=== clk_rst_ctrl_flat ===
File: src/rtl/clk_rst_ctrl_if.sv
// Control/status bundle of clk_rst_ctrl: software reset and divide ratio in; synchronized reset, divider and uptime out.
interface clk_rst_ctrl_if #(
  parameter int DIV_WIDTH = 8,
  parameter int CNT_WIDTH = 32
);
  logic                 sw_rst_req;
  logic [DIV_WIDTH-1:0] div_ratio;
  logic                 rst_sync_n;
  logic                 rst_done;
  logic                 clk_div_en;
  logic                 clk_div;
  logic [CNT_WIDTH-1:0] uptime;

  modport master (
    output sw_rst_req, div_ratio,
    input  rst_sync_n, rst_done, clk_div_en, clk_div, uptime
  );

  modport slave (
    input  sw_rst_req, div_ratio,
    output rst_sync_n, rst_done, clk_div_en, clk_div, uptime
  );
endinterface

File: src/rtl/clk_rst_ctrl.sv
// Reset synchronizer with hold time, reset-done pulse, programmable clock divider and saturating uptime.
// rst_sync_n releases SYNC_STAGES+HOLD_CYCLES+1 edges after rst rises; all outputs registered, no backpressure.
module clk_rst_ctrl #(
  parameter int SYNC_STAGES = 2,
  parameter int HOLD_CYCLES = 16,
  parameter int DIV_WIDTH   = 8,
  parameter int CNT_WIDTH   = 32
) (
  input  logic          clk,
  input  logic          rst,
  clk_rst_ctrl_if.slave bus
);

  typedef enum logic [1:0] {ST_RESET, ST_HOLD, ST_RUN} state_t;

  localparam int HW = $clog2(HOLD_CYCLES + 1);
  localparam logic [HW-1:0]        HOLD_LAST = HW'(HOLD_CYCLES - 1);
  localparam logic [DIV_WIDTH-1:0] DIV_ONE   = DIV_WIDTH'(1);
  localparam logic [CNT_WIDTH-1:0] CNT_ONE   = CNT_WIDTH'(1);

  state_t                 state, state_nxt;
  logic [HW-1:0]          hold_cnt, hold_cnt_nxt;
  logic [SYNC_STAGES-1:0] sync_q;
  logic                   sync_ok;

  logic                   run_q, run_nxt;
  logic                   rst_done_q;
  logic [DIV_WIDTH-1:0]   div_n, div_n_nxt, div_cnt, div_cnt_nxt, eff_n;
  logic [DIV_WIDTH:0]     half_nxt;
  logic                   div_en_q, div_en_nxt, clk_div_q, clk_div_nxt;
  logic [CNT_WIDTH-1:0]   uptime_q, uptime_nxt;

  always_ff @(posedge clk or negedge rst) begin
    if (!rst) sync_q <= '0;
    else      sync_q <= {sync_q[SYNC_STAGES-2:0], 1'b1};
  end

  assign sync_ok = sync_q[SYNC_STAGES-1];

  always_ff @(posedge clk or negedge rst) begin
    if (!rst) begin
      state    <= ST_RESET;
      hold_cnt <= '0;
    end else begin
      state    <= state_nxt;
      hold_cnt <= hold_cnt_nxt;
    end
  end

  always_comb begin
    state_nxt    = state;
    hold_cnt_nxt = hold_cnt;
    if (bus.sw_rst_req) begin
      state_nxt    = ST_HOLD;
      hold_cnt_nxt = '0;
    end else begin
      case (state)
        ST_RESET: begin
          if (sync_ok) begin
            state_nxt    = ST_HOLD;
            hold_cnt_nxt = '0;
          end
        end
        ST_HOLD: begin
          if (hold_cnt == HOLD_LAST) state_nxt = ST_RUN;
          else                       hold_cnt_nxt = hold_cnt + 1'b1;
        end
        ST_RUN:  state_nxt = ST_RUN;
        default: state_nxt = ST_RESET;
      endcase
    end
  end

  assign run_nxt = (state_nxt == ST_RUN);
  assign eff_n   = (bus.div_ratio > DIV_ONE) ? bus.div_ratio : DIV_ONE;

  // Ratio is captured only on entry to RUN and at each period wrap, so a mid-period change waits its turn.
  always_comb begin
    div_n_nxt   = '0;
    div_cnt_nxt = '0;
    if (run_nxt) begin
      if (!run_q || (div_cnt == div_n - DIV_ONE)) begin
        div_n_nxt   = eff_n;
        div_cnt_nxt = '0;
      end else begin
        div_n_nxt   = div_n;
        div_cnt_nxt = div_cnt + DIV_ONE;
      end
    end
  end

  assign half_nxt    = ({1'b0, div_n_nxt} + {{DIV_WIDTH{1'b0}}, 1'b1}) >> 1;
  assign div_en_nxt  = run_nxt && (div_cnt_nxt == div_n_nxt - DIV_ONE);
  assign clk_div_nxt = run_nxt && (div_n_nxt > DIV_ONE) && ({1'b0, div_cnt_nxt} < half_nxt);

  always_comb begin
    uptime_nxt = '0;
    if (run_nxt) begin
      if (!run_q)         uptime_nxt = CNT_ONE;
      else if (&uptime_q) uptime_nxt = uptime_q;
      else                uptime_nxt = uptime_q + CNT_ONE;
    end
  end

  always_ff @(posedge clk or negedge rst) begin
    if (!rst) begin
      run_q      <= 1'b0;
      rst_done_q <= 1'b0;
      div_n      <= '0;
      div_cnt    <= '0;
      div_en_q   <= 1'b0;
      clk_div_q  <= 1'b0;
      uptime_q   <= '0;
    end else begin
      run_q      <= run_nxt;
      rst_done_q <= run_nxt && !run_q;
      div_n      <= div_n_nxt;
      div_cnt    <= div_cnt_nxt;
      div_en_q   <= div_en_nxt;
      clk_div_q  <= clk_div_nxt;
      uptime_q   <= uptime_nxt;
    end
  end

  assign bus.rst_sync_n = run_q;
  assign bus.rst_done   = rst_done_q;
  assign bus.clk_div_en = div_en_q;
  assign bus.clk_div    = clk_div_q;
  assign bus.uptime     = uptime_q;

endmodule

File: src/flat_wrapper.sv
// flat-port wrapper written by rule: the top's interface ports become plain ports
module clk_rst_ctrl_flat 
#(
  parameter int SYNC_STAGES = 2,
  parameter int HOLD_CYCLES = 16,
  parameter int DIV_WIDTH   = 8,
  parameter int CNT_WIDTH   = 32
)
  (clk, rst, bus_sw_rst_req, bus_div_ratio, bus_rst_sync_n, bus_rst_done, bus_clk_div_en, bus_clk_div, bus_uptime);
  clk_rst_ctrl_if #(.DIV_WIDTH(DIV_WIDTH), .CNT_WIDTH(CNT_WIDTH)) bus_i ();
  input  logic clk;
  input  logic rst;
  input wire logic [$bits(bus_i.sw_rst_req)-1:0] bus_sw_rst_req;
  input wire logic [$bits(bus_i.div_ratio)-1:0] bus_div_ratio;
  output wire logic [$bits(bus_i.rst_sync_n)-1:0] bus_rst_sync_n;
  output wire logic [$bits(bus_i.rst_done)-1:0] bus_rst_done;
  output wire logic [$bits(bus_i.clk_div_en)-1:0] bus_clk_div_en;
  output wire logic [$bits(bus_i.clk_div)-1:0] bus_clk_div;
  output wire logic [$bits(bus_i.uptime)-1:0] bus_uptime;
  assign bus_i.sw_rst_req = bus_sw_rst_req;
  assign bus_i.div_ratio = bus_div_ratio;
  assign bus_rst_sync_n = bus_i.rst_sync_n;
  assign bus_rst_done = bus_i.rst_done;
  assign bus_clk_div_en = bus_i.clk_div_en;
  assign bus_clk_div = bus_i.clk_div;
  assign bus_uptime = bus_i.uptime;
  clk_rst_ctrl #(.SYNC_STAGES(SYNC_STAGES), .HOLD_CYCLES(HOLD_CYCLES), .DIV_WIDTH(DIV_WIDTH), .CNT_WIDTH(CNT_WIDTH)) u_core (.clk(clk), .rst(rst), .bus(bus_i));
endmodule
File: config.mk
export PLATFORM = sky130hd
export DESIGN_NAME = clk_rst_ctrl_flat
export DESIGN_NICKNAME = d
export VERILOG_FILES = /design/src/rtl/clk_rst_ctrl_if.sv /design/src/rtl/clk_rst_ctrl.sv /design/src/flat_wrapper.sv
export SDC_FILE = /design/constraint.sdc
export NUM_CORES = 1
export LEC_CHECK = 0
export ABC_CLOCK_PERIOD_IN_PS = 6000
export CORE_UTILIZATION = 45
export CTS_CLUSTER_DIAMETER = 50
export DETAILED_ROUTE_END_ITERATION = 12
export PLACE_DENSITY = 0.65
export SYNTH_ARGS = -nofsm -noshare
export SYNTH_HDL_FRONTEND = slang
export SYNTH_SLANG_ARGS = --single-unit
File: constraint.sdc
create_clock -name clk -period 6 [get_ports clk]
set_clock_uncertainty 0.1 [all_clocks]
set_input_delay 1.2 -clock clk [delete_from_list [all_inputs] [get_ports clk]]
set_output_delay 1.2 -clock clk [all_outputs]
set_load 0.02 [all_outputs]
clk_rst_ctrl_flat, metal 1:
Scale: 4 px per µm. Supply wires on this layer in grey. Cells faint in the background.
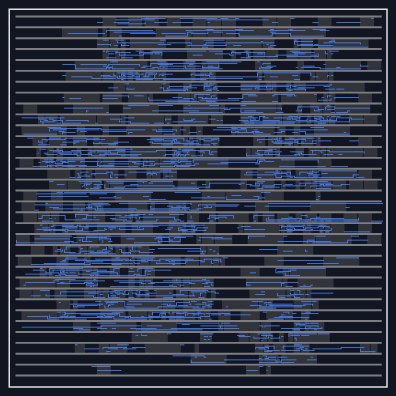
- nets with wire on the layer: 426
- longest straight run: 31.3 µm
- main direction: horizontal
- wire length on this layer: 4,200 µm
- share of all routed wire: 49%

clk_rst_ctrl_flat, M2 wires:
Scale: 4 px per µm.
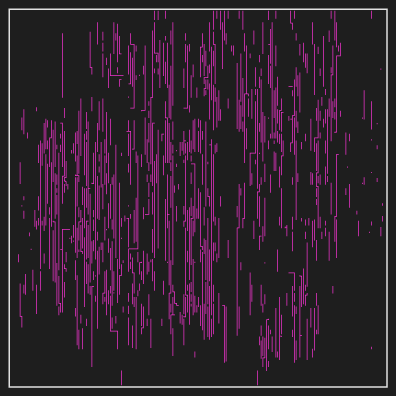
- wire length on this layer: 3,870 µm
- longest straight run: 43.9 µm
- share of all routed wire: 45%
- nets with wire on the layer: 400
- main direction: vertical

==> impl_metrics.env <==
# physical design summary
export IMPL_status="complete, no violations"
export IMPL_power_frac_seq_pct=53.1
export IMPL_largest_reg_flops=32
export IMPL_synth_area_top_cells="dfrtp_1 (40%), xor2_1 (9.2%), nor2_1 (6.2%)"
export IMPL_post_dp_cell_area_mm2=0.00436
export IMPL_crit_required_ns=6.17
export IMPL_synth_flops=61
export IMPL_fp_util_pct=46.4
export IMPL_grt_first_pass_wirelength_um=14400
export IMPL_path_buffers=4
export IMPL_p_clk_mw=0.342
export IMPL_viasPerCell=5.36
export IMPL_min_delay_start="u_core.sync_q[0]$_DFF_PN0_"
export IMPL_dieArea_mm2=0.00885
export IMPL_grt_util_met1_pct=29.5
export IMPL_buffers=49
export IMPL_path_class="primary input to register"
export IMPL_syn_avg_cell_area_um2=9.47
export IMPL_seq_share_pct=33.6
export IMPL_finalPower_mw=0.782
export IMPL_htree_num_levels=3
export IMPL_power_top_group="registers"
export IMPL_busiest_layer="met2"
export IMPL_met2_usage_pct=33.5
export IMPL_area_growth_pct=19.2
export IMPL_cp_arrival_ns=4.61
export IMPL_crit_path_max_incr_delay_ns=0.46
export IMPL_synth_area_mux_share_pct=3.38
export IMPL_fmax_mhz=225
export IMPL_comb_power_share_pct=3.2
export IMPL_warnings=28
export IMPL_p_sw_mw=0.175
export IMPL_ff2ff_setup_slack_ns=1.84
export IMPL_ys_types=64
export IMPL_slew_viol_final=0
export IMPL_largest_cell_class="combinational gates"
export IMPL_ys_sh_simple_pct=24.1
export IMPL_ys_warn_count=0
export IMPL_place_inst=547
export IMPL_gr_total_overflow=0
export IMPL_drv_cap=0
export IMPL_yosysTopAreaCellShare_pct=40.0
export IMPL_wl_met2_um=3870
export IMPL_worst_pin_slew_ns=0.804
export IMPL_diodes=0
export IMPL_holdWs_ns=0.266
export IMPL_edf_count=0
export IMPL_cts_resized=0
export IMPL_min_to="u_core.sync_q[1]$_DFF_PN0_"
export IMPL_power_per_cell_area_mw_per_mm2=172
export IMPL_ys_sh_xor_pct=14.2
export IMPL_tap_cells=105

=== ext_int_ctrl ===
[src/rtl/ext_int_ctrl.sv]
// External interrupt controller: synchronizes and de-glitches an asynchronous
// interrupt line, then tracks request/service handshaking with the CPU.
module ext_int_ctrl #(
  parameter int unsigned SYNC_STAGES = 2,
  parameter int unsigned FILT_CYCLES = 4
) (
  input  logic       clk,
  input  logic       reset,
  input  logic       ext_irq,
  input  logic       int_en,
  input  logic       int_ack,
  input  logic       eret,
  output logic       int_req,
  output logic       in_service,
  output logic       overrun,
  output logic [7:0] int_count
);

  typedef enum logic [2:0] {
    IDLE    = 3'b001,
    PENDING = 3'b010,
    SERVICE = 3'b100
  } state_t;

  localparam logic [3:0] RUN_LAST = 4'(FILT_CYCLES - 1);

  logic [SYNC_STAGES-1:0] sync_q;
  logic [SYNC_STAGES-1:0] sync_vld;
  logic                   sync_s;
  logic [3:0]             run_cnt;
  logic                   filt_lvl;
  logic                   filt_prev;
  logic                   armed;
  logic                   edge_evt;
  logic                   queued_q;
  state_t                 state_q;
  state_t                 state_d;

  // Synchronizer; sync_vld marks when the chain holds real samples rather than reset zeros.
  always_ff @(posedge clk or negedge reset) begin
    if (!reset) begin
      sync_q   <= '0;
      sync_vld <= '0;
    end else begin
      sync_q   <= {sync_q[SYNC_STAGES-2:0], ext_irq};
      sync_vld <= {sync_vld[SYNC_STAGES-2:0], 1'b1};
    end
  end

  assign sync_s = sync_q[SYNC_STAGES-1];

  always_ff @(posedge clk or negedge reset) begin
    if (!reset) begin
      run_cnt   <= '0;
      filt_lvl  <= 1'b0;
      filt_prev <= 1'b0;
    end else begin
      filt_prev <= filt_lvl;
      if (sync_s != filt_lvl) begin
        if (run_cnt == RUN_LAST) begin
          filt_lvl <= sync_s;
          run_cnt  <= '0;
        end else begin
          run_cnt <= run_cnt + 4'd1;
        end
      end else begin
        run_cnt <= '0;
      end
    end
  end

  // Edges are only honoured once a genuine low has been seen after reset, so a
  // line held high through reset does not fire until it falls and rises again.
  always_ff @(posedge clk or negedge reset) begin
    if (!reset) begin
      armed <= 1'b0;
    end else if (sync_vld[SYNC_STAGES-1] && !sync_s) begin
      armed <= 1'b1;
    end
  end

  assign edge_evt = filt_lvl & ~filt_prev & armed;

  always_ff @(posedge clk or negedge reset) begin
    if (!reset) begin
      state_q <= IDLE;
    end else begin
      state_q <= state_d;
    end
  end

  always_comb begin
    state_d = state_q;
    unique case (state_q)
      IDLE: begin
        if (edge_evt) state_d = PENDING;
      end
      PENDING: begin
        if (int_ack && int_en) state_d = SERVICE;
      end
      SERVICE: begin
        // An edge arriving alongside eret counts as already queued.
        if (eret) state_d = (queued_q || edge_evt) ? PENDING : IDLE;
      end
      default: state_d = IDLE;
    endcase
  end

  always_comb begin
    int_req    = (state_q == PENDING) & int_en;
    in_service = (state_q == SERVICE);
  end

  always_ff @(posedge clk or negedge reset) begin
    if (!reset) begin
      int_count <= '0;
      overrun   <= 1'b0;
      queued_q  <= 1'b0;
    end else begin
      unique case (state_q)
        IDLE: begin
          if (edge_evt) int_count <= int_count + 8'd1;
        end
        PENDING: begin
          if (edge_evt) overrun <= 1'b1;
        end
        SERVICE: begin
          if (edge_evt) begin
            if (queued_q) overrun <= 1'b1;
            else          int_count <= int_count + 8'd1;
          end
          if (eret)          queued_q <= 1'b0;
          else if (edge_evt) queued_q <= 1'b1;
        end
        default: begin
          queued_q <= 1'b0;
        end
      endcase
    end
  end

endmodule

[config.mk]
export PLATFORM = sky130hd
export DESIGN_NAME = ext_int_ctrl
export DESIGN_NICKNAME = d
export VERILOG_FILES = /design/src/rtl/ext_int_ctrl.sv
export SDC_FILE = /design/constraint.sdc
export NUM_CORES = 1
export LEC_CHECK = 0
export CORE_MARGIN = 5
export CORE_UTILIZATION = 51
export CTS_CLUSTER_SIZE = 8
export DETAILED_ROUTE_END_ITERATION = 16
export PLACE_DENSITY_LB_ADDON = 0.12
export SLEW_MARGIN = 20
export SYNTH_ARGS = -nofsm -noshare
export SYNTH_HDL_FRONTEND = slang
export SYNTH_SLANG_ARGS = --single-unit
[constraint.sdc]
create_clock -name clk -period 2 [get_ports clk]
set_input_delay 0.4 -clock clk [delete_from_list [all_inputs] [get_ports clk]]
set_output_delay 0.4 -clock clk [all_outputs]
set_load 0.02 [all_outputs]
ext_int_ctrl, metal 1:
Scale: 8 px per µm. Supply wires on this layer in grey. Cells faint in the background.
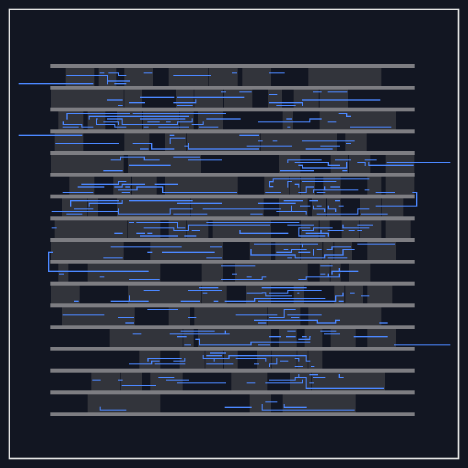
- longest straight run: 12.4 µm
- share of all routed wire: 47%
- wire length on this layer: 901 µm
- main direction: horizontal

==> impl_metrics.env <==
# physical design summary
export IMPL_powerComb_mw=0.678
export IMPL_ys_cells=91
export IMPL_synth_flops=24
export IMPL_clk_pin_slew_ns=0.12
export IMPL_reg_top3="int_count: 8 flops, run_cnt: 4 flops, state_q: 3 flops"
export IMPL_internal_power_mw=1.05
export IMPL_aoi_share_pct=12.3
export IMPL_synth_most_common_cell="dfrtp_1"
export IMPL_synthArstFlopShare_pct=100
export IMPL_min_to="sync_vld[1]$_DFF_PN0_"
export IMPL_p_clk_mw=0.243
export IMPL_cts_buffer_depth=2
export IMPL_fp_row_count=16
export IMPL_crit_family="flip-flops"
export IMPL_setup_worst_path_end="int_req"
export IMPL_slew_viol_final=0
export IMPL_ys_warn_count=0
export IMPL_clock_buffers=4
export IMPL_nFillCells=163
export IMPL_min_delay_start="sync_vld[0]$_DFF_PN0_"
export IMPL_ys_sh_simple_pct=17.3
export IMPL_synth_area_top_cells="dfrtp_1 (53%), xnor2_1 (5.7%), dfstp_2 (2.4%)"
export IMPL_fin_crit_sh_pct=93.8
export IMPL_num_nets_final=125
export IMPL_whs_path_depth=0
export IMPL_hold_viol=0
export IMPL_status="complete, no violations"
export IMPL_post_dp_cell_area_mm2=0.00130
export IMPL_dieHeight_um=56.0
export IMPL_power_frac_seq_pct=44.4
export IMPL_gr_total_overflow=0
export IMPL_fin_cells=143
export IMPL_holdWs_ns=0.366
export IMPL_fp_util_pct=54.4
export IMPL_grt_start_max_net_pins=25

=== mem_port_arbiter_flat ===
mem_port_arbiter_flat, M2 wires:
Scale: 4 px per µm.
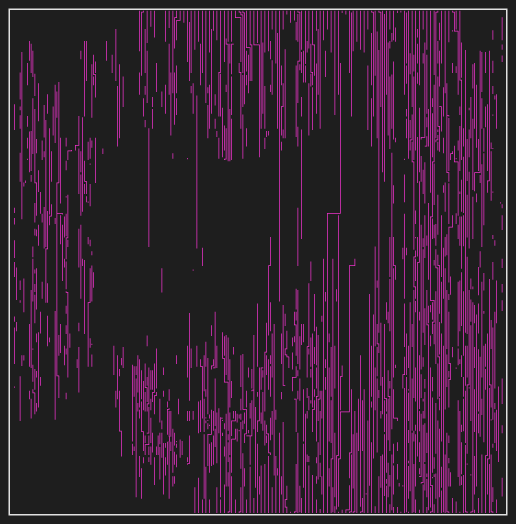
mem_port_arbiter_flat, routing congestion:
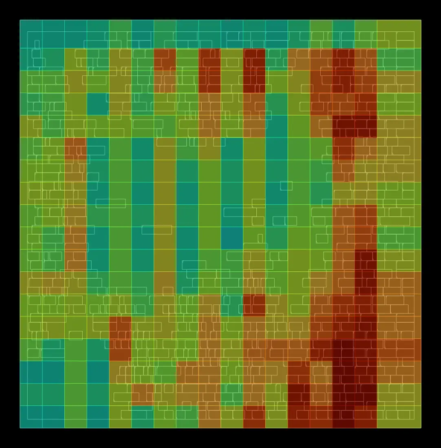
### src/rtl/mem_port_arbiter_if.sv
// Bundle between the MEM-stage port arbiter and its environment.
// Carries the CPU, debug and memory/IO bus signal groups.
interface mem_port_arbiter_if #(
  parameter int CNT_W = 16
);
  logic             cpu_req;
  logic             cpu_we;
  logic [31:0]      cpu_addr;
  logic [31:0]      cpu_wdata;
  logic [31:0]      cpu_rdata;
  logic             cpu_stall;

  logic             dbg_req;
  logic             dbg_we;
  logic [31:0]      dbg_addr;
  logic [31:0]      dbg_wdata;
  logic             dbg_gnt;
  logic             dbg_rvalid;
  logic [31:0]      dbg_rdata;

  logic [31:0]      bus_addr;
  logic [31:0]      bus_wdata;
  logic             bus_we;
  logic [31:0]      bus_rdata;

  logic [CNT_W-1:0] conflict_cnt;

  modport slave (
    input  cpu_req,
    input  cpu_we,
    input  cpu_addr,
    input  cpu_wdata,
    output cpu_rdata,
    output cpu_stall,
    input  dbg_req,
    input  dbg_we,
    input  dbg_addr,
    input  dbg_wdata,
    output dbg_gnt,
    output dbg_rvalid,
    output dbg_rdata,
    output bus_addr,
    output bus_wdata,
    output bus_we,
    input  bus_rdata,
    output conflict_cnt
  );

  modport master (
    output cpu_req,
    output cpu_we,
    output cpu_addr,
    output cpu_wdata,
    input  cpu_rdata,
    input  cpu_stall,
    output dbg_req,
    output dbg_we,
    output dbg_addr,
    output dbg_wdata,
    input  dbg_gnt,
    input  dbg_rvalid,
    input  dbg_rdata,
    input  bus_addr,
    input  bus_wdata,
    input  bus_we,
    output bus_rdata,
    input  conflict_cnt
  );
endinterface

### src/rtl/mem_port_arbiter.sv
// Shares the MEM-stage data port between the pipeline and a debug master.
// CPU has priority; a starvation counter forces a debug grant after STARVE_MAX losses.
module mem_port_arbiter #(
  parameter int STARVE_MAX = 4,
  parameter int CNT_W      = 16
) (
  input  logic                i_mem_clk,
  input  logic                i_clrn,
  mem_port_arbiter_if.slave   io_arb
);

  localparam int SW = $clog2(STARVE_MAX + 1);

  typedef enum logic {
    S_CPU,
    S_FORCE
  } state_t;

  state_t           r_state;
  logic [SW-1:0]    r_starve;
  logic             r_rvalid;
  logic [31:0]      r_rdata;
  logic [CNT_W-1:0] r_cnt;

  logic             w_both;
  logic             w_force;
  logic             w_dbg_own;
  logic             w_cpu_own;
  logic             w_stall;
  logic [SW-1:0]    w_starve_inc;

  assign w_both  = io_arb.cpu_req & io_arb.dbg_req;
  assign w_force = (r_state == S_FORCE);

  // All grants are gated by reset so no write can reach memory while clrn=0.
  assign w_dbg_own = i_clrn & io_arb.dbg_req
                   & (~io_arb.cpu_req | w_force);
  assign w_stall   = i_clrn & w_both & w_force;
  assign w_cpu_own = i_clrn & io_arb.cpu_req & ~w_dbg_own;

  assign w_starve_inc = r_starve + 1'b1;

  assign io_arb.bus_addr  = w_dbg_own ? io_arb.dbg_addr
                                      : io_arb.cpu_addr;
  assign io_arb.bus_wdata = w_dbg_own ? io_arb.dbg_wdata
                                      : io_arb.cpu_wdata;
  assign io_arb.bus_we    = w_dbg_own ? io_arb.dbg_we
                                      : (w_cpu_own & io_arb.cpu_we);

  assign io_arb.cpu_rdata    = io_arb.bus_rdata;
  assign io_arb.cpu_stall    = w_stall;
  assign io_arb.dbg_gnt      = w_dbg_own;
  assign io_arb.dbg_rvalid   = r_rvalid;
  assign io_arb.dbg_rdata    = r_rdata;
  assign io_arb.conflict_cnt = r_cnt;

  always_ff @(posedge i_mem_clk) begin
    if (!i_clrn) begin
      r_state  <= S_CPU;
      r_starve <= '0;
      r_rvalid <= 1'b0;
      r_rdata  <= '0;
      r_cnt    <= '0;
    end else begin
      r_rvalid <= w_dbg_own & ~io_arb.dbg_we;
      if (w_dbg_own && !io_arb.dbg_we) begin
        r_rdata <= io_arb.bus_rdata;
      end

      if (w_both && (r_cnt != '1)) begin
        r_cnt <= r_cnt + 1'b1;
      end

      // Only consecutive conflicts build up starvation.
      if (!w_both || w_force) begin
        r_starve <= '0;
        r_state  <= S_CPU;
      end else begin
        r_starve <= w_starve_inc;
        if (w_starve_inc == SW'(STARVE_MAX)) begin
          r_state <= S_FORCE;
        end
      end
    end
  end

endmodule

### src/flat_wrapper.sv
// flat-port wrapper written by rule: the top's interface ports become plain ports
module mem_port_arbiter_flat 
#(
  parameter int STARVE_MAX = 4,
  parameter int CNT_W      = 16
)
  (i_mem_clk, i_clrn, io_arb_cpu_req, io_arb_cpu_we, io_arb_cpu_addr, io_arb_cpu_wdata, io_arb_cpu_rdata, io_arb_cpu_stall, io_arb_dbg_req, io_arb_dbg_we, io_arb_dbg_addr, io_arb_dbg_wdata, io_arb_dbg_gnt, io_arb_dbg_rvalid, io_arb_dbg_rdata, io_arb_bus_addr, io_arb_bus_wdata, io_arb_bus_we, io_arb_bus_rdata, io_arb_conflict_cnt);
  mem_port_arbiter_if #(.CNT_W(CNT_W)) io_arb_i ();
  input  logic i_mem_clk;
  input  logic i_clrn;
  input wire logic [$bits(io_arb_i.cpu_req)-1:0] io_arb_cpu_req;
  input wire logic [$bits(io_arb_i.cpu_we)-1:0] io_arb_cpu_we;
  input wire logic [$bits(io_arb_i.cpu_addr)-1:0] io_arb_cpu_addr;
  input wire logic [$bits(io_arb_i.cpu_wdata)-1:0] io_arb_cpu_wdata;
  output wire logic [$bits(io_arb_i.cpu_rdata)-1:0] io_arb_cpu_rdata;
  output wire logic [$bits(io_arb_i.cpu_stall)-1:0] io_arb_cpu_stall;
  input wire logic [$bits(io_arb_i.dbg_req)-1:0] io_arb_dbg_req;
  input wire logic [$bits(io_arb_i.dbg_we)-1:0] io_arb_dbg_we;
  input wire logic [$bits(io_arb_i.dbg_addr)-1:0] io_arb_dbg_addr;
  input wire logic [$bits(io_arb_i.dbg_wdata)-1:0] io_arb_dbg_wdata;
  output wire logic [$bits(io_arb_i.dbg_gnt)-1:0] io_arb_dbg_gnt;
  output wire logic [$bits(io_arb_i.dbg_rvalid)-1:0] io_arb_dbg_rvalid;
  output wire logic [$bits(io_arb_i.dbg_rdata)-1:0] io_arb_dbg_rdata;
  output wire logic [$bits(io_arb_i.bus_addr)-1:0] io_arb_bus_addr;
  output wire logic [$bits(io_arb_i.bus_wdata)-1:0] io_arb_bus_wdata;
  output wire logic [$bits(io_arb_i.bus_we)-1:0] io_arb_bus_we;
  input wire logic [$bits(io_arb_i.bus_rdata)-1:0] io_arb_bus_rdata;
  output wire logic [$bits(io_arb_i.conflict_cnt)-1:0] io_arb_conflict_cnt;
  assign io_arb_i.cpu_req = io_arb_cpu_req;
  assign io_arb_i.cpu_we = io_arb_cpu_we;
  assign io_arb_i.cpu_addr = io_arb_cpu_addr;
  assign io_arb_i.cpu_wdata = io_arb_cpu_wdata;
  assign io_arb_cpu_rdata = io_arb_i.cpu_rdata;
  assign io_arb_cpu_stall = io_arb_i.cpu_stall;
  assign io_arb_i.dbg_req = io_arb_dbg_req;
  assign io_arb_i.dbg_we = io_arb_dbg_we;
  assign io_arb_i.dbg_addr = io_arb_dbg_addr;
  assign io_arb_i.dbg_wdata = io_arb_dbg_wdata;
  assign io_arb_dbg_gnt = io_arb_i.dbg_gnt;
  assign io_arb_dbg_rvalid = io_arb_i.dbg_rvalid;
  assign io_arb_dbg_rdata = io_arb_i.dbg_rdata;
  assign io_arb_bus_addr = io_arb_i.bus_addr;
  assign io_arb_bus_wdata = io_arb_i.bus_wdata;
  assign io_arb_bus_we = io_arb_i.bus_we;
  assign io_arb_i.bus_rdata = io_arb_bus_rdata;
  assign io_arb_conflict_cnt = io_arb_i.conflict_cnt;
  mem_port_arbiter #(.STARVE_MAX(STARVE_MAX), .CNT_W(CNT_W)) u_core (.i_mem_clk(i_mem_clk), .i_clrn(i_clrn), .io_arb(io_arb_i));
endmodule
### config.mk
export PLATFORM = sky130hd
export DESIGN_NAME = mem_port_arbiter_flat
export DESIGN_NICKNAME = d
export VERILOG_FILES = /design/src/rtl/mem_port_arbiter_if.sv /design/src/rtl/mem_port_arbiter.sv /design/src/flat_wrapper.sv
export SDC_FILE = /design/constraint.sdc
export NUM_CORES = 1
export LEC_CHECK = 0
export CORE_AREA = 2 2 122 124
export DETAILED_ROUTE_END_ITERATION = 12
export DIE_AREA = 0 0 124 126
export PLACE_DENSITY = 0.72
export SLEW_MARGIN = 40
export SYNTH_ARGS = -nofsm -noshare
export SYNTH_HDL_FRONTEND = slang
export SYNTH_SLANG_ARGS = --single-unit
### constraint.sdc
create_clock -name i_mem_clk -period 1.9 [get_ports i_mem_clk]
set_input_delay 0.38 -clock i_mem_clk [delete_from_list [all_inputs] [get_ports i_mem_clk]]
set_output_delay 0.38 -clock i_mem_clk [all_outputs]
set_load 0.05 [all_outputs]
==> impl_metrics.env <==
# physical design summary
export IMPL_diodes=3
export IMPL_logic_area_mm2=0.00199
export IMPL_start_kind="register"
export IMPL_postRouteAntennaNets=0
export IMPL_status="finished with violations"
export IMPL_drt_total_wl_um=17100
export IMPL_vias=3823
export IMPL_cp_arrival_ns=1.79
export IMPL_post_cts_repair_setup_buffers=15
export IMPL_cp_common_cell="buf_8"
export IMPL_grt_util_met1_pct=16.0
export IMPL_wl_met2_um=9480
export IMPL_syn_cell_area_mm2=0.00316
export IMPL_edf_count=0
export IMPL_ys_sh_simple_pct=14.2
export IMPL_final_common_cell="clkdlybuf4s50_1"
export IMPL_synthAdderAreaFrac_pct=1.19
export IMPL_largest_reg_flops=32
export IMPL_power_leakage_nw=3.56
export IMPL_setup_viol=64
export IMPL_fin_ws_ns=-0.273
export IMPL_internal_power_mw=2.59
export IMPL_worst_pin_slew_ns=0.531
export IMPL_critPathSlowestCell="dfxtp_2"
export IMPL_ir_drop_v=0.000410
export IMPL_grt_start_max_net_pins=41
export IMPL_netlist_logic_family_top="multiplexers"
export IMPL_syn_avg_cell_area_um2=9.70
export IMPL_highest_layer="met4"
export IMPL_core_area_mm2=0.0143
export IMPL_min_to="u_core.r_starve[0]$_SDFF_PP0_"
export IMPL_violations="negative setup slack"
## Picture notes: 'M2 wires' of mem_port_arbiter_flat
- share of all routed wire: 55%
- nets with wire on the layer: 753
- main direction: vertical
- longest straight run: 74.8 µm

## Picture notes: 'routing congestion' of mem_port_arbiter_flat
global-route track usage on met2: 38.8%
Finished Core Util: 54.0%
busiest grt layer: met2


=== instruction_encoder_flat ===
## src/rtl/instruction_encoder_if.sv

```systemverilog
// Host byte stream and instruction FIFO write port of the instruction encoder.
// master = host/FIFO side, slave = encoder.
interface instruction_encoder_if #(parameter int CNT_W = 16);
  logic [7:0]       byte_in;
  logic             byte_valid;
  logic             byte_ready;
  logic             frame_clear;
  logic             fifo_full;
  logic             fifo_write;
  logic [81:0]      fifo_wdata;
  logic             busy;
  logic [CNT_W-1:0] words_sent;

  modport master (
    output byte_in, byte_valid, frame_clear, fifo_full,
    input  byte_ready, fifo_write, fifo_wdata, busy, words_sent
  );

  modport slave (
    input  byte_in, byte_valid, frame_clear, fifo_full,
    output byte_ready, fifo_write, fifo_wdata, busy, words_sent
  );
endinterface

```

## src/rtl/instruction_encoder.sv

```systemverilog
// Packs a byte-serial host command stream into 82-bit instruction words and
// writes them to the instruction FIFO, holding the word stable while it is full.
module instruction_encoder #(
  parameter int CNT_W = 16
) (
  input  logic             clk,
  input  logic             n_rst,
  instruction_encoder_if.slave bus
);

  typedef enum logic [1:0] {HDR, COORD, FILL, PUSH} state_t;

  state_t           state_q, state_d;
  logic [81:0]      word_q, word_d;
  logic [2:0]       cnt_q, cnt_d;
  logic [CNT_W-1:0] sent_q, sent_d;
  logic             accept, push;
  logic [2:0]       pos;
  logic [6:0]       lsb;

  always_comb begin
    state_d = state_q;
    word_d  = word_q;
    cnt_d   = cnt_q;
    sent_d  = sent_q;
    push    = 1'b0;
    pos     = '0;
    lsb     = '0;
    accept  = bus.byte_valid && (state_q != PUSH);
    case (state_q)
      HDR: if (accept) begin
        word_d = '0;
        if (bus.byte_in[0]) begin
          word_d[0]   = 1'b1;
          word_d[4:1] = bus.byte_in[7:4];
          state_d     = PUSH;
        end else begin
          word_d[1]     = bus.byte_in[1];
          word_d[50]    = bus.byte_in[2];
          word_d[51]    = bus.byte_in[3];
          word_d[81:78] = bus.byte_in[7:4];
          cnt_d         = bus.byte_in[1] ? 3'd6 : 3'd4;
          state_d       = COORD;
        end
      end
      COORD: if (accept) begin
        // byte position within the coordinate block, low byte of coord0 first
        pos = (word_q[1] ? 3'd6 : 3'd4) - cnt_q;
        lsb = 7'd2 + {1'b0, pos, 3'b000};
        word_d[lsb +: 8] = bus.byte_in;
        cnt_d = cnt_q - 3'd1;
        if (cnt_q == 3'd1) begin
          cnt_d   = word_q[51] ? 3'd1 : 3'd3;
          state_d = FILL;
        end
      end
      FILL: if (accept) begin
        if (word_q[51]) begin
          word_d[77:76] = bus.byte_in[1:0];
        end else begin
          pos = 3'd3 - cnt_q;
          lsb = 7'd52 + {1'b0, pos, 3'b000};
          word_d[lsb +: 8] = bus.byte_in;
        end
        cnt_d = cnt_q - 3'd1;
        if (cnt_q == 3'd1) state_d = PUSH;
      end
      PUSH: if (!bus.fifo_full) begin
        push    = 1'b1;
        sent_d  = sent_q + 1'b1;
        word_d  = '0;
        state_d = HDR;
      end
      default: state_d = HDR;
    endcase
    // abort wins over any accept or push in the same cycle
    if (bus.frame_clear) begin
      state_d = HDR;
      word_d  = '0;
      cnt_d   = '0;
      sent_d  = sent_q;
      push    = 1'b0;
    end
  end

  always_ff @(posedge clk or negedge n_rst) begin
    if (!n_rst) begin
      state_q <= HDR;
      word_q  <= '0;
      cnt_q   <= '0;
      sent_q  <= '0;
    end else begin
      state_q <= state_d;
      word_q  <= word_d;
      cnt_q   <= cnt_d;
      sent_q  <= sent_d;
    end
  end

  assign bus.byte_ready = (state_q != PUSH);
  assign bus.fifo_write = push;
  assign bus.fifo_wdata = word_q;
  assign bus.busy       = (state_q != HDR);
  assign bus.words_sent = sent_q;

endmodule

```

## src/flat_wrapper.sv

```systemverilog
// flat-port wrapper written by rule: the top's interface ports become plain ports
module instruction_encoder_flat 
#(
  parameter int CNT_W = 16
)
  (clk, n_rst, bus_byte_in, bus_byte_valid, bus_frame_clear, bus_fifo_full, bus_byte_ready, bus_fifo_write, bus_fifo_wdata, bus_busy, bus_words_sent);
  instruction_encoder_if #(.CNT_W(CNT_W)) bus_i ();
  input  logic clk;
  input  logic n_rst;
  input wire logic [$bits(bus_i.byte_in)-1:0] bus_byte_in;
  input wire logic [$bits(bus_i.byte_valid)-1:0] bus_byte_valid;
  input wire logic [$bits(bus_i.frame_clear)-1:0] bus_frame_clear;
  input wire logic [$bits(bus_i.fifo_full)-1:0] bus_fifo_full;
  output wire logic [$bits(bus_i.byte_ready)-1:0] bus_byte_ready;
  output wire logic [$bits(bus_i.fifo_write)-1:0] bus_fifo_write;
  output wire logic [$bits(bus_i.fifo_wdata)-1:0] bus_fifo_wdata;
  output wire logic [$bits(bus_i.busy)-1:0] bus_busy;
  output wire logic [$bits(bus_i.words_sent)-1:0] bus_words_sent;
  assign bus_i.byte_in = bus_byte_in;
  assign bus_i.byte_valid = bus_byte_valid;
  assign bus_i.frame_clear = bus_frame_clear;
  assign bus_i.fifo_full = bus_fifo_full;
  assign bus_byte_ready = bus_i.byte_ready;
  assign bus_fifo_write = bus_i.fifo_write;
  assign bus_fifo_wdata = bus_i.fifo_wdata;
  assign bus_busy = bus_i.busy;
  assign bus_words_sent = bus_i.words_sent;
  instruction_encoder #(.CNT_W(CNT_W)) u_core (.clk(clk), .n_rst(n_rst), .bus(bus_i));
endmodule
```

## config.mk

```make
export PLATFORM = sky130hd
export DESIGN_NAME = instruction_encoder_flat
export DESIGN_NICKNAME = d
export VERILOG_FILES = /design/src/rtl/instruction_encoder_if.sv /design/src/rtl/instruction_encoder.sv /design/src/flat_wrapper.sv
export SDC_FILE = /design/constraint.sdc
export NUM_CORES = 1
export LEC_CHECK = 0
export ABC_AREA = 1
export CAP_MARGIN = 15
export CORE_ASPECT_RATIO = 1.75
export CORE_MARGIN = 5
export CORE_UTILIZATION = 47
export CTS_CLUSTER_SIZE = 8
export DETAILED_ROUTE_END_ITERATION = 10
export HOLD_SLACK_MARGIN = 0.15
export PLACE_DENSITY = 0.72
export SKIP_CTS_REPAIR_TIMING = 1
export SYNTH_ARGS = -nofsm -noshare
export SYNTH_HDL_FRONTEND = slang
export SYNTH_SLANG_ARGS = --single-unit
```

## constraint.sdc

```tcl
create_clock -name clk -period 5.4 [get_ports clk]
set_input_delay 1.08 -clock clk [delete_from_list [all_inputs] [get_ports clk]]
set_output_delay 1.08 -clock clk [all_outputs]
set_load 0.005 [all_outputs]
```

instruction_encoder_flat, metal 1:
Scale: 4 px per µm. Supply wires on this layer in grey. Cells faint in the background.
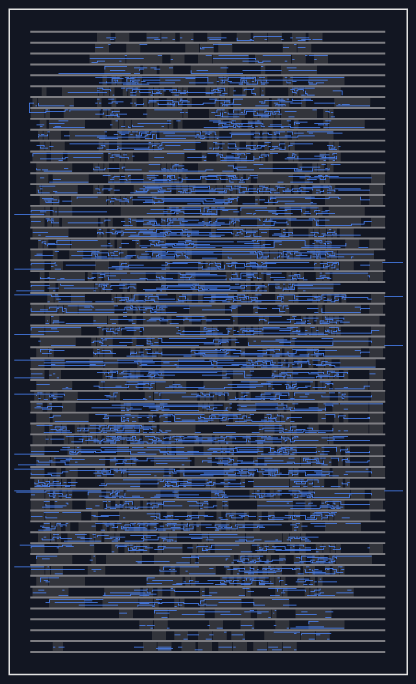
- nets with wire on the layer: 960
- longest straight run: 30.4 µm
- wire length on this layer: 7,890 µm

instruction_encoder_flat, M2 wires:
Scale: 4 px per µm.
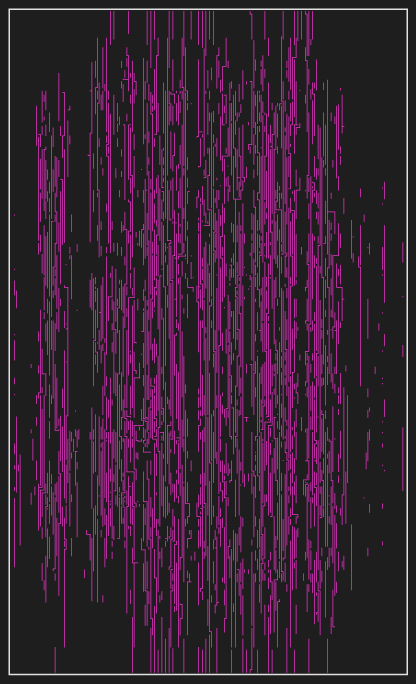
- wire length on this layer: 11,200 µm
- share of all routed wire: 52%
- main direction: vertical
- longest straight run: 49.3 µm
- nets with wire on the layer: 851

==> impl_metrics.env <==
# physical design summary
export IMPL_synthArstFlopShare_pct=100
export IMPL_flop_count=103
export IMPL_synthAdderAreaFrac_pct=3.37
export IMPL_highest_layer="met4"
export IMPL_clockNetworkAreaShare_pct=3.84
export IMPL_ys_warn_count=0
export IMPL_inverters=95
export IMPL_ys_sh_xor_pct=2.01
export IMPL_routedWlPerCell_um=17.5
export IMPL_setup_viol=0
export IMPL_logic_area_mm2=0.00342
export IMPL_syn_nets=998
export IMPL_hp_class="register to register"
export IMPL_power_per_cell_area_mw_per_mm2=419
export IMPL_whs_path_depth=2
export IMPL_setup_worst_path_end="bus_fifo_write"
export IMPL_cts_buffer_depth=2
export IMPL_htree_num_levels=3
export IMPL_drive_gt1_share_pct=3.38
export IMPL_path_class="primary input to primary output"
export IMPL_flop_cell="dfrtp_1"
export IMPL_comb_share_pct=42.3
export IMPL_grt_util_met1_pct=29.9
export IMPL_p_clk_mw=0.689
export IMPL_r2r_end="u_core.bus.fifo_wdata[11]$_DFFE_PN0P_"
export IMPL_yosysTopAreaCellShare_pct=39.5
export IMPL_crit_fanout=7
export IMPL_fin_cells=1243
export IMPL_postLayoutCoreUtil_pct=58.7
export IMPL_clockRootBuffer="clkbuf_16"
export IMPL_p_sw_mw=1.69
export IMPL_crit_path_max_incr_delay_ns=0.52
export IMPL_synthTopCellsByCount="nand2_1 (379), dfrtp_1 (103), nand3_1 (93)"
export IMPL_edf_count=0
export IMPL_grt_usage_pct=26.7
export IMPL_synth_most_common_cell="nand2_1"
export IMPL_met3_usage_pct=4.71
export IMPL_cp_common_cell="clkdlybuf4s50_1"
export IMPL_power_frac_seq_pct=27.1
export IMPL_worst_setup_path_end_kind="primary output"
export IMPL_start_kind="primary input"
export IMPL_syn_cell_area_mm2=0.00653
export IMPL_ys_sh_simple_pct=38.3
export IMPL_holdWs_ns=0.469
export IMPL_finalPower_mw=3.39
export IMPL_power_top_group="combinational cells"
export IMPL_synth_area_leader_cell="dfrtp_1"
export IMPL_core_area_mm2=0.0138
export IMPL_fin_ws_ns=1.66
export IMPL_grt_start_max_net_pins=67
export IMPL_drt_total_wl_um=21700
export IMPL_fin_skew_ns=0.00581
export IMPL_path_buffers=4
export IMPL_tap_cells=177
export IMPL_drc=0
export IMPL_fp_row_count=57
export IMPL_min_to="u_core.bus.fifo_wdata[45]$_DFFE_PN0P_"
export IMPL_wl_met1_um=7890
export IMPL_drv_cap=0
export IMPL_slew_viol_final=0
export IMPL_cts_buffers=9
export IMPL_cts_tree="done"
export IMPL_io_buffer_count=113
export IMPL_status="complete, no violations"
export IMPL_synth_area_top_cells="dfrtp_1 (39%), nand2_1 (22%), nand3_1 (7.1%)"
export IMPL_largest_cell_class="combinational gates"
export IMPL_preCtsSetupSlack_ns=1.56
export IMPL_lay_top_cells="nand2_1 (379), clkdlybuf4s50_1 (112), dfrtp_1 (103)"

=== ifetch_miss_unit ===
ifetch_miss_unit, metal 4:
Scale: 1 px per µm. Supply wires on this layer in grey. Cells faint in the background.
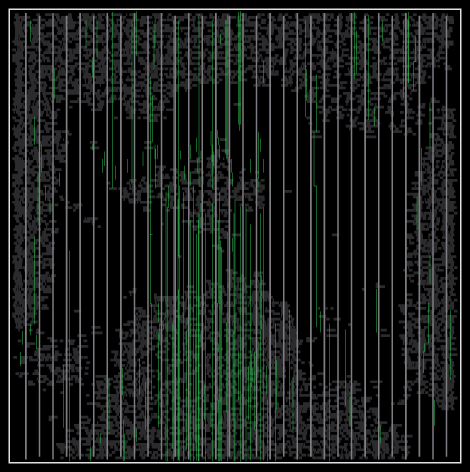
ifetch_miss_unit, metal 1:
Scale: 1 px per µm. Supply wires on this layer in grey. Cells faint in the background.
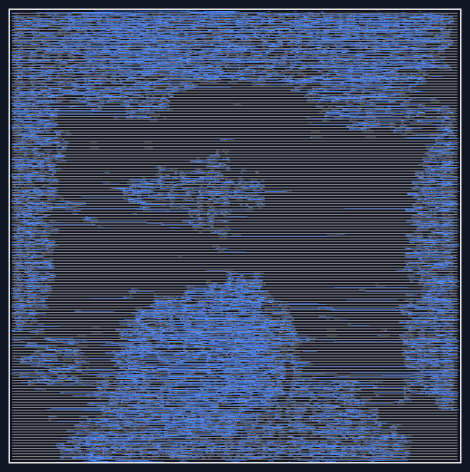
### src/rtl/ifetch_miss_unit_pkg.sv
// +--------------------------------------------------------------------------+
// | ifetch_miss_unit_pkg: shared L1I geometry, line/thread types and the     |
// | miss-entry record used by the instruction-side miss handler.             |
// | Rev 1.0                                                                  |
// +--------------------------------------------------------------------------+
`ifndef THREADS_PER_CORE
`define THREADS_PER_CORE 4
`endif
`ifndef L1I_WAYS
`define L1I_WAYS 4
`endif

`default_nettype none

package ifetch_miss_unit_pkg;

  localparam int THREADS_PER_CORE   = `THREADS_PER_CORE;
  localparam int L1I_WAYS           = `L1I_WAYS;
  localparam int L1I_SETS           = 64;
  localparam int CACHE_LINE_BITS    = 512;
  localparam int CACHE_LINE_INDEX_W = 26;
  localparam int L1I_SET_W          = $clog2(L1I_SETS);
  localparam int L1I_TAG_W          = CACHE_LINE_INDEX_W - L1I_SET_W;
  localparam int L1I_WAY_W          = $clog2(L1I_WAYS);
  localparam int THREAD_IDX_W       = $clog2(THREADS_PER_CORE);

  typedef logic [CACHE_LINE_INDEX_W-1:0] cache_line_index_t;
  typedef logic [L1I_SET_W-1:0]          l1i_set_idx_t;
  typedef logic [L1I_TAG_W-1:0]          l1i_tag_t;
  typedef logic [L1I_WAY_W-1:0]          l1i_way_idx_t;
  typedef logic [CACHE_LINE_BITS-1:0]    cache_line_data_t;
  typedef logic [THREAD_IDX_W-1:0]       local_thread_idx_t;

  typedef struct packed {
    logic                        valid;
    logic                        issued;
    cache_line_index_t           addr;
    logic [THREADS_PER_CORE-1:0] waiting;
  } ifetch_miss_entry_t;

  function automatic l1i_set_idx_t line_set(input cache_line_index_t addr);
    return addr[L1I_SET_W-1:0];
  endfunction

  function automatic l1i_tag_t line_tag(input cache_line_index_t addr);
    return addr[CACHE_LINE_INDEX_W-1:L1I_SET_W];
  endfunction

endpackage

`default_nettype wire

### src/rtl/ifetch_miss_unit_rr_arbiter.sv
// +--------------------------------------------------------------------------+
// | ifetch_miss_unit_rr_arbiter: round-robin pick among requesters; the      |
// | pointer moves past the index the caller reports as accepted.             |
// | Rev 1.0                                                                  |
// +--------------------------------------------------------------------------+
`default_nettype none

module ifetch_miss_unit_rr_arbiter #(
  parameter  int NUM_REQ = 4,
  localparam int IDX_W   = $clog2(NUM_REQ)
) (
  input  logic               clk,
  input  logic               reset,
  input  logic [NUM_REQ-1:0] request_i,
  input  logic               advance_i,
  input  logic [IDX_W-1:0]   advance_idx_i,
  output logic               grant_valid_o,
  output logic [IDX_W-1:0]   grant_idx_o
);

  logic [IDX_W-1:0] ptr_q;
  logic [IDX_W-1:0] ptr_d;
  logic [IDX_W-1:0] cand;

  always_ff @(posedge clk) begin
    if (reset) ptr_q <= '0;
    else       ptr_q <= ptr_d;
  end

  always_comb begin
    ptr_d = ptr_q;
    if (advance_i) ptr_d = IDX_W'((int'(advance_idx_i) + 1) % NUM_REQ);
  end

  // Scan from the farthest offset down so the requester nearest the pointer wins.
  always_comb begin
    grant_valid_o = 1'b0;
    grant_idx_o   = '0;
    cand          = '0;
    for (int i = NUM_REQ - 1; i >= 0; i--) begin
      cand = IDX_W'((int'(ptr_q) + i) % NUM_REQ);
      if (request_i[cand]) begin
        grant_valid_o = 1'b1;
        grant_idx_o   = cand;
      end
    end
  end

endmodule

`default_nettype wire

### src/rtl/ifetch_miss_unit.sv
// +--------------------------------------------------------------------------+
// | ifetch_miss_unit: icache miss coalescing, L2 line requests and the       |
// | victim-tag-data fill pipeline. Optional IFETCH_MISS_PERF_EN adds perf    |
// | event outputs. Rev 1.0                                                   |
// +--------------------------------------------------------------------------+
`default_nettype none

module ifetch_miss_unit
  import ifetch_miss_unit_pkg::*;
#(
  parameter int NUM_ENTRIES = THREADS_PER_CORE
) (
  input  logic                        clk,
  input  logic                        reset,
  input  logic                        ifd_cache_miss,
  input  cache_line_index_t           ifd_cache_miss_paddr,
  input  local_thread_idx_t           ifd_cache_miss_thread_idx,
  output logic                        ifm_request_valid,
  output cache_line_index_t           ifm_request_paddr,
  output local_thread_idx_t           ifm_request_entry,
  input  logic                        l2_request_ready,
  input  logic                        l2_response_valid,
  input  local_thread_idx_t           l2_response_entry,
  input  cache_line_data_t            l2_response_data,
  output logic                        ifm_lru_fill_en,
  output l1i_set_idx_t                ifm_lru_fill_set,
  input  l1i_way_idx_t                ift_fill_lru,
  output logic [L1I_WAYS-1:0]         l2i_itag_update_en,
  output l1i_set_idx_t                l2i_itag_update_set,
  output l1i_tag_t                    l2i_itag_update_tag,
  output logic                        l2i_idata_update_en,
  output l1i_way_idx_t                l2i_idata_update_way,
  output l1i_set_idx_t                l2i_idata_update_set,
  output cache_line_data_t            l2i_idata_update_data,
  output logic [THREADS_PER_CORE-1:0] ifm_wake_bitmap,
  output logic                        ifm_perf_coalesced,
  output logic                        ifm_perf_queue_busy
);

  if (NUM_ENTRIES != THREADS_PER_CORE) begin : g_bad_entries
    $error("ifetch_miss_unit: NUM_ENTRIES must equal THREADS_PER_CORE");
  end

  ifetch_miss_entry_t          entry_q [NUM_ENTRIES];
  ifetch_miss_entry_t          entry_d [NUM_ENTRIES];
  logic [NUM_ENTRIES-1:0]      hit_vec;
  logic [NUM_ENTRIES-1:0]      pending;
  logic [THREADS_PER_CORE-1:0] thread_oh;
  logic                        miss_hit;
  logic                        r0_merge;
  logic                        request_fire;
  logic                        arb_valid;
  local_thread_idx_t           arb_idx;
  logic                        hold_q;
  local_thread_idx_t           hold_entry_q;

  // R1 / R2 fill pipeline registers
  logic                        s1_valid_q;
  l1i_set_idx_t                s1_set_q;
  l1i_tag_t                    s1_tag_q;
  cache_line_data_t            s1_data_q;
  logic [THREADS_PER_CORE-1:0] s1_waiting_q;
  logic                        s2_valid_q;
  l1i_way_idx_t                s2_way_q;
  l1i_set_idx_t                s2_set_q;
  cache_line_data_t            s2_data_q;
  logic [THREADS_PER_CORE-1:0] s2_waiting_q;

  for (genvar g = 0; g < NUM_ENTRIES; g++) begin : g_cam
    assign hit_vec[g] = entry_q[g].valid && (entry_q[g].addr == ifd_cache_miss_paddr);
    assign pending[g] = entry_q[g].valid && !entry_q[g].issued;
  end

  assign thread_oh = THREADS_PER_CORE'(1) << ifd_cache_miss_thread_idx;
  assign miss_hit  = ifd_cache_miss && (|hit_vec);
  // A hit on the entry being freed this cycle must ride along with the fill.
  assign r0_merge  = miss_hit && l2_response_valid && hit_vec[l2_response_entry];

  ifetch_miss_unit_rr_arbiter #(
    .NUM_REQ (NUM_ENTRIES)
  ) u_arb (
    .clk           (clk),
    .reset         (reset),
    .request_i     (pending),
    .advance_i     (request_fire),
    .advance_idx_i (ifm_request_entry),
    .grant_valid_o (arb_valid),
    .grant_idx_o   (arb_idx)
  );

  // Once presented, a request is pinned until L2 takes it.
  assign ifm_request_valid = hold_q || arb_valid;
  assign ifm_request_entry = hold_q ? hold_entry_q : arb_idx;
  assign ifm_request_paddr = entry_q[ifm_request_entry].addr;
  assign request_fire      = ifm_request_valid && l2_request_ready;

  always_comb begin
    for (int i = 0; i < NUM_ENTRIES; i++) entry_d[i] = entry_q[i];
    if (request_fire) entry_d[ifm_request_entry].issued = 1'b1;
    if (l2_response_valid) entry_d[l2_response_entry] = '0;
    if (ifd_cache_miss) begin
      if (miss_hit) begin
        if (!r0_merge) begin
          for (int i = 0; i < NUM_ENTRIES; i++)
            if (hit_vec[i]) entry_d[i].waiting = entry_q[i].waiting | thread_oh;
        end
      end else begin
        entry_d[ifd_cache_miss_thread_idx] = '{valid: 1'b1, issued: 1'b0,
                                               addr: ifd_cache_miss_paddr,
                                               waiting: thread_oh};
      end
    end
  end

  always_ff @(posedge clk) begin
    if (reset) begin
      for (int i = 0; i < NUM_ENTRIES; i++) entry_q[i] <= '0;
      hold_q       <= 1'b0;
      hold_entry_q <= '0;
      s1_valid_q   <= 1'b0;
      s1_set_q     <= '0;
      s1_tag_q     <= '0;
      s1_data_q    <= '0;
      s1_waiting_q <= '0;
      s2_valid_q   <= 1'b0;
      s2_way_q     <= '0;
      s2_set_q     <= '0;
      s2_data_q    <= '0;
      s2_waiting_q <= '0;
    end else begin
      for (int i = 0; i < NUM_ENTRIES; i++) entry_q[i] <= entry_d[i];
      hold_q       <= ifm_request_valid && !l2_request_ready;
      hold_entry_q <= ifm_request_entry;
      s1_valid_q   <= l2_response_valid;
      s1_waiting_q <= '0;
      if (l2_response_valid) begin
        s1_set_q     <= line_set(entry_q[l2_response_entry].addr);
        s1_tag_q     <= line_tag(entry_q[l2_response_entry].addr);
        s1_data_q    <= l2_response_data;
        s1_waiting_q <= entry_q[l2_response_entry].waiting | (r0_merge ? thread_oh : '0);
      end
      s2_valid_q   <= s1_valid_q;
      s2_waiting_q <= s1_waiting_q;
      if (s1_valid_q) begin
        s2_way_q  <= ift_fill_lru;
        s2_set_q  <= s1_set_q;
        s2_data_q <= s1_data_q;
      end
    end
  end

  assign ifm_lru_fill_en       = l2_response_valid;
  assign ifm_lru_fill_set      = line_set(entry_q[l2_response_entry].addr);
  assign l2i_itag_update_en    = s1_valid_q ? (L1I_WAYS'(1) << ift_fill_lru) : '0;
  assign l2i_itag_update_set   = s1_set_q;
  assign l2i_itag_update_tag   = s1_tag_q;
  assign l2i_idata_update_en   = s2_valid_q;
  assign l2i_idata_update_way  = s2_way_q;
  assign l2i_idata_update_set  = s2_set_q;
  assign l2i_idata_update_data = s2_data_q;
  assign ifm_wake_bitmap       = s2_waiting_q;

`ifdef IFETCH_MISS_PERF_EN
  assign ifm_perf_coalesced  = miss_hit;
  assign ifm_perf_queue_busy = ifm_request_valid && !l2_request_ready;
`else
  assign ifm_perf_coalesced  = 1'b0;
  assign ifm_perf_queue_busy = 1'b0;
`endif

`ifndef SYNTHESIS
  always_ff @(posedge clk) begin
    if (!reset) begin
      if (ifd_cache_miss && !miss_hit)
        assert (!entry_q[ifd_cache_miss_thread_idx].valid);
      if (l2_response_valid)
        assert (entry_q[l2_response_entry].valid && entry_q[l2_response_entry].issued);
    end
  end
`endif

endmodule

`default_nettype wire

### config.mk
export PLATFORM = sky130hd
export DESIGN_NAME = ifetch_miss_unit
export DESIGN_NICKNAME = d
export VERILOG_FILES = /design/src/rtl/ifetch_miss_unit_pkg.sv /design/src/rtl/ifetch_miss_unit_rr_arbiter.sv /design/src/rtl/ifetch_miss_unit.sv
export SDC_FILE = /design/constraint.sdc
export NUM_CORES = 2
export LEC_CHECK = 0
export CAP_MARGIN = 20
export CORE_AREA = 2 2 448 450
export DETAILED_ROUTE_END_ITERATION = 10
export DIE_AREA = 0 0 450 452
export SETUP_SLACK_MARGIN = 0.1
export SLEW_MARGIN = 5
export SYNTH_ARGS = -nofsm -noshare
export SYNTH_HDL_FRONTEND = slang
export SYNTH_HIERARCHICAL = 1
export SYNTH_SLANG_ARGS = --single-unit
### constraint.sdc
create_clock -name clk -period 3.8 [get_ports clk]
set_input_delay 1.14 -clock clk [delete_from_list [all_inputs] [get_ports clk]]
set_output_delay 1.14 -clock clk [all_outputs]
set_load 0.005 [all_outputs]
==> impl_metrics.env <==
# physical design summary
export IMPL_worst_setup_path_end_kind="primary output"
export IMPL_wl_met3_um=13800
export IMPL_r2r_cells=10
export IMPL_grt_first_pass_wirelength_um=270000
export IMPL_crit_family="buffers and inverters"
export IMPL_status="finished with violations"
export IMPL_ys_types=51
export IMPL_fp_row_count=164
export IMPL_clockRootBuffer="clkbuf_16"
export IMPL_dieArea_mm2=0.203
export IMPL_synth_area_mux_share_pct=24.8
export IMPL_htree_num_levels=4
export IMPL_synth_flops=1201
export IMPL_path_class="register to primary output"
export IMPL_ff2ff_setup_slack_ns=0.89
export IMPL_diodes=19
export IMPL_cts_tree="done"
export IMPL_fp_util_pct=22.8
export IMPL_post_cts_repair_setup_buffers=25
export IMPL_ys_sh_xor_pct=2.05
export IMPL_fin_ws_ns=-0.286
export IMPL_cp_arrival_ns=2.95
export IMPL_comb_share_pct=30.3
export IMPL_dr_first_iter_drc_count=2744
export IMPL_post_dp_cell_area_mm2=0.0610
export IMPL_clkLatencyLatePin_ns=0.80
export IMPL_drt_first_pass_iters=5
export IMPL_synth_area_leader_cell="dfxtp_1"
export IMPL_pg_seq_mw=13.5
export IMPL_violations="negative setup slack"
export IMPL_ios=1142
export IMPL_grt_util_met1_pct=21.1
export IMPL_cp_depth=14
export IMPL_slew_viol_final=0
export IMPL_final_common_cell="dfxtp_1"
export IMPL_warnings=38
export IMPL_lay_top_cells="dfxtp_1 (1,196), clkdlybuf4s50_1 (1,105), nor2_1 (1,088)"
export IMPL_grt_start_max_net_pins=117
export IMPL_finalPower_mw=31.1
export IMPL_synth_most_common_cell="dfxtp_1"
export IMPL_setup_worst_path_start="entry_q[0][31]$_SDFF_PP0_"
export IMPL_power_per_cell_area_mw_per_mm2=464
export IMPL_rsz0062_at_grt="true"
export IMPL_worst_pin_slew_ns=1.18
export IMPL_setup_viol=27
export IMPL_cts_buffers=142
export IMPL_start_kind="register"
export IMPL_wl_met1_um=75700
export IMPL_num_nets_final=6297
export IMPL_comb_multi_input_count=2962
export IMPL_ys_cells=4526
export IMPL_preCtsSetupSlack_ns=-0.982
export IMPL_yosysTopAreaCellShare_pct=53.0
export IMPL_clock_buffers=206
Notes on 'metal 4' of ifetch_miss_unit above:
- wire length on this layer: 13,300 µm
- longest straight run: 275 µm
- share of all routed wire: 6.9%
- nets with wire on the layer: 123

Notes on 'metal 1' of ifetch_miss_unit above:
- longest straight run: 104 µm
- wire length on this layer: 75.7 mm
- nets with wire on the layer: 5,905
- main direction: horizontal
- share of all routed wire: 39%


=== seq_mag_cmp ===
[src/rtl/seq_mag_cmp.sv]
// Multi-cycle magnitude comparator: walks WIDTH-bit operands one SLICE-bit slice per clock, MSB first.
// Define SEQ_MAG_CMP_FIXED_LAT_EN for constant-time operation (always N slices, no early exit).
module seq_mag_cmp #(
   parameter int WIDTH = 16,
   parameter int SLICE = 4
) (
   input  logic             clk,
   input  logic             reset,
   input  logic             start,
   input  logic [WIDTH-1:0] a,
   input  logic [WIDTH-1:0] b,
   input  logic             signed_mode,
   output logic             ready,
   output logic             valid,
   output logic             greater,
   output logic             less,
   output logic             equal
);

   localparam int N  = WIDTH / SLICE;
   localparam int IW = (N > 1) ? $clog2(N) : 1;
   localparam logic [IW-1:0]    LAST    = IW'(N - 1);
   localparam logic [SLICE-1:0] TOP_BIT = SLICE'(1) << (SLICE - 1);

   localparam logic [0:0] IDLE = 1'b0;
   localparam logic [0:0] RUN  = 1'b1;

   if ((SLICE < 1) || (WIDTH % SLICE != 0)) begin : g_bad_param
      $error("seq_mag_cmp: SLICE must divide WIDTH");
   end

   logic [0:0]       state;
   logic [WIDTH-1:0] a_p0;
   logic [WIDTH-1:0] b_p0;
   logic             sm_p0;
   logic [IW-1:0]    idx_p0;

   logic [SLICE-1:0] sa;
   logic [SLICE-1:0] sb;
   logic             slice_gt;
   logic             slice_lt;

   // Slice idx counted from the MSB; the sign bit is flipped so two's-complement orders as unsigned.
   function automatic logic [SLICE-1:0] pick_slice(input logic [WIDTH-1:0] v,
                                                   input logic [IW-1:0]    i,
                                                   input logic             inv);
      logic [WIDTH-1:0] sh;
      logic [SLICE-1:0] s;
      sh = v << (int'(i) * SLICE);
      s  = sh[WIDTH-1 -: SLICE];
      if (inv) s = s ^ TOP_BIT;
      return s;
   endfunction

   always_comb begin
      sa       = pick_slice(a_p0, idx_p0, sm_p0 && (idx_p0 == '0));
      sb       = pick_slice(b_p0, idx_p0, sm_p0 && (idx_p0 == '0));
      slice_gt = (sa > sb);
      slice_lt = (sa < sb);
   end

   assign ready = (state == IDLE);

`ifdef SEQ_MAG_CMP_FIXED_LAT_EN
   logic dec_p0;
   logic dgt_p0;
   logic dlt_p0;

   always_ff @(posedge clk) begin
      if (reset) begin
         state   <= IDLE;
         a_p0    <= '0;
         b_p0    <= '0;
         sm_p0   <= 1'b0;
         idx_p0  <= '0;
         dec_p0  <= 1'b0;
         dgt_p0  <= 1'b0;
         dlt_p0  <= 1'b0;
         valid   <= 1'b0;
         greater <= 1'b0;
         less    <= 1'b0;
         equal   <= 1'b0;
      end else begin
         case (state)
            IDLE: begin
               valid <= 1'b0;
               if (start) begin
                  a_p0    <= a;
                  b_p0    <= b;
                  sm_p0   <= signed_mode;
                  idx_p0  <= '0;
                  dec_p0  <= 1'b0;
                  dgt_p0  <= 1'b0;
                  dlt_p0  <= 1'b0;
                  greater <= 1'b0;
                  less    <= 1'b0;
                  equal   <= 1'b0;
                  state   <= RUN;
               end
            end
            RUN: begin
               // The first differing slice wins, but the walk always runs to the last slice.
               if (idx_p0 == LAST) begin
                  valid <= 1'b1;
                  state <= IDLE;
                  if (dec_p0) begin
                     greater <= dgt_p0;
                     less    <= dlt_p0;
                  end else if (slice_gt) begin
                     greater <= 1'b1;
                  end else if (slice_lt) begin
                     less    <= 1'b1;
                  end else begin
                     equal   <= 1'b1;
                  end
               end else begin
                  if (!dec_p0 && (slice_gt || slice_lt)) begin
                     dec_p0 <= 1'b1;
                     dgt_p0 <= slice_gt;
                     dlt_p0 <= slice_lt;
                  end
                  idx_p0 <= idx_p0 + 1'b1;
               end
            end
            default: state <= IDLE;
         endcase
      end
   end
`else
   always_ff @(posedge clk) begin
      if (reset) begin
         state   <= IDLE;
         a_p0    <= '0;
         b_p0    <= '0;
         sm_p0   <= 1'b0;
         idx_p0  <= '0;
         valid   <= 1'b0;
         greater <= 1'b0;
         less    <= 1'b0;
         equal   <= 1'b0;
      end else begin
         case (state)
            IDLE: begin
               valid <= 1'b0;
               if (start) begin
                  a_p0    <= a;
                  b_p0    <= b;
                  sm_p0   <= signed_mode;
                  idx_p0  <= '0;
                  greater <= 1'b0;
                  less    <= 1'b0;
                  equal   <= 1'b0;
                  state   <= RUN;
               end
            end
            RUN: begin
               // Stop on the first differing slice; equal only once every slice matched.
               if (slice_gt) begin
                  greater <= 1'b1;
                  valid   <= 1'b1;
                  state   <= IDLE;
               end else if (slice_lt) begin
                  less    <= 1'b1;
                  valid   <= 1'b1;
                  state   <= IDLE;
               end else if (idx_p0 == LAST) begin
                  equal   <= 1'b1;
                  valid   <= 1'b1;
                  state   <= IDLE;
               end else begin
                  idx_p0  <= idx_p0 + 1'b1;
               end
            end
            default: state <= IDLE;
         endcase
      end
   end
`endif

endmodule

[config.mk]
export PLATFORM = sky130hd
export DESIGN_NAME = seq_mag_cmp
export DESIGN_NICKNAME = d
export VERILOG_FILES = /design/src/rtl/seq_mag_cmp.sv
export SDC_FILE = /design/constraint.sdc
export NUM_CORES = 1
export LEC_CHECK = 0
export ABC_CLOCK_PERIOD_IN_PS = 2600
export CELL_PAD_IN_SITES_DETAIL_PLACEMENT = 0
export CELL_PAD_IN_SITES_GLOBAL_PLACEMENT = 2
export CORE_MARGIN = 8
export CORE_UTILIZATION = 26
export CTS_CLUSTER_DIAMETER = 80
export DETAILED_ROUTE_END_ITERATION = 10
export PLACE_DENSITY_LB_ADDON = 0.1
export REMOVE_ABC_BUFFERS = 1
export SETUP_SLACK_MARGIN = 0.5
export SYNTH_ARGS = -nofsm -noshare
export SYNTH_HDL_FRONTEND = slang
export SYNTH_SLANG_ARGS = --single-unit
[constraint.sdc]
create_clock -name clk -period 2.6 [get_ports clk]
set_clock_uncertainty 0.2 [all_clocks]
set_input_delay 0.52 -clock clk [delete_from_list [all_inputs] [get_ports clk]]
set_output_delay 0.52 -clock clk [all_outputs]
set_load 0.05 [all_outputs]
seq_mag_cmp, metal 1:
Scale: 4 px per µm. Supply wires on this layer in grey. Cells faint in the background.
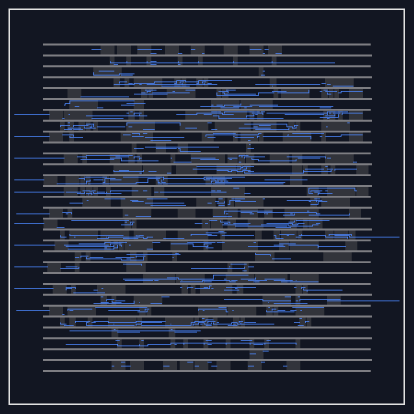
- nets with wire on the layer: 260
- share of all routed wire: 52%
- wire length on this layer: 2,250 µm

seq_mag_cmp, M2 wires:
Scale: 4 px per µm.
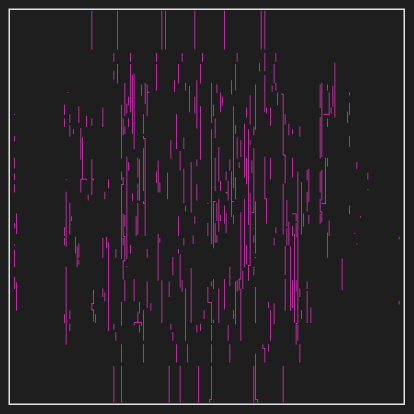
- main direction: vertical
- wire length on this layer: 1,810 µm
- longest straight run: 37.9 µm
- share of all routed wire: 42%
- nets with wire on the layer: 228

seq_mag_cmp, met3 routing:
Scale: 6 px per µm. Cells faint in the background.
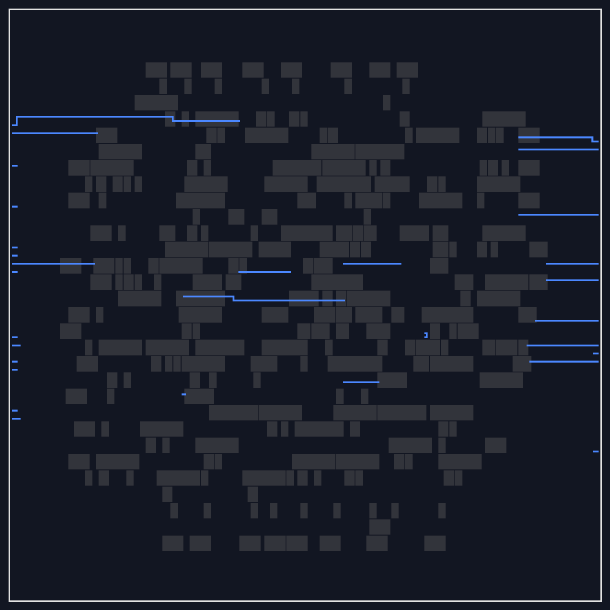
- main direction: horizontal
- wire length on this layer: 220 µm

==> impl_metrics.env <==
# physical design summary
export IMPL_inverters=8
export IMPL_fin_cells=332
export IMPL_comb_share_pct=38.4
export IMPL_ff2ff_setup_slack_ns=0.19
export IMPL_path_buffers=0
export IMPL_ys_warn_count=0
export IMPL_synth_area_leader_cell="dfxtp_1"
export IMPL_flop_cell="dfxtp_1"
export IMPL_clk_pin_slew_ns=0.08
export IMPL_status="complete, no violations"
export IMPL_cts_buffer_depth=2
export IMPL_core_area_mm2=0.00668
export IMPL_grt_util_met1_pct=12.5
export IMPL_antenna_found_initial=0
export IMPL_clock_buffers=6
export IMPL_cts_hold_buf=0
export IMPL_postRouteAntennaNets=0
export IMPL_ys_sh_xor_pct=0.992
export IMPL_cp_arrival_ns=2.44
export IMPL_internal_power_mw=0.995
export IMPL_cts_buffers=5
export IMPL_syn_instance_count=206
export IMPL_r2r_end="idx_p0[0]$_SDFFE_PP0P_"
export IMPL_comb_power_share_pct=23.0
export IMPL_wl_met1_um=2250
export IMPL_min_to="less$_SDFFE_PP0P_"
export IMPL_fp_util_pct=26.4
export IMPL_drive_gt1_share_pct=16.7
export IMPL_ys_types=27
export IMPL_ys_cells=206

=== mul_shift_add_32bit ===
mul_shift_add_32bit, M2 wires:
Scale: 3 px per µm.
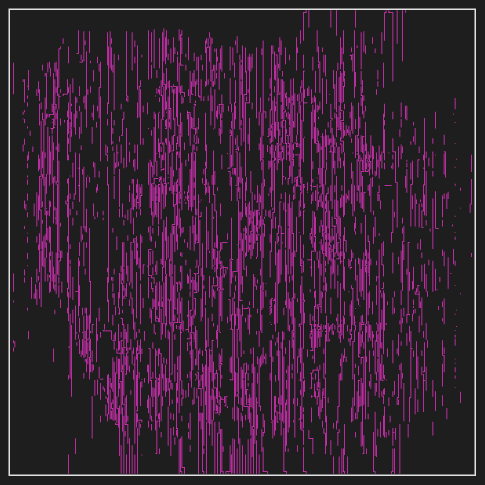
mul_shift_add_32bit, metal 4:
Scale: 2 px per µm. Supply wires on this layer in grey. Cells faint in the background.
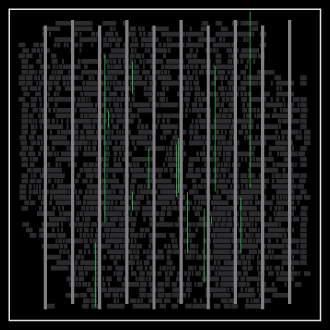
mul_shift_add_32bit, met3 routing:
Scale: 4 px per µm. Cells faint in the background.
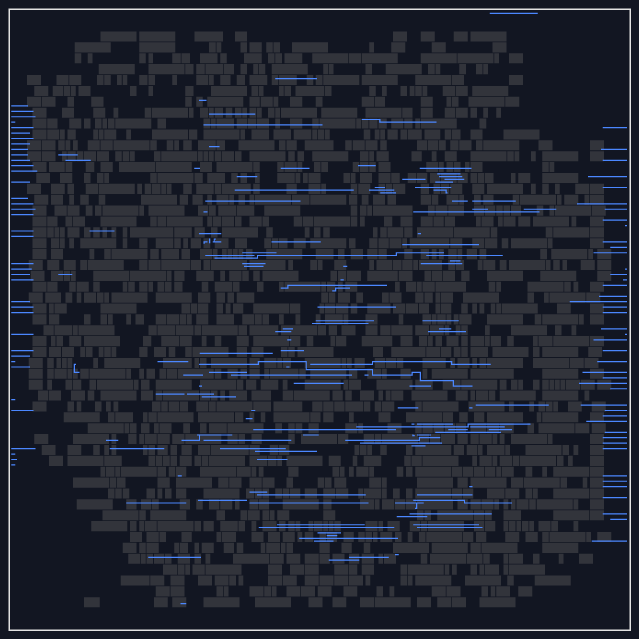
$ cat src/rtl/mul_shift_add_32bit.sv
// rtl/mul_shift_add_32bit.sv - sequential shift-add signed/unsigned multiplier, 64-bit product
`ifndef WORD_LENGTH
`define WORD_LENGTH 32
`endif

module msa_cla_adder #(
    parameter int W = `WORD_LENGTH
) (
    input  logic [0:W-1] i_a,
    input  logic [0:W-1] i_b,
    input  logic         i_c,
    output logic [0:W-1] o_sum,
    output logic         o_c
);
    localparam int NG = W / 4;

    // Little-endian view of the MSB-first operands keeps the carry chain readable.
    logic [W-1:0]  w_x;
    logic [W-1:0]  w_y;
    logic [W-1:0]  w_g;
    logic [W-1:0]  w_p;
    logic [W-1:0]  w_c;
    logic [NG-1:0] w_gg;
    logic [NG-1:0] w_gp;
    logic [NG:0]   w_cg;

    assign w_x = i_a;
    assign w_y = i_b;
    assign w_g = w_x & w_y;
    assign w_p = w_x ^ w_y;

    always_comb begin
        w_gg = '0;
        w_gp = '0;
        w_c  = '0;
        w_cg = '0;
        w_cg[0] = i_c;
        for (int k = 0; k < NG; k++) begin
            w_gg[k] = w_g[4*k+3]
                    | (w_p[4*k+3] & w_g[4*k+2])
                    | (w_p[4*k+3] & w_p[4*k+2] & w_g[4*k+1])
                    | (w_p[4*k+3] & w_p[4*k+2] & w_p[4*k+1] & w_g[4*k]);
            w_gp[k] = w_p[4*k+3] & w_p[4*k+2] & w_p[4*k+1] & w_p[4*k];
            w_c[4*k]   = w_cg[k];
            w_c[4*k+1] = w_g[4*k] | (w_p[4*k] & w_cg[k]);
            w_c[4*k+2] = w_g[4*k+1] | (w_p[4*k+1] & w_g[4*k])
                       | (w_p[4*k+1] & w_p[4*k] & w_cg[k]);
            w_c[4*k+3] = w_g[4*k+2] | (w_p[4*k+2] & w_g[4*k+1])
                       | (w_p[4*k+2] & w_p[4*k+1] & w_g[4*k])
                       | (w_p[4*k+2] & w_p[4*k+1] & w_p[4*k] & w_cg[k]);
            w_cg[k+1] = w_gg[k] | (w_gp[k] & w_cg[k]);
        end
    end

    assign o_sum = w_p ^ w_c;
    assign o_c   = w_cg[NG];
endmodule

module mul_shift_add_32bit #(
    parameter int WORD_LENGTH = `WORD_LENGTH
) (
    input  logic                   clk,
    input  logic                   rst,
    input  logic                   start,
    input  logic                   signedOp,
    input  logic [0:WORD_LENGTH-1] a,
    input  logic [0:WORD_LENGTH-1] b,
    output logic                   busy,
    output logic                   done,
    output logic [0:WORD_LENGTH-1] resHi,
    output logic [0:WORD_LENGTH-1] resLo,
    output logic                   ovl
);
    localparam int CW = $clog2(WORD_LENGTH);
    localparam logic [CW-1:0] LAST = CW'(WORD_LENGTH - 1);
    localparam logic [0:WORD_LENGTH-1] ONE = 1;

    typedef enum logic [1:0] {
        IDLE = 2'd0,
        RUN  = 2'd1,
        FIN  = 2'd2
    } state_t;

    state_t                 r_state;
    state_t                 w_next;
    logic [CW-1:0]          r_cnt;
    logic [0:WORD_LENGTH-1] r_mcand;
    logic [0:WORD_LENGTH-1] r_mpl;
    logic [0:WORD_LENGTH-1] r_acc;
    logic                   r_neg;
    logic                   r_signed;
    logic                   r_done;
    logic [0:WORD_LENGTH-1] r_res_hi;
    logic [0:WORD_LENGTH-1] r_res_lo;
    logic                   r_ovl;

    logic [0:WORD_LENGTH-1] w_mag_a;
    logic [0:WORD_LENGTH-1] w_mag_b;
    logic [0:WORD_LENGTH-1] w_addend;
    logic [0:WORD_LENGTH-1] w_sum;
    logic                   w_cout;
    logic [0:WORD_LENGTH-1] w_neg_lo;
    logic                   w_neg_lo_c;
    logic [0:WORD_LENGTH-1] w_neg_hi;
    logic                   w_neg_hi_unused_c;
    logic [0:WORD_LENGTH-1] w_prod_hi;
    logic [0:WORD_LENGTH-1] w_prod_lo;
    logic                   w_ovl;

    // 0x80000000 negates to itself, which is exactly its unsigned magnitude.
    assign w_mag_a  = (signedOp && a[0]) ? (~a + ONE) : a;
    assign w_mag_b  = (signedOp && b[0]) ? (~b + ONE) : b;
    assign w_addend = r_mpl[WORD_LENGTH-1] ? r_mcand : '0;

    msa_cla_adder #(.W(WORD_LENGTH)) u_step_add (
        .i_a   (r_acc),
        .i_b   (w_addend),
        .i_c   (1'b0),
        .o_sum (w_sum),
        .o_c   (w_cout)
    );

    // Two's complement of {acc, mpl}: +1 enters the low half, its carry feeds the high half.
    msa_cla_adder #(.W(WORD_LENGTH)) u_neg_lo (
        .i_a   (~r_mpl),
        .i_b   ('0),
        .i_c   (1'b1),
        .o_sum (w_neg_lo),
        .o_c   (w_neg_lo_c)
    );

    msa_cla_adder #(.W(WORD_LENGTH)) u_neg_hi (
        .i_a   (~r_acc),
        .i_b   ('0),
        .i_c   (w_neg_lo_c),
        .o_sum (w_neg_hi),
        .o_c   (w_neg_hi_unused_c)
    );

    assign w_prod_hi = r_neg ? w_neg_hi : r_acc;
    assign w_prod_lo = r_neg ? w_neg_lo : r_mpl;
    assign w_ovl     = r_signed ? (w_prod_hi != {WORD_LENGTH{w_prod_lo[0]}})
                                : (w_prod_hi != '0);

    always_ff @(posedge clk or negedge rst) begin
        if (!rst) begin
            r_state <= IDLE;
        end else begin
            r_state <= w_next;
        end
    end

    always_comb begin
        w_next = r_state;
        case (r_state)
            IDLE:    if (start) w_next = RUN;
            RUN:     if (r_cnt == LAST) w_next = FIN;
            FIN:     w_next = IDLE;
            default: w_next = IDLE;
        endcase
    end

    always_ff @(posedge clk or negedge rst) begin
        if (!rst) begin
            r_cnt    <= '0;
            r_mcand  <= '0;
            r_mpl    <= '0;
            r_acc    <= '0;
            r_neg    <= 1'b0;
            r_signed <= 1'b0;
            r_done   <= 1'b0;
            r_res_hi <= '0;
            r_res_lo <= '0;
            r_ovl    <= 1'b0;
        end else begin
            r_done <= 1'b0;
            case (r_state)
                IDLE: begin
                    if (start) begin
                        r_mcand  <= w_mag_a;
                        r_mpl    <= w_mag_b;
                        r_acc    <= '0;
                        r_cnt    <= '0;
                        r_neg    <= signedOp & (a[0] ^ b[0]);
                        r_signed <= signedOp;
                    end
                end
                RUN: begin
                    // The adder carry is consumed by the shift, so it never needs its own flop.
                    r_acc <= {w_cout, w_sum[0:WORD_LENGTH-2]};
                    r_mpl <= {w_sum[WORD_LENGTH-1], r_mpl[0:WORD_LENGTH-2]};
                    r_cnt <= r_cnt + CW'(1);
                end
                FIN: begin
                    r_res_hi <= w_prod_hi;
                    r_res_lo <= w_prod_lo;
                    r_ovl    <= w_ovl;
                    r_done   <= 1'b1;
                end
                default: ;
            endcase
        end
    end

    assign busy  = (r_state != IDLE);
    assign done  = r_done;
    assign resHi = r_res_hi;
    assign resLo = r_res_lo;
    assign ovl   = r_ovl;
endmodule

$ cat config.mk
export PLATFORM = sky130hd
export DESIGN_NAME = mul_shift_add_32bit
export DESIGN_NICKNAME = d
export VERILOG_FILES = /design/src/rtl/mul_shift_add_32bit.sv
export SDC_FILE = /design/constraint.sdc
export NUM_CORES = 1
export LEC_CHECK = 0
export ABC_CLOCK_PERIOD_IN_PS = 4000
export CORE_MARGIN = 4
export CORE_UTILIZATION = 52
export DETAILED_ROUTE_END_ITERATION = 12
export MAX_ROUTING_LAYER = met4
export PLACE_DENSITY = 0.75
export SYNTH_ARGS = -nofsm -noshare
export SYNTH_HDL_FRONTEND = slang
export SYNTH_SLANG_ARGS = --single-unit
$ cat constraint.sdc
create_clock -name clk -period 4 [get_ports clk]
set_input_delay 0.8 -clock clk [delete_from_list [all_inputs] [get_ports clk]]
set_output_delay 0.8 -clock clk [all_outputs]
set_load 0.1 [all_outputs]
==> impl_metrics.env <==
# physical design summary
export IMPL_status="complete, no violations"
export IMPL_synth_area_leader_cell="dfrtp_1"
export IMPL_cts_sinks=171
export IMPL_setup_worst_path_end="ovl$_DFFE_PN0P_"
export IMPL_synth_most_common_cell="o21ai_0"
export IMPL_ios=135
export IMPL_postLayoutCoreUtil_pct=64.5
export IMPL_ys_types=74
export IMPL_grt_pass1_vias=9386
export IMPL_min_period_ns=3.99
export IMPL_fin_crit_sh_pct=99.7
export IMPL_nFillCells=1798
export IMPL_post_cts_repair_setup_buffers=2
export IMPL_cp_arrival_ns=4.31
export IMPL_ys_sh_simple_pct=19.9
export IMPL_critPathSlowestCell="or4_4"
export IMPL_drt_first_pass_iters=5
export IMPL_grt_start_max_net_pins=127
export IMPL_cts_hold_buf=0
export IMPL_flop_cell="dfrtp_1"
export IMPL_clkLatencyLatePin_ns=0.44
export IMPL_seq_share_pct=31.5
export IMPL_nonClkBufAreaFrac_pct=12.5
export IMPL_hold_viol=0
export IMPL_path_buffers=0
## Picture notes: 'M2 wires' of mul_shift_add_32bit
- share of all routed wire: 44%
- wire length on this layer: 12,400 µm
- nets with wire on the layer: 1,223
- longest straight run: 49.3 µm
- main direction: vertical

## Picture notes: 'metal 4' of mul_shift_add_32bit
- wire length on this layer: 467 µm
- main direction: vertical
- share of all routed wire: 1.6%
- longest straight run: 87.7 µm

## Picture notes: 'met3 routing' of mul_shift_add_32bit
- nets with wire on the layer: 168
- main direction: horizontal
- longest straight run: 35.4 µm
- wire length on this layer: 1,850 µm


=== digit_serial_adder ===
digit_serial_adder, routing congestion:
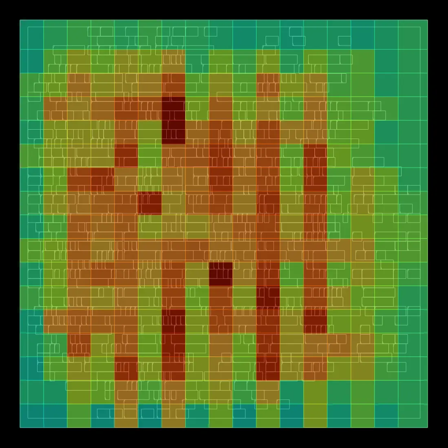
digit_serial_adder, M2 wires:
Scale: 4 px per µm.
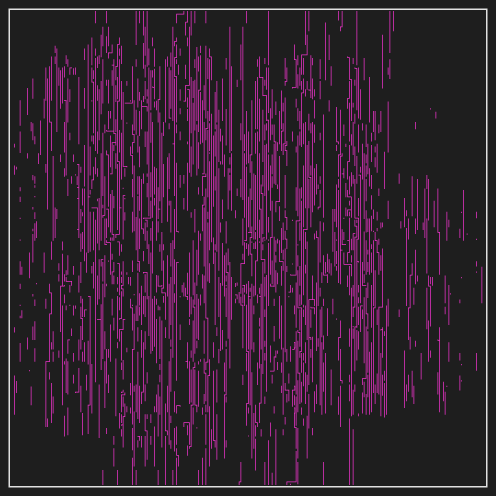
digit_serial_adder, metal 1:
Scale: 4 px per µm. Supply wires on this layer in grey. Cells faint in the background.
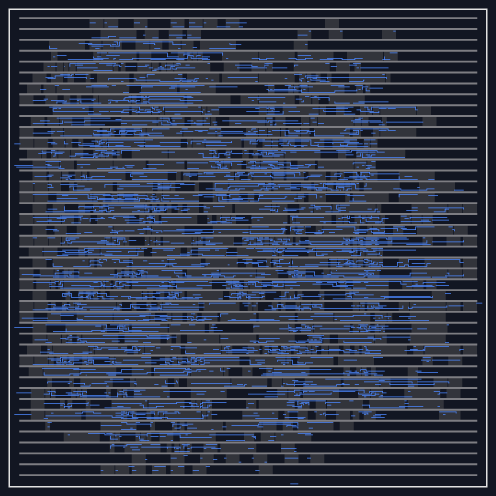
<file path="config.mk">
export PLATFORM = sky130hd
export DESIGN_NAME = digit_serial_adder
export DESIGN_NICKNAME = d
export VERILOG_FILES = /design/src/rtl/digit_serial_adder_pkg.sv /design/src/rtl/digit_serial_adder_digit_adder.sv /design/src/rtl/digit_serial_adder.sv
export SDC_FILE = /design/constraint.sdc
export NUM_CORES = 1
export LEC_CHECK = 0
export CAP_MARGIN = 20
export CORE_MARGIN = 2
export CORE_UTILIZATION = 48
export DETAILED_ROUTE_END_ITERATION = 10
export GPL_TIMING_DRIVEN = 0
export PLACE_DENSITY = 0.76
export SLEW_MARGIN = 20
export SYNTH_ARGS = -nofsm -noshare
export SYNTH_HDL_FRONTEND = slang
export SYNTH_SLANG_ARGS = --single-unit
</file>
<file path="constraint.sdc">
create_clock -name clk -period 5 [get_ports clk]
set_clock_uncertainty 0.2 [all_clocks]
set_input_delay 0.75 -clock clk [delete_from_list [all_inputs] [get_ports clk]]
set_output_delay 0.75 -clock clk [all_outputs]
set_load 0.02 [all_outputs]
</file>
<file path="src/rtl/digit_serial_adder_pkg.sv">
// Shared types and constants for the digit-serial adder/subtractor.
package digit_serial_adder_pkg;

    typedef enum logic {
        IDLE = 1'b0,
        RUN  = 1'b1
    } state_e;

    // Counter width for a given digit count; a single-digit adder still needs a 1-bit counter.
    function automatic int cnt_width(input int ndig);
        return (ndig > 1) ? $clog2(ndig) : 1;
    endfunction

    localparam int DEF_WIDTH = 32;
    localparam int DEF_DIGIT = 8;
    localparam int NDIG      = DEF_WIDTH / DEF_DIGIT;
    localparam int CNT_W     = cnt_width(NDIG);

endpackage

</file>
<file path="src/rtl/digit_serial_adder_digit_adder.sv">
// One-bit full-adder cell and the DIGIT-bit ripple adder built from it.
module full_adder (
    input  logic a,
    input  logic b,
    input  logic ci,
    output logic s,
    output logic co
);
    assign s  = a ^ b ^ ci;
    assign co = (a & b) | (a & ci) | (b & ci);
endmodule

module digit_adder #(
    parameter int DIGIT = 8
) (
    input  logic [DIGIT-1:0] a,
    input  logic [DIGIT-1:0] b,
    input  logic             ci,
    output logic [DIGIT-1:0] s,
    output logic             co
);
    logic [DIGIT:0] c;

    assign c[0] = ci;
    assign co   = c[DIGIT];

    for (genvar i = 0; i < DIGIT; i++) begin : g_bit
        full_adder u_fa (
            .a  (a[i]),
            .b  (b[i]),
            .ci (c[i]),
            .s  (s[i]),
            .co (c[i+1])
        );
    end
endmodule

</file>
<file path="src/rtl/digit_serial_adder.sv">
// Two's-complement adder/subtractor that adds DIGIT bits per clock over
// WIDTH/DIGIT cycles, with a start/busy/done handshake and held results.
module digit_serial_adder
    import digit_serial_adder_pkg::*;
#(
    parameter int WIDTH = 32,
    parameter int DIGIT = 8
) (
    input  logic             clk,
    input  logic             rst_n,
    input  logic             start,
    input  logic [WIDTH-1:0] a,
    input  logic [WIDTH-1:0] b,
    input  logic             cin,
    input  logic             sub,
    output logic             busy,
    output logic             done,
    output logic [WIDTH-1:0] sum,
    output logic             cout,
    output logic             ovf
);
    localparam int NUM_DIG   = (DIGIT >= 1) ? WIDTH / DIGIT : 1;
    localparam int CNT_WIDTH = cnt_width(NUM_DIG);

    if (DIGIT < 1 || (WIDTH % DIGIT) != 0) begin : g_bad_params
        $fatal(1, "digit_serial_adder: WIDTH must be a positive multiple of DIGIT");
    end

    state_e                 state_q, state_d;
    logic [CNT_WIDTH-1:0]   cnt_q, cnt_d;
    logic [WIDTH-1:0]       a_q, a_d;
    logic [WIDTH-1:0]       b_q, b_d;      // already inverted for subtraction
    logic [WIDTH-1:0]       res_q, res_d;  // partially assembled result
    logic [WIDTH-1:0]       sum_q, sum_d;
    logic                   carry_q, carry_d;
    logic                   cout_q, cout_d;
    logic                   ovf_q, ovf_d;
    logic                   busy_q, busy_d;
    logic                   done_q, done_d;

    logic [DIGIT-1:0]       dig_a, dig_b, dig_s;
    logic                   dig_co;
    int                     dig_base;

    assign dig_base = int'(cnt_q) * DIGIT;
    assign dig_a    = a_q[dig_base +: DIGIT];
    assign dig_b    = b_q[dig_base +: DIGIT];

    digit_adder #(.DIGIT(DIGIT)) u_digit_adder (
        .a  (dig_a),
        .b  (dig_b),
        .ci (carry_q),
        .s  (dig_s),
        .co (dig_co)
    );

    // Next-state logic: accept in IDLE, add one digit per cycle in RUN, publish on the last digit.
    always_comb begin
        // NOTE: every signal gets a default first so no path leaves it unassigned, which would infer a latch.
        state_d = state_q;
        cnt_d   = cnt_q;
        a_d     = a_q;
        b_d     = b_q;
        res_d   = res_q;
        sum_d   = sum_q;
        carry_d = carry_q;
        cout_d  = cout_q;
        ovf_d   = ovf_q;
        busy_d  = busy_q;
        done_d  = 1'b0;

        unique case (state_q)
            IDLE: begin
                if (start) begin
                    a_d     = a;
                    b_d     = sub ? ~b : b;
                    carry_d = sub ? 1'b1 : cin;
                    cnt_d   = '0;
                    busy_d  = 1'b1;
                    state_d = RUN;
                end
            end
            RUN: begin
                res_d[dig_base +: DIGIT] = dig_s;
                carry_d = dig_co;
                cnt_d   = cnt_q + 1'b1;
                if (cnt_q == CNT_WIDTH'(NUM_DIG - 1)) begin
                    sum_d   = res_d;
                    cout_d  = dig_co;
                    // Carry into the MSB recovered from its sum bit, compared with the carry out.
                    ovf_d   = a_q[WIDTH-1] ^ b_q[WIDTH-1] ^ res_d[WIDTH-1] ^ dig_co;
                    cnt_d   = '0;
                    busy_d  = 1'b0;
                    done_d  = 1'b1;
                    state_d = IDLE;
                end
            end
            default: state_d = IDLE;
        endcase
    end

    // State and datapath registers; reset clears everything so an aborted operation leaves no trace.
    always_ff @(posedge clk or negedge rst_n) begin
        if (!rst_n) begin
            // NOTE: operand/result registers are reset too; reset must show sum=0, and stale operands are never observable anyway.
            state_q <= IDLE;
            cnt_q   <= '0;
            a_q     <= '0;
            b_q     <= '0;
            res_q   <= '0;
            sum_q   <= '0;
            carry_q <= 1'b0;
            cout_q  <= 1'b0;
            ovf_q   <= 1'b0;
            busy_q  <= 1'b0;
            done_q  <= 1'b0;
        end else begin
            // NOTE: non-blocking assignments so every flop samples pre-edge values regardless of statement order.
            state_q <= state_d;
            cnt_q   <= cnt_d;
            a_q     <= a_d;
            b_q     <= b_d;
            res_q   <= res_d;
            sum_q   <= sum_d;
            carry_q <= carry_d;
            cout_q  <= cout_d;
            ovf_q   <= ovf_d;
            busy_q  <= busy_d;
            done_q  <= done_d;
        end
    end

    assign busy = busy_q;
    assign done = done_q;
    assign sum  = sum_q;
    assign cout = cout_q;
    assign ovf  = ovf_q;

endmodule

</file>
==> impl_metrics.env <==
# physical design summary
export IMPL_status="complete, no violations"
export IMPL_highest_layer="met4"
export IMPL_start_kind="register"
export IMPL_dieArea_mm2=0.0142
export IMPL_holdWs_ns=0.103
export IMPL_regArea_mm2=0.00340
export IMPL_fin_ws_ns=0.160
export IMPL_power_per_cell_area_mw_per_mm2=752
export IMPL_grt_usage_pct=23.0
export IMPL_warnings=31
export IMPL_cts_sinks=136
export IMPL_edf_count=0
export IMPL_place_inst=900
export IMPL_setup_worst_path_start="cnt_q[0]$_DFFE_PN0P_"
export IMPL_dr_first_iter_drc_count=258
export IMPL_met3_usage_pct=4.98
export IMPL_aoi_share_pct=13.4
export IMPL_seq_area_frac_synth_pct=53.6
export IMPL_synth_area_mux_share_pct=5.85
export IMPL_worst_setup_path_end_kind="register"
export IMPL_num_nets_final=830
export IMPL_cts_tree="done"
export IMPL_fmax_mhz=207
export IMPL_ys_cells=620
export IMPL_r2r_end="ovf$_DFFE_PN0P_"
export IMPL_fin_cells=935
export IMPL_cts_resized=7
export IMPL_antenna_found_initial=0
export IMPL_synth_flops=136
export IMPL_p_sw_mw=2.55
export IMPL_fp_row_count=42
export IMPL_cp_arrival_ns=4.92
export IMPL_grt_start_max_net_pins=81
export IMPL_ys_sh_simple_pct=13.6
export IMPL_drive_gt1_share_pct=10.4
export IMPL_viasPerCell=5.34
export IMPL_met2_usage_pct=40.0
About 'routing congestion' of digit_serial_adder:
Finished Core Util: 63.4%
busiest grt layer: met2
routed wire length per instance: 16.3 µm
met1 Use GR: 28.6%

About 'M2 wires' of digit_serial_adder:
- main direction: vertical
- share of all routed wire: 52%
- nets with wire on the layer: 708
- wire length on this layer: 7,940 µm

About 'metal 1' of digit_serial_adder:
- wire length on this layer: 6,230 µm
- main direction: horizontal
- longest straight run: 32.2 µm
- share of all routed wire: 41%


=== beep_sequencer ===
`src/rtl/beep_sequencer_pkg.sv`:
```
// beep_sequencer_pkg: shared state encoding and 190 Hz default phase lengths
package beep_sequencer_pkg;
  typedef enum logic [1:0] {IDLE = 2'd0, ON = 2'd1, GAP = 2'd2} state_t;
  localparam int DEF_ON_TICKS = 38;
  localparam int DEF_OFF_TICKS = 38;
endpackage

```
`src/rtl/beep_sequencer_tick_timer.sv`:
```
// tick_timer: loadable down-counter that flags its final tick
module tick_timer #(
  parameter int W = 6
) (
  input  logic         clk190,
  input  logic         rst,
  input  logic         load,
  input  logic [W-1:0] load_val,
  output logic         last
);
  logic [W-1:0] cnt_q, cnt_d;
  always_comb cnt_d = load ? load_val : (cnt_q != '0 ? cnt_q - 1'b1 : cnt_q);
  always_ff @(posedge clk190 or posedge rst)
    if (rst) cnt_q <= '0;
    else cnt_q <= cnt_d;
  assign last = cnt_q == W'(1);
endmodule

```
`src/rtl/beep_sequencer.sv`:
```
// beep_sequencer: turns counted request pulses into timed buzzer beep patterns
module beep_sequencer
  import beep_sequencer_pkg::*;
#(
  parameter int ON_TICKS = DEF_ON_TICKS,
  parameter int OFF_TICKS = DEF_OFF_TICKS,
  parameter int CNT_W = 3
) (
  input  logic             clk190,
  input  logic             rst,
  input  logic             req,
  input  logic [CNT_W-1:0] count,
  input  logic             stop,
  output logic             buzzer,
  output logic             busy,
  output logic             done,
  output logic             overflow
);
  localparam int TW = $clog2((ON_TICKS > OFF_TICKS ? ON_TICKS : OFF_TICKS) + 1);
  state_t state_q, state_d;
  logic [CNT_W-1:0] rem_q, rem_d, pc_q, pc_d;
  logic pv_q, pv_d, done_q, done_d, ovf_q, ovf_d;
  logic load, last, new_req;
  logic [TW-1:0] load_val;
  assign new_req = req && count != '0;
  tick_timer #(.W(TW)) u_tmr (
    .clk190(clk190), .rst(rst), .load(load), .load_val(load_val), .last(last)
  );
  always_comb begin
    state_d = state_q;
    rem_d = rem_q;
    pv_d = pv_q;
    pc_d = pc_q;
    done_d = 1'b0;
    ovf_d = 1'b0;
    load = 1'b0;
    load_val = '0;
    if (stop) begin
      state_d = IDLE;
      rem_d = '0;
      pv_d = 1'b0;
      pc_d = '0;
      load = 1'b1;
    end else if (state_q == IDLE) begin
      if (new_req) begin
        state_d = ON;
        rem_d = count;
        load = 1'b1;
        load_val = TW'(ON_TICKS);
      end
    end else begin
      if (new_req) begin
        ovf_d = pv_q;
        pv_d = 1'b1;
        pc_d = pv_q ? pc_q : count;
      end
      if (last && state_q == ON) begin
        state_d = GAP;
        rem_d = rem_q - 1'b1;
        load = 1'b1;
        load_val = TW'(OFF_TICKS);
      end else if (last && rem_q != '0) begin
        state_d = ON;
        load = 1'b1;
        load_val = TW'(ON_TICKS);
      end else if (last) begin
        // a request landing on the final gap tick has just been latched, so it starts here too
        done_d = 1'b1;
        state_d = pv_d ? ON : IDLE;
        rem_d = pv_d ? pc_d : '0;
        load = pv_d;
        load_val = pv_d ? TW'(ON_TICKS) : '0;
        pv_d = 1'b0;
        pc_d = '0;
      end
    end
  end
  always_ff @(posedge clk190 or posedge rst)
    if (rst) begin
      state_q <= IDLE;
      rem_q <= '0;
      pv_q <= 1'b0;
      pc_q <= '0;
      done_q <= 1'b0;
      ovf_q <= 1'b0;
    end else begin
      state_q <= state_d;
      rem_q <= rem_d;
      pv_q <= pv_d;
      pc_q <= pc_d;
      done_q <= done_d;
      ovf_q <= ovf_d;
    end
  assign buzzer = state_q == ON;
  assign busy = state_q != IDLE;
  assign done = done_q;
  assign overflow = ovf_q;
endmodule

```
`config.mk`:
```
export PLATFORM = sky130hd
export DESIGN_NAME = beep_sequencer
export DESIGN_NICKNAME = d
export VERILOG_FILES = /design/src/rtl/beep_sequencer_pkg.sv /design/src/rtl/beep_sequencer_tick_timer.sv /design/src/rtl/beep_sequencer.sv
export SDC_FILE = /design/constraint.sdc
export NUM_CORES = 1
export LEC_CHECK = 0
export ABC_AREA = 0
export CAP_MARGIN = 20
export CORE_MARGIN = 3
export CORE_UTILIZATION = 39
export DETAILED_ROUTE_END_ITERATION = 12
export SLEW_MARGIN = 5
export SYNTH_ARGS = -nofsm -noshare
export SYNTH_HDL_FRONTEND = slang
export SYNTH_SLANG_ARGS = --single-unit
```
`constraint.sdc`:
```
create_clock -name clk190 -period 4.6 [get_ports clk190]
set_input_delay 1.38 -clock clk190 [delete_from_list [all_inputs] [get_ports clk190]]
set_output_delay 1.38 -clock clk190 [all_outputs]
set_load 0.1 [all_outputs]
```
beep_sequencer, metal 1:
Scale: 8 px per µm. Supply wires on this layer in grey. Cells faint in the background.
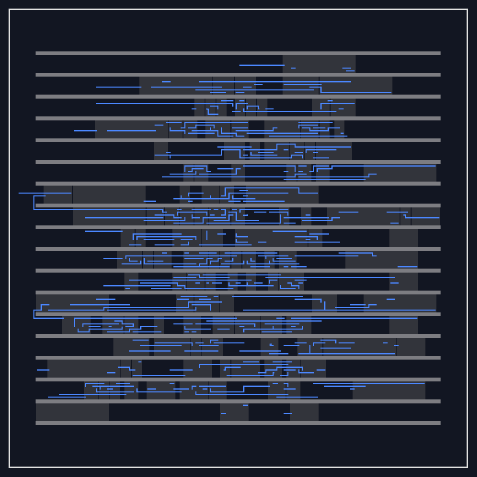
- longest straight run: 23.9 µm
- main direction: horizontal
- nets with wire on the layer: 125
- share of all routed wire: 51%
- wire length on this layer: 1,160 µm

beep_sequencer, M2 wires:
Scale: 8 px per µm.
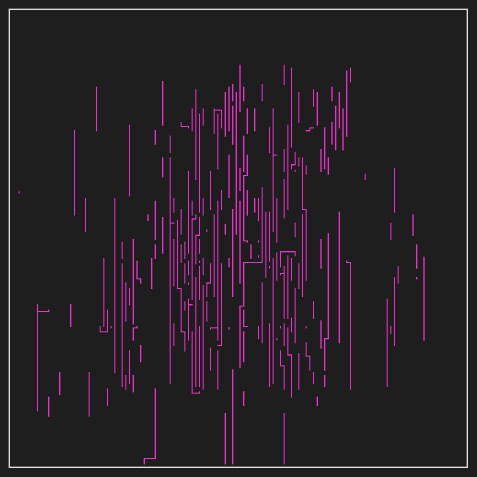
- longest straight run: 28.2 µm
- share of all routed wire: 42%
- main direction: vertical
- wire length on this layer: 963 µm
- nets with wire on the layer: 104

==> impl_metrics.env <==
# physical design summary
export IMPL_status="complete, no violations"
export IMPL_finalPower_mw=0.442
export IMPL_comb_power_share_pct=37.7
export IMPL_internal_power_mw=0.264
export IMPL_ys_sh_xor_pct=1.72
export IMPL_ios=11
export IMPL_r2r_cells=7
export IMPL_setup_worst_path_start="state_q[0]$_DFFE_PP0P_"
export IMPL_whs_path_depth=1
export IMPL_synthAdderAreaFrac_pct=4.92
export IMPL_drv_cap=0
export IMPL_fin_ws_ns=1.04
export IMPL_antenna_found_initial=0
export IMPL_wl_met1_um=1160
export IMPL_cts_sinks=17
export IMPL_path_class="register to primary output"
export IMPL_path_cells="nor2b_1 -> clkdlybuf4s50_1"
export IMPL_path_buffers=1
export IMPL_power_frac_seq_pct=42.9
export IMPL_crit_path_max_incr_delay_ns=1.16
export IMPL_io_buffer_count=10
export IMPL_flop_count=17
export IMPL_drive_gt1_share_pct=5.47
export IMPL_clockNetworkAreaShare_pct=2.36
export IMPL_flop_cell="dfrtp_1"
export IMPL_wl_met2_um=962
export IMPL_dieHeight_um=57.1
export IMPL_dp_final_hpwl_um=1680
export IMPL_fin_cells=156
export IMPL_synth_flops=17
export IMPL_gr_total_overflow=0
export IMPL_wl_met3_um=112
export IMPL_grt_pass1_vias=785
export IMPL_start_kind="register"
export IMPL_comb_multi_input_count=87
export IMPL_syn_cell_area_mm2=0.00102
export IMPL_edf_count=0
export IMPL_fin_area_mm2=0.00117
export IMPL_highest_layer="met4"
export IMPL_cp_depth=2

=== tdc_fifo_reader ===
tdc_fifo_reader, metal 1:
Scale: 4 px per µm. Supply wires on this layer in grey. Cells faint in the background.
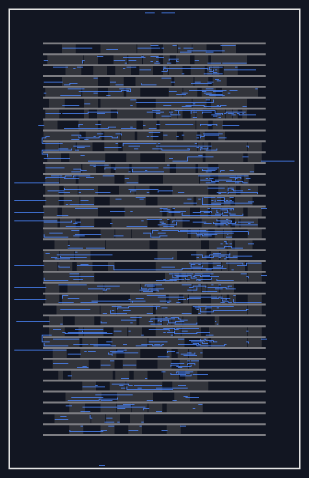
tdc_fifo_reader, M2 wires:
Scale: 4 px per µm.
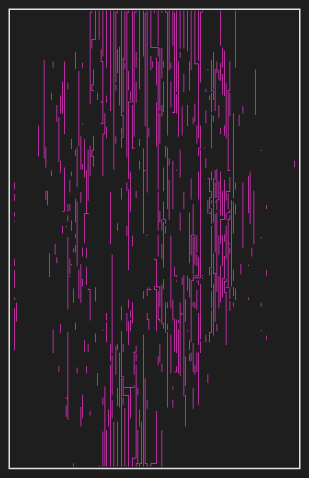
**config.mk**
```make
export PLATFORM = sky130hd
export DESIGN_NAME = tdc_fifo_reader
export DESIGN_NICKNAME = d
export VERILOG_FILES = /design/src/rtl/tdc_fifo_reader.sv
export SDC_FILE = /design/constraint.sdc
export NUM_CORES = 1
export LEC_CHECK = 0
export ABC_AREA = 0
export CAP_MARGIN = 20
export CORE_ASPECT_RATIO = 1.75
export CORE_MARGIN = 8
export CORE_UTILIZATION = 45
export DETAILED_ROUTE_END_ITERATION = 10
export GPL_TIMING_DRIVEN = 0
export HOLD_SLACK_MARGIN = 0.03
export PLACE_DENSITY = 0.79
export SKIP_LAST_GASP = 1
export SLEW_MARGIN = 20
export SYNTH_ARGS = -nofsm -noshare
export SYNTH_HDL_FRONTEND = slang
export SYNTH_SLANG_ARGS = --single-unit
```
**constraint.sdc**
```tcl
create_clock -name clk -period 2.55 [get_ports clk]
set_input_delay 0.255 -clock clk [delete_from_list [all_inputs] [get_ports clk]]
set_output_delay 0.255 -clock clk [all_outputs]
set_load 0.01 [all_outputs]
```
**src/rtl/tdc_fifo_reader.sv**
```systemverilog
// Round-robin reader for NUM_CH TDC result FIFOs: CSN/RDN strobe sequencing and a
// channel-tagged valid/ready output stream. Define TDC_RD_CNT_EN for the rd_count port.
module tdc_fifo_reader #(
    parameter int DATA_W     = 28,
    parameter int ADDR_W     = 4,
    parameter int NUM_CH     = 2,
    parameter int SETUP_CYC  = 1,
    parameter int RD_LOW_CYC = 2,
    parameter int MAX_BURST  = 16,
    localparam int CH_W      = (NUM_CH > 1) ? $clog2(NUM_CH) : 1
) (
    input  logic                     clk,
    input  logic                     reset_n,
    input  logic                     start,
    input  logic                     mode,
    input  logic [NUM_CH*ADDR_W-1:0] ch_addr,
    input  logic [NUM_CH-1:0]        ef,
    input  logic [DATA_W-1:0]        tdc_data,
    output logic [ADDR_W-1:0]        tdc_addr,
    output logic                     CSN,
    output logic                     RDN,
    output logic [DATA_W-1:0]        out_data,
    output logic [CH_W-1:0]          out_ch,
    output logic                     out_valid,
    input  logic                     out_ready,
    output logic                     busy,
    output logic                     done,
`ifdef TDC_RD_CNT_EN
    input  logic                     rd_count_clr,
    output logic [31:0]              rd_count,
`endif
    output logic                     empty_err
);

    localparam int RECOV_CYC = 3;
    localparam int PH_MAX0   = (SETUP_CYC > RD_LOW_CYC) ? SETUP_CYC : RD_LOW_CYC;
    localparam int PH_MAX    = (PH_MAX0 > RECOV_CYC) ? PH_MAX0 : RECOV_CYC;
    localparam int PH_W      = $clog2(PH_MAX);
    localparam int BCNT_W    = $clog2(MAX_BURST + 1);

    localparam logic [PH_W-1:0]   SETUP_LAST = PH_W'(SETUP_CYC - 1);
    localparam logic [PH_W-1:0]   STROBE_LAST = PH_W'(RD_LOW_CYC - 1);
    localparam logic [PH_W-1:0]   RECOV_LAST = PH_W'(RECOV_CYC - 1);
    localparam logic [BCNT_W-1:0] BURST_LIM  = BCNT_W'(MAX_BURST);
    localparam logic [CH_W:0]     CH_LIM     = (CH_W + 1)'(NUM_CH);

    typedef enum logic [2:0] {
        S_IDLE,
        S_ARB,
        S_SETUP,
        S_STROBE,
        S_RECOV,
        S_PRESENT
    } state_t;

    // Reset asserts asynchronously but releases on a clock edge.
    logic [1:0] rst_sync;
    logic       rst_n_int;

    // NOTE: sequential state is always written with non-blocking assignments so every
    // flop samples pre-edge values regardless of process evaluation order.
    always_ff @(posedge clk or negedge reset_n) begin
        if (!reset_n) begin
            rst_sync <= '0;
        end else begin
            rst_sync <= {rst_sync[0], 1'b1};
        end
    end

    assign rst_n_int = rst_sync[1];

    logic [NUM_CH-1:0] ef_s1, ef_s2;
    logic              st_s1, st_s2, st_s3;
    logic              start_edge;

    always_ff @(posedge clk or negedge rst_n_int) begin
        if (!rst_n_int) begin
            ef_s1 <= '1;
            ef_s2 <= '1;
            st_s1 <= 1'b0;
            st_s2 <= 1'b0;
            st_s3 <= 1'b0;
        end else begin
            ef_s1 <= ef;
            ef_s2 <= ef_s1;
            st_s1 <= start;
            st_s2 <= st_s1;
            st_s3 <= st_s2;
        end
    end

    assign start_edge = st_s2 & ~st_s3;

    state_t              state_q, state_d;
    logic [PH_W-1:0]     ph_q, ph_d;
    logic                mode_q;
    logic [BCNT_W-1:0]   bcnt_q, bcnt_inc;
    logic [CH_W-1:0]     ch_q, ptr_q, pick;
    logic                pick_found;
    logic [ADDR_W-1:0]   addr_arr [NUM_CH];

    always_comb begin
        for (int i = 0; i < NUM_CH; i++) begin
            addr_arr[i] = ch_addr[i*ADDR_W +: ADDR_W];
        end
    end

    // Round-robin search starting one past the channel served last.
    always_comb begin
        logic [CH_W:0] sum;
        logic [CH_W-1:0] idx;
        pick_found = 1'b0;
        pick       = '0;
        sum        = '0;
        idx        = '0;
        for (int k = 1; k <= NUM_CH; k++) begin
            sum = {1'b0, ptr_q} + (CH_W + 1)'(k);
            if (sum >= CH_LIM) begin
                sum = sum - CH_LIM;
            end
            idx = sum[CH_W-1:0];
            if (!pick_found && !ef_s2[idx]) begin
                pick_found = 1'b1;
                pick       = idx;
            end
        end
    end

    assign bcnt_inc = bcnt_q + 1'b1;

    logic arm, grant, capture, accept, present_entry;
    logic done_d, err_d, csn_d, rdn_d, busy_d;

    // NOTE: every output of this block gets a default first so no path leaves a
    // variable unassigned and no latch is inferred.
    always_comb begin
        state_d = state_q;
        ph_d    = ph_q;
        arm     = 1'b0;
        grant   = 1'b0;
        capture = 1'b0;
        accept  = 1'b0;
        done_d  = 1'b0;
        err_d   = 1'b0;
        unique case (state_q)
            S_IDLE: begin
                if (start_edge) begin
                    state_d = S_ARB;
                    arm     = 1'b1;
                end
            end
            S_ARB: begin
                ph_d = '0;
                if (pick_found) begin
                    state_d = S_SETUP;
                    grant   = 1'b1;
                end else begin
                    state_d = S_IDLE;
                    done_d  = 1'b1;
                    err_d   = 1'b1;
                end
            end
            S_SETUP: begin
                if (ph_q == SETUP_LAST) begin
                    state_d = S_STROBE;
                    ph_d    = '0;
                end else begin
                    ph_d = ph_q + 1'b1;
                end
            end
            S_STROBE: begin
                if (ph_q == STROBE_LAST) begin
                    state_d = S_RECOV;
                    ph_d    = '0;
                    capture = 1'b1;
                end else begin
                    ph_d = ph_q + 1'b1;
                end
            end
            S_RECOV: begin
                if (ph_q == RECOV_LAST) begin
                    state_d = S_PRESENT;
                    ph_d    = '0;
                end else begin
                    ph_d = ph_q + 1'b1;
                end
            end
            S_PRESENT: begin
                if (out_valid && out_ready) begin
                    accept = 1'b1;
                    if (mode_q && (bcnt_inc < BURST_LIM) && !(&ef_s2)) begin
                        state_d = S_ARB;
                    end else begin
                        state_d = S_IDLE;
                        done_d  = 1'b1;
                    end
                end
            end
            default: begin
                state_d = S_IDLE;
            end
        endcase

        present_entry = (state_q == S_RECOV) && (state_d == S_PRESENT);
        // Strobes are decoded from the next state and registered, so the TDC sees glitch-free pins.
        csn_d  = !((state_d == S_SETUP) || (state_d == S_STROBE) ||
                   ((state_d == S_RECOV) && (ph_d == '0)));
        rdn_d  = !(state_d == S_STROBE);
        busy_d = (state_d != S_IDLE);
    end

    always_ff @(posedge clk or negedge rst_n_int) begin
        if (!rst_n_int) begin
            state_q   <= S_IDLE;
            ph_q      <= '0;
            mode_q    <= 1'b0;
            bcnt_q    <= '0;
            ch_q      <= '0;
            ptr_q     <= '0;
            tdc_addr  <= '0;
            CSN       <= 1'b1;
            RDN       <= 1'b1;
            out_data  <= '0;
            out_ch    <= '0;
            out_valid <= 1'b0;
            busy      <= 1'b0;
            done      <= 1'b0;
            empty_err <= 1'b0;
        end else begin
            state_q   <= state_d;
            ph_q      <= ph_d;
            CSN       <= csn_d;
            RDN       <= rdn_d;
            busy      <= busy_d;
            done      <= done_d;
            empty_err <= err_d;
            out_valid <= (state_d == S_PRESENT);
            if (arm) begin
                mode_q <= mode;
                bcnt_q <= '0;
            end
            if (grant) begin
                ch_q     <= pick;
                tdc_addr <= addr_arr[pick];
            end
            if (capture) begin
                out_data <= tdc_data;
            end
            if (present_entry) begin
                out_ch <= ch_q;
                ptr_q  <= ch_q;
            end
            if (accept) begin
                bcnt_q <= bcnt_inc;
            end
        end
    end

`ifdef TDC_RD_CNT_EN
    always_ff @(posedge clk or negedge rst_n_int) begin
        if (!rst_n_int) begin
            rd_count <= '0;
        end else if (rd_count_clr) begin
            rd_count <= '0;
        end else if (accept) begin
            rd_count <= rd_count + 32'd1;
        end
    end
`endif

endmodule

```
==> impl_metrics.env <==
# physical design summary
export IMPL_flop_cell="dfrtp_1"
export IMPL_fp_row_count=36
export IMPL_status="complete, no violations"
export IMPL_seq_share_pct=41.6
export IMPL_slew_viol_final=0
export IMPL_routedWlPerCell_um=15.1
export IMPL_preCtsSetupSlack_ns=0.551
export IMPL_synthTopCellsByCount="dfrtp_1 (54), mux2_2 (31)"
export IMPL_antenna_found_initial=0
export IMPL_edf_count=0
export IMPL_dp_final_hpwl_um=4140
export IMPL_setup_viol=0
export IMPL_ir_drop_v=0.000728
export IMPL_grt_start_max_net_pins=59
export IMPL_crit_family="AND-OR/OR-AND gates"
export IMPL_num_nets_final=327
export IMPL_syn_cell_area_mm2=0.00249
export IMPL_cts_buffer_depth=2
export IMPL_gp_congestion=0.872
export IMPL_setup_tns_ns=0
export IMPL_viasPerCell=4.90
export IMPL_comb_power_share_pct=38.4
export IMPL_crit_path_max_incr_delay_ns=0.46
export IMPL_place_inst=342
export IMPL_finalPower_mw=4.08
export IMPL_internal_power_mw=2.90
About 'metal 1' of tdc_fifo_reader:
- nets with wire on the layer: 290
- main direction: horizontal
- longest straight run: 19.3 µm
- share of all routed wire: 35%
- wire length on this layer: 1,900 µm

About 'M2 wires' of tdc_fifo_reader:
- longest straight run: 45.3 µm
- wire length on this layer: 2,970 µm
- main direction: vertical
- share of all routed wire: 55%
- nets with wire on the layer: 288


=== deserializer ===
deserializer, clock distribution:
Scale: 4 px per µm.
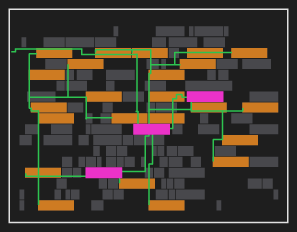
$ cat src/rtl/deserializer.sv
// rtl/deserializer.sv - 1-bit stream to DATA_WIDTH-bit word deserializer with valid/ready output.
// Optional saturating error counter built when DESER_ERR_COUNT_EN is defined.
module deserializer #(
  parameter int DATA_WIDTH = 8
) (
  input  logic                  clk_i,
  input  logic                  rst_n_i,
  input  logic                  serial_in_i,
  input  logic                  enable_i,
  input  logic                  start_i,
  output logic [DATA_WIDTH-1:0] parallel_out_o,
  output logic                  valid_out_o,
  input  logic                  ready_i,
  output logic                  frame_err_o,
  output logic                  overflow_o,
  output logic [7:0]            err_count_o
);

  localparam int CW = $clog2(DATA_WIDTH) + 1;

  typedef enum logic {IDLE, RECV} state_t;

  state_t                state;
  logic [DATA_WIDTH-1:0] shift_reg;
  logic [CW-1:0]         bit_cnt;
  logic                  last_bit;
  logic                  handshake;

  assign last_bit  = (state == RECV) && enable_i && !start_i &&
                     (bit_cnt == CW'(DATA_WIDTH - 1));
  assign handshake = valid_out_o && ready_i;

  always_ff @(posedge clk_i or negedge rst_n_i) begin
    if (!rst_n_i) begin
      state          <= IDLE;
      shift_reg      <= '0;
      bit_cnt        <= '0;
      parallel_out_o <= '0;
      valid_out_o    <= 1'b0;
      frame_err_o    <= 1'b0;
      overflow_o     <= 1'b0;
    end else begin
      frame_err_o <= 1'b0;
      overflow_o  <= 1'b0;
      // A completing word below overrides this clear.
      if (handshake) valid_out_o <= 1'b0;
      if (enable_i) begin
        if (start_i) begin
          // A start seen while still receiving aborts the partial word.
          frame_err_o <= (state == RECV);
          shift_reg   <= {{(DATA_WIDTH-1){1'b0}}, serial_in_i};
          bit_cnt     <= CW'(1);
          state       <= RECV;
        end else if (state == RECV) begin
          if (last_bit) begin
            parallel_out_o <= {shift_reg[DATA_WIDTH-2:0], serial_in_i};
            valid_out_o    <= 1'b1;
            overflow_o     <= valid_out_o && !ready_i;
            bit_cnt        <= '0;
            state          <= IDLE;
          end else begin
            shift_reg <= {shift_reg[DATA_WIDTH-2:0], serial_in_i};
            bit_cnt   <= bit_cnt + 1'b1;
          end
        end
      end
    end
  end

`ifdef DESER_ERR_COUNT_EN
  logic [8:0] err_sum;

  assign err_sum = {1'b0, err_count_o} + {8'b0, frame_err_o} + {8'b0, overflow_o};

  always_ff @(posedge clk_i or negedge rst_n_i) begin
    if (!rst_n_i) err_count_o <= '0;
    else          err_count_o <= err_sum[8] ? 8'hFF : err_sum[7:0];
  end
`else
  assign err_count_o = '0;
`endif

endmodule

$ cat config.mk
export PLATFORM = sky130hd
export DESIGN_NAME = deserializer
export DESIGN_NICKNAME = d
export VERILOG_FILES = /design/src/rtl/deserializer.sv
export SDC_FILE = /design/constraint.sdc
export NUM_CORES = 1
export LEC_CHECK = 0
export CELL_PAD_IN_SITES_DETAIL_PLACEMENT = 0
export CELL_PAD_IN_SITES_GLOBAL_PLACEMENT = 1
export CORE_ASPECT_RATIO = 0.75
export CORE_MARGIN = 2
export CORE_UTILIZATION = 35
export CTS_BUF_LIST = sky130_fd_sc_hd__clkbuf_16
export DETAILED_ROUTE_END_ITERATION = 10
export PLACE_DENSITY_LB_ADDON = 0.1
export SYNTH_ARGS = -nofsm -noshare
export SYNTH_HDL_FRONTEND = slang
export SYNTH_SLANG_ARGS = --single-unit
export TNS_END_PERCENT = 10
$ cat constraint.sdc
create_clock -name clk_i -period 1.61 [get_ports clk_i]
set_clock_uncertainty 0.15 [all_clocks]
set_input_delay 0.2415 -clock clk_i [delete_from_list [all_inputs] [get_ports clk_i]]
set_output_delay 0.2415 -clock clk_i [all_outputs]
set_load 0.05 [all_outputs]
==> impl_metrics.env <==
# physical design summary
export IMPL_synth_area_leader_cell="dfrtp_1"
export IMPL_syn_instance_count=88
export IMPL_crit_fanout=4
export IMPL_power_per_cell_area_mw_per_mm2=1230
export IMPL_yosysTopAreaCellShare_pct=51.5
export IMPL_fin_ws_ns=-0.0428
export IMPL_r2r_cells=5
export IMPL_start_kind="register"
export IMPL_cts_buffers=3
export IMPL_edf_count=0
export IMPL_antenna_found_initial=0
export IMPL_hold_viol=0
export IMPL_synthAdderAreaFrac_pct=1.12
export IMPL_drt_total_wl_um=2170
export IMPL_buffers=37
export IMPL_dr_first_iter_drc_count=11
export IMPL_fp_row_count=17
export IMPL_num_nets_final=132
export IMPL_aoi_share_pct=9.74
export IMPL_area_growth_pct=52.2
export IMPL_r2r_start="bit_cnt[1]$_DFFE_PN0P_"
export IMPL_status="finished with violations"
export IMPL_comb_multi_input_count=55
export IMPL_swShare_pct=32.6
export IMPL_setup_viol=11
export IMPL_violations="negative setup slack"
export IMPL_synthArstFlopShare_pct=100
export IMPL_gr_total_overflow=0
export IMPL_cp_depth=5
export IMPL_comb_power_share_pct=37.1
Notes on 'clock distribution' of deserializer above:
- magenta: clock-net drivers (count 3)
- green: clock wires (length 326 µm)
- orange: flip-flops (count 23)
- routed clock nets: 4
- flops lie: all over the die



==> layout pictures side by side <==
Metal 4.
Scale: 3 px per µm. Supply wires on this layer in grey. Cells faint in the background.
panel A
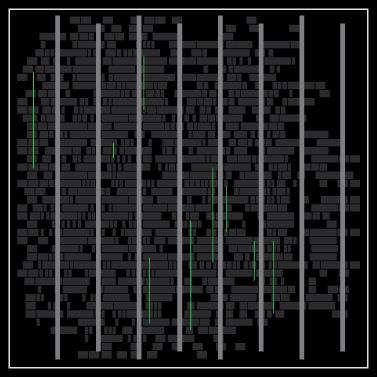
panel B
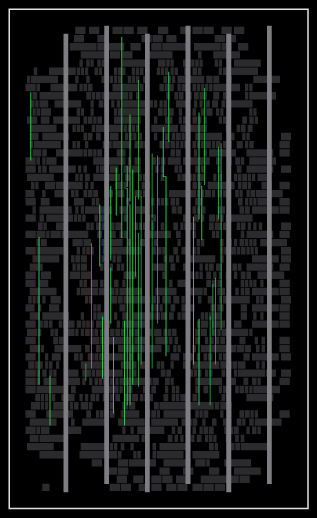
panel C
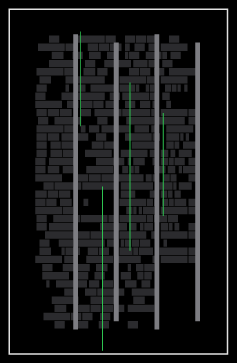
panel D
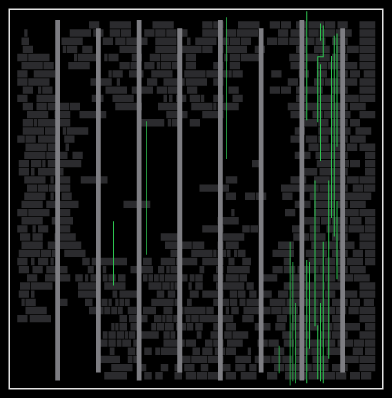
- smallest die: panel C
digit_serial_adder: panel A
instruction_encoder_flat: panel B
mem_port_arbiter_flat: panel D
tdc_fifo_reader: panel C


==> layout pictures side by side <==
Clock distribution.
Plate I
Scale: 3 px per µm.
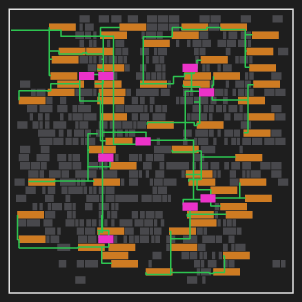
Plate II
Scale: 3 px per µm.
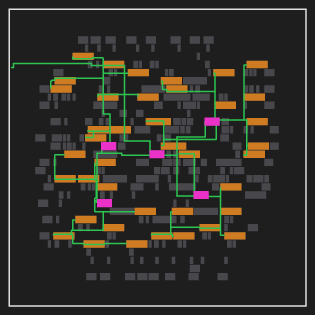
Plate III
Scale: 4 px per µm.
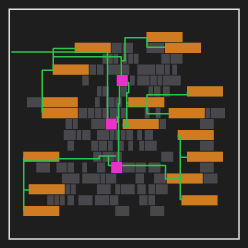
Plate IV
Scale: 4 px per µm.
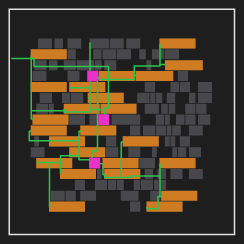
- fewest sequential cells: Plate III
- clk_rst_ctrl_flat = Plate I
- ext_int_ctrl = Plate IV
- seq_mag_cmp = Plate II
- beep_sequencer = Plate III

Key to Plate III:
- orange: flip-flops (count 17)
- magenta: clock-net drivers (count 3)
- green: clock wires (length 256 µm)
- flops lie: all over the die

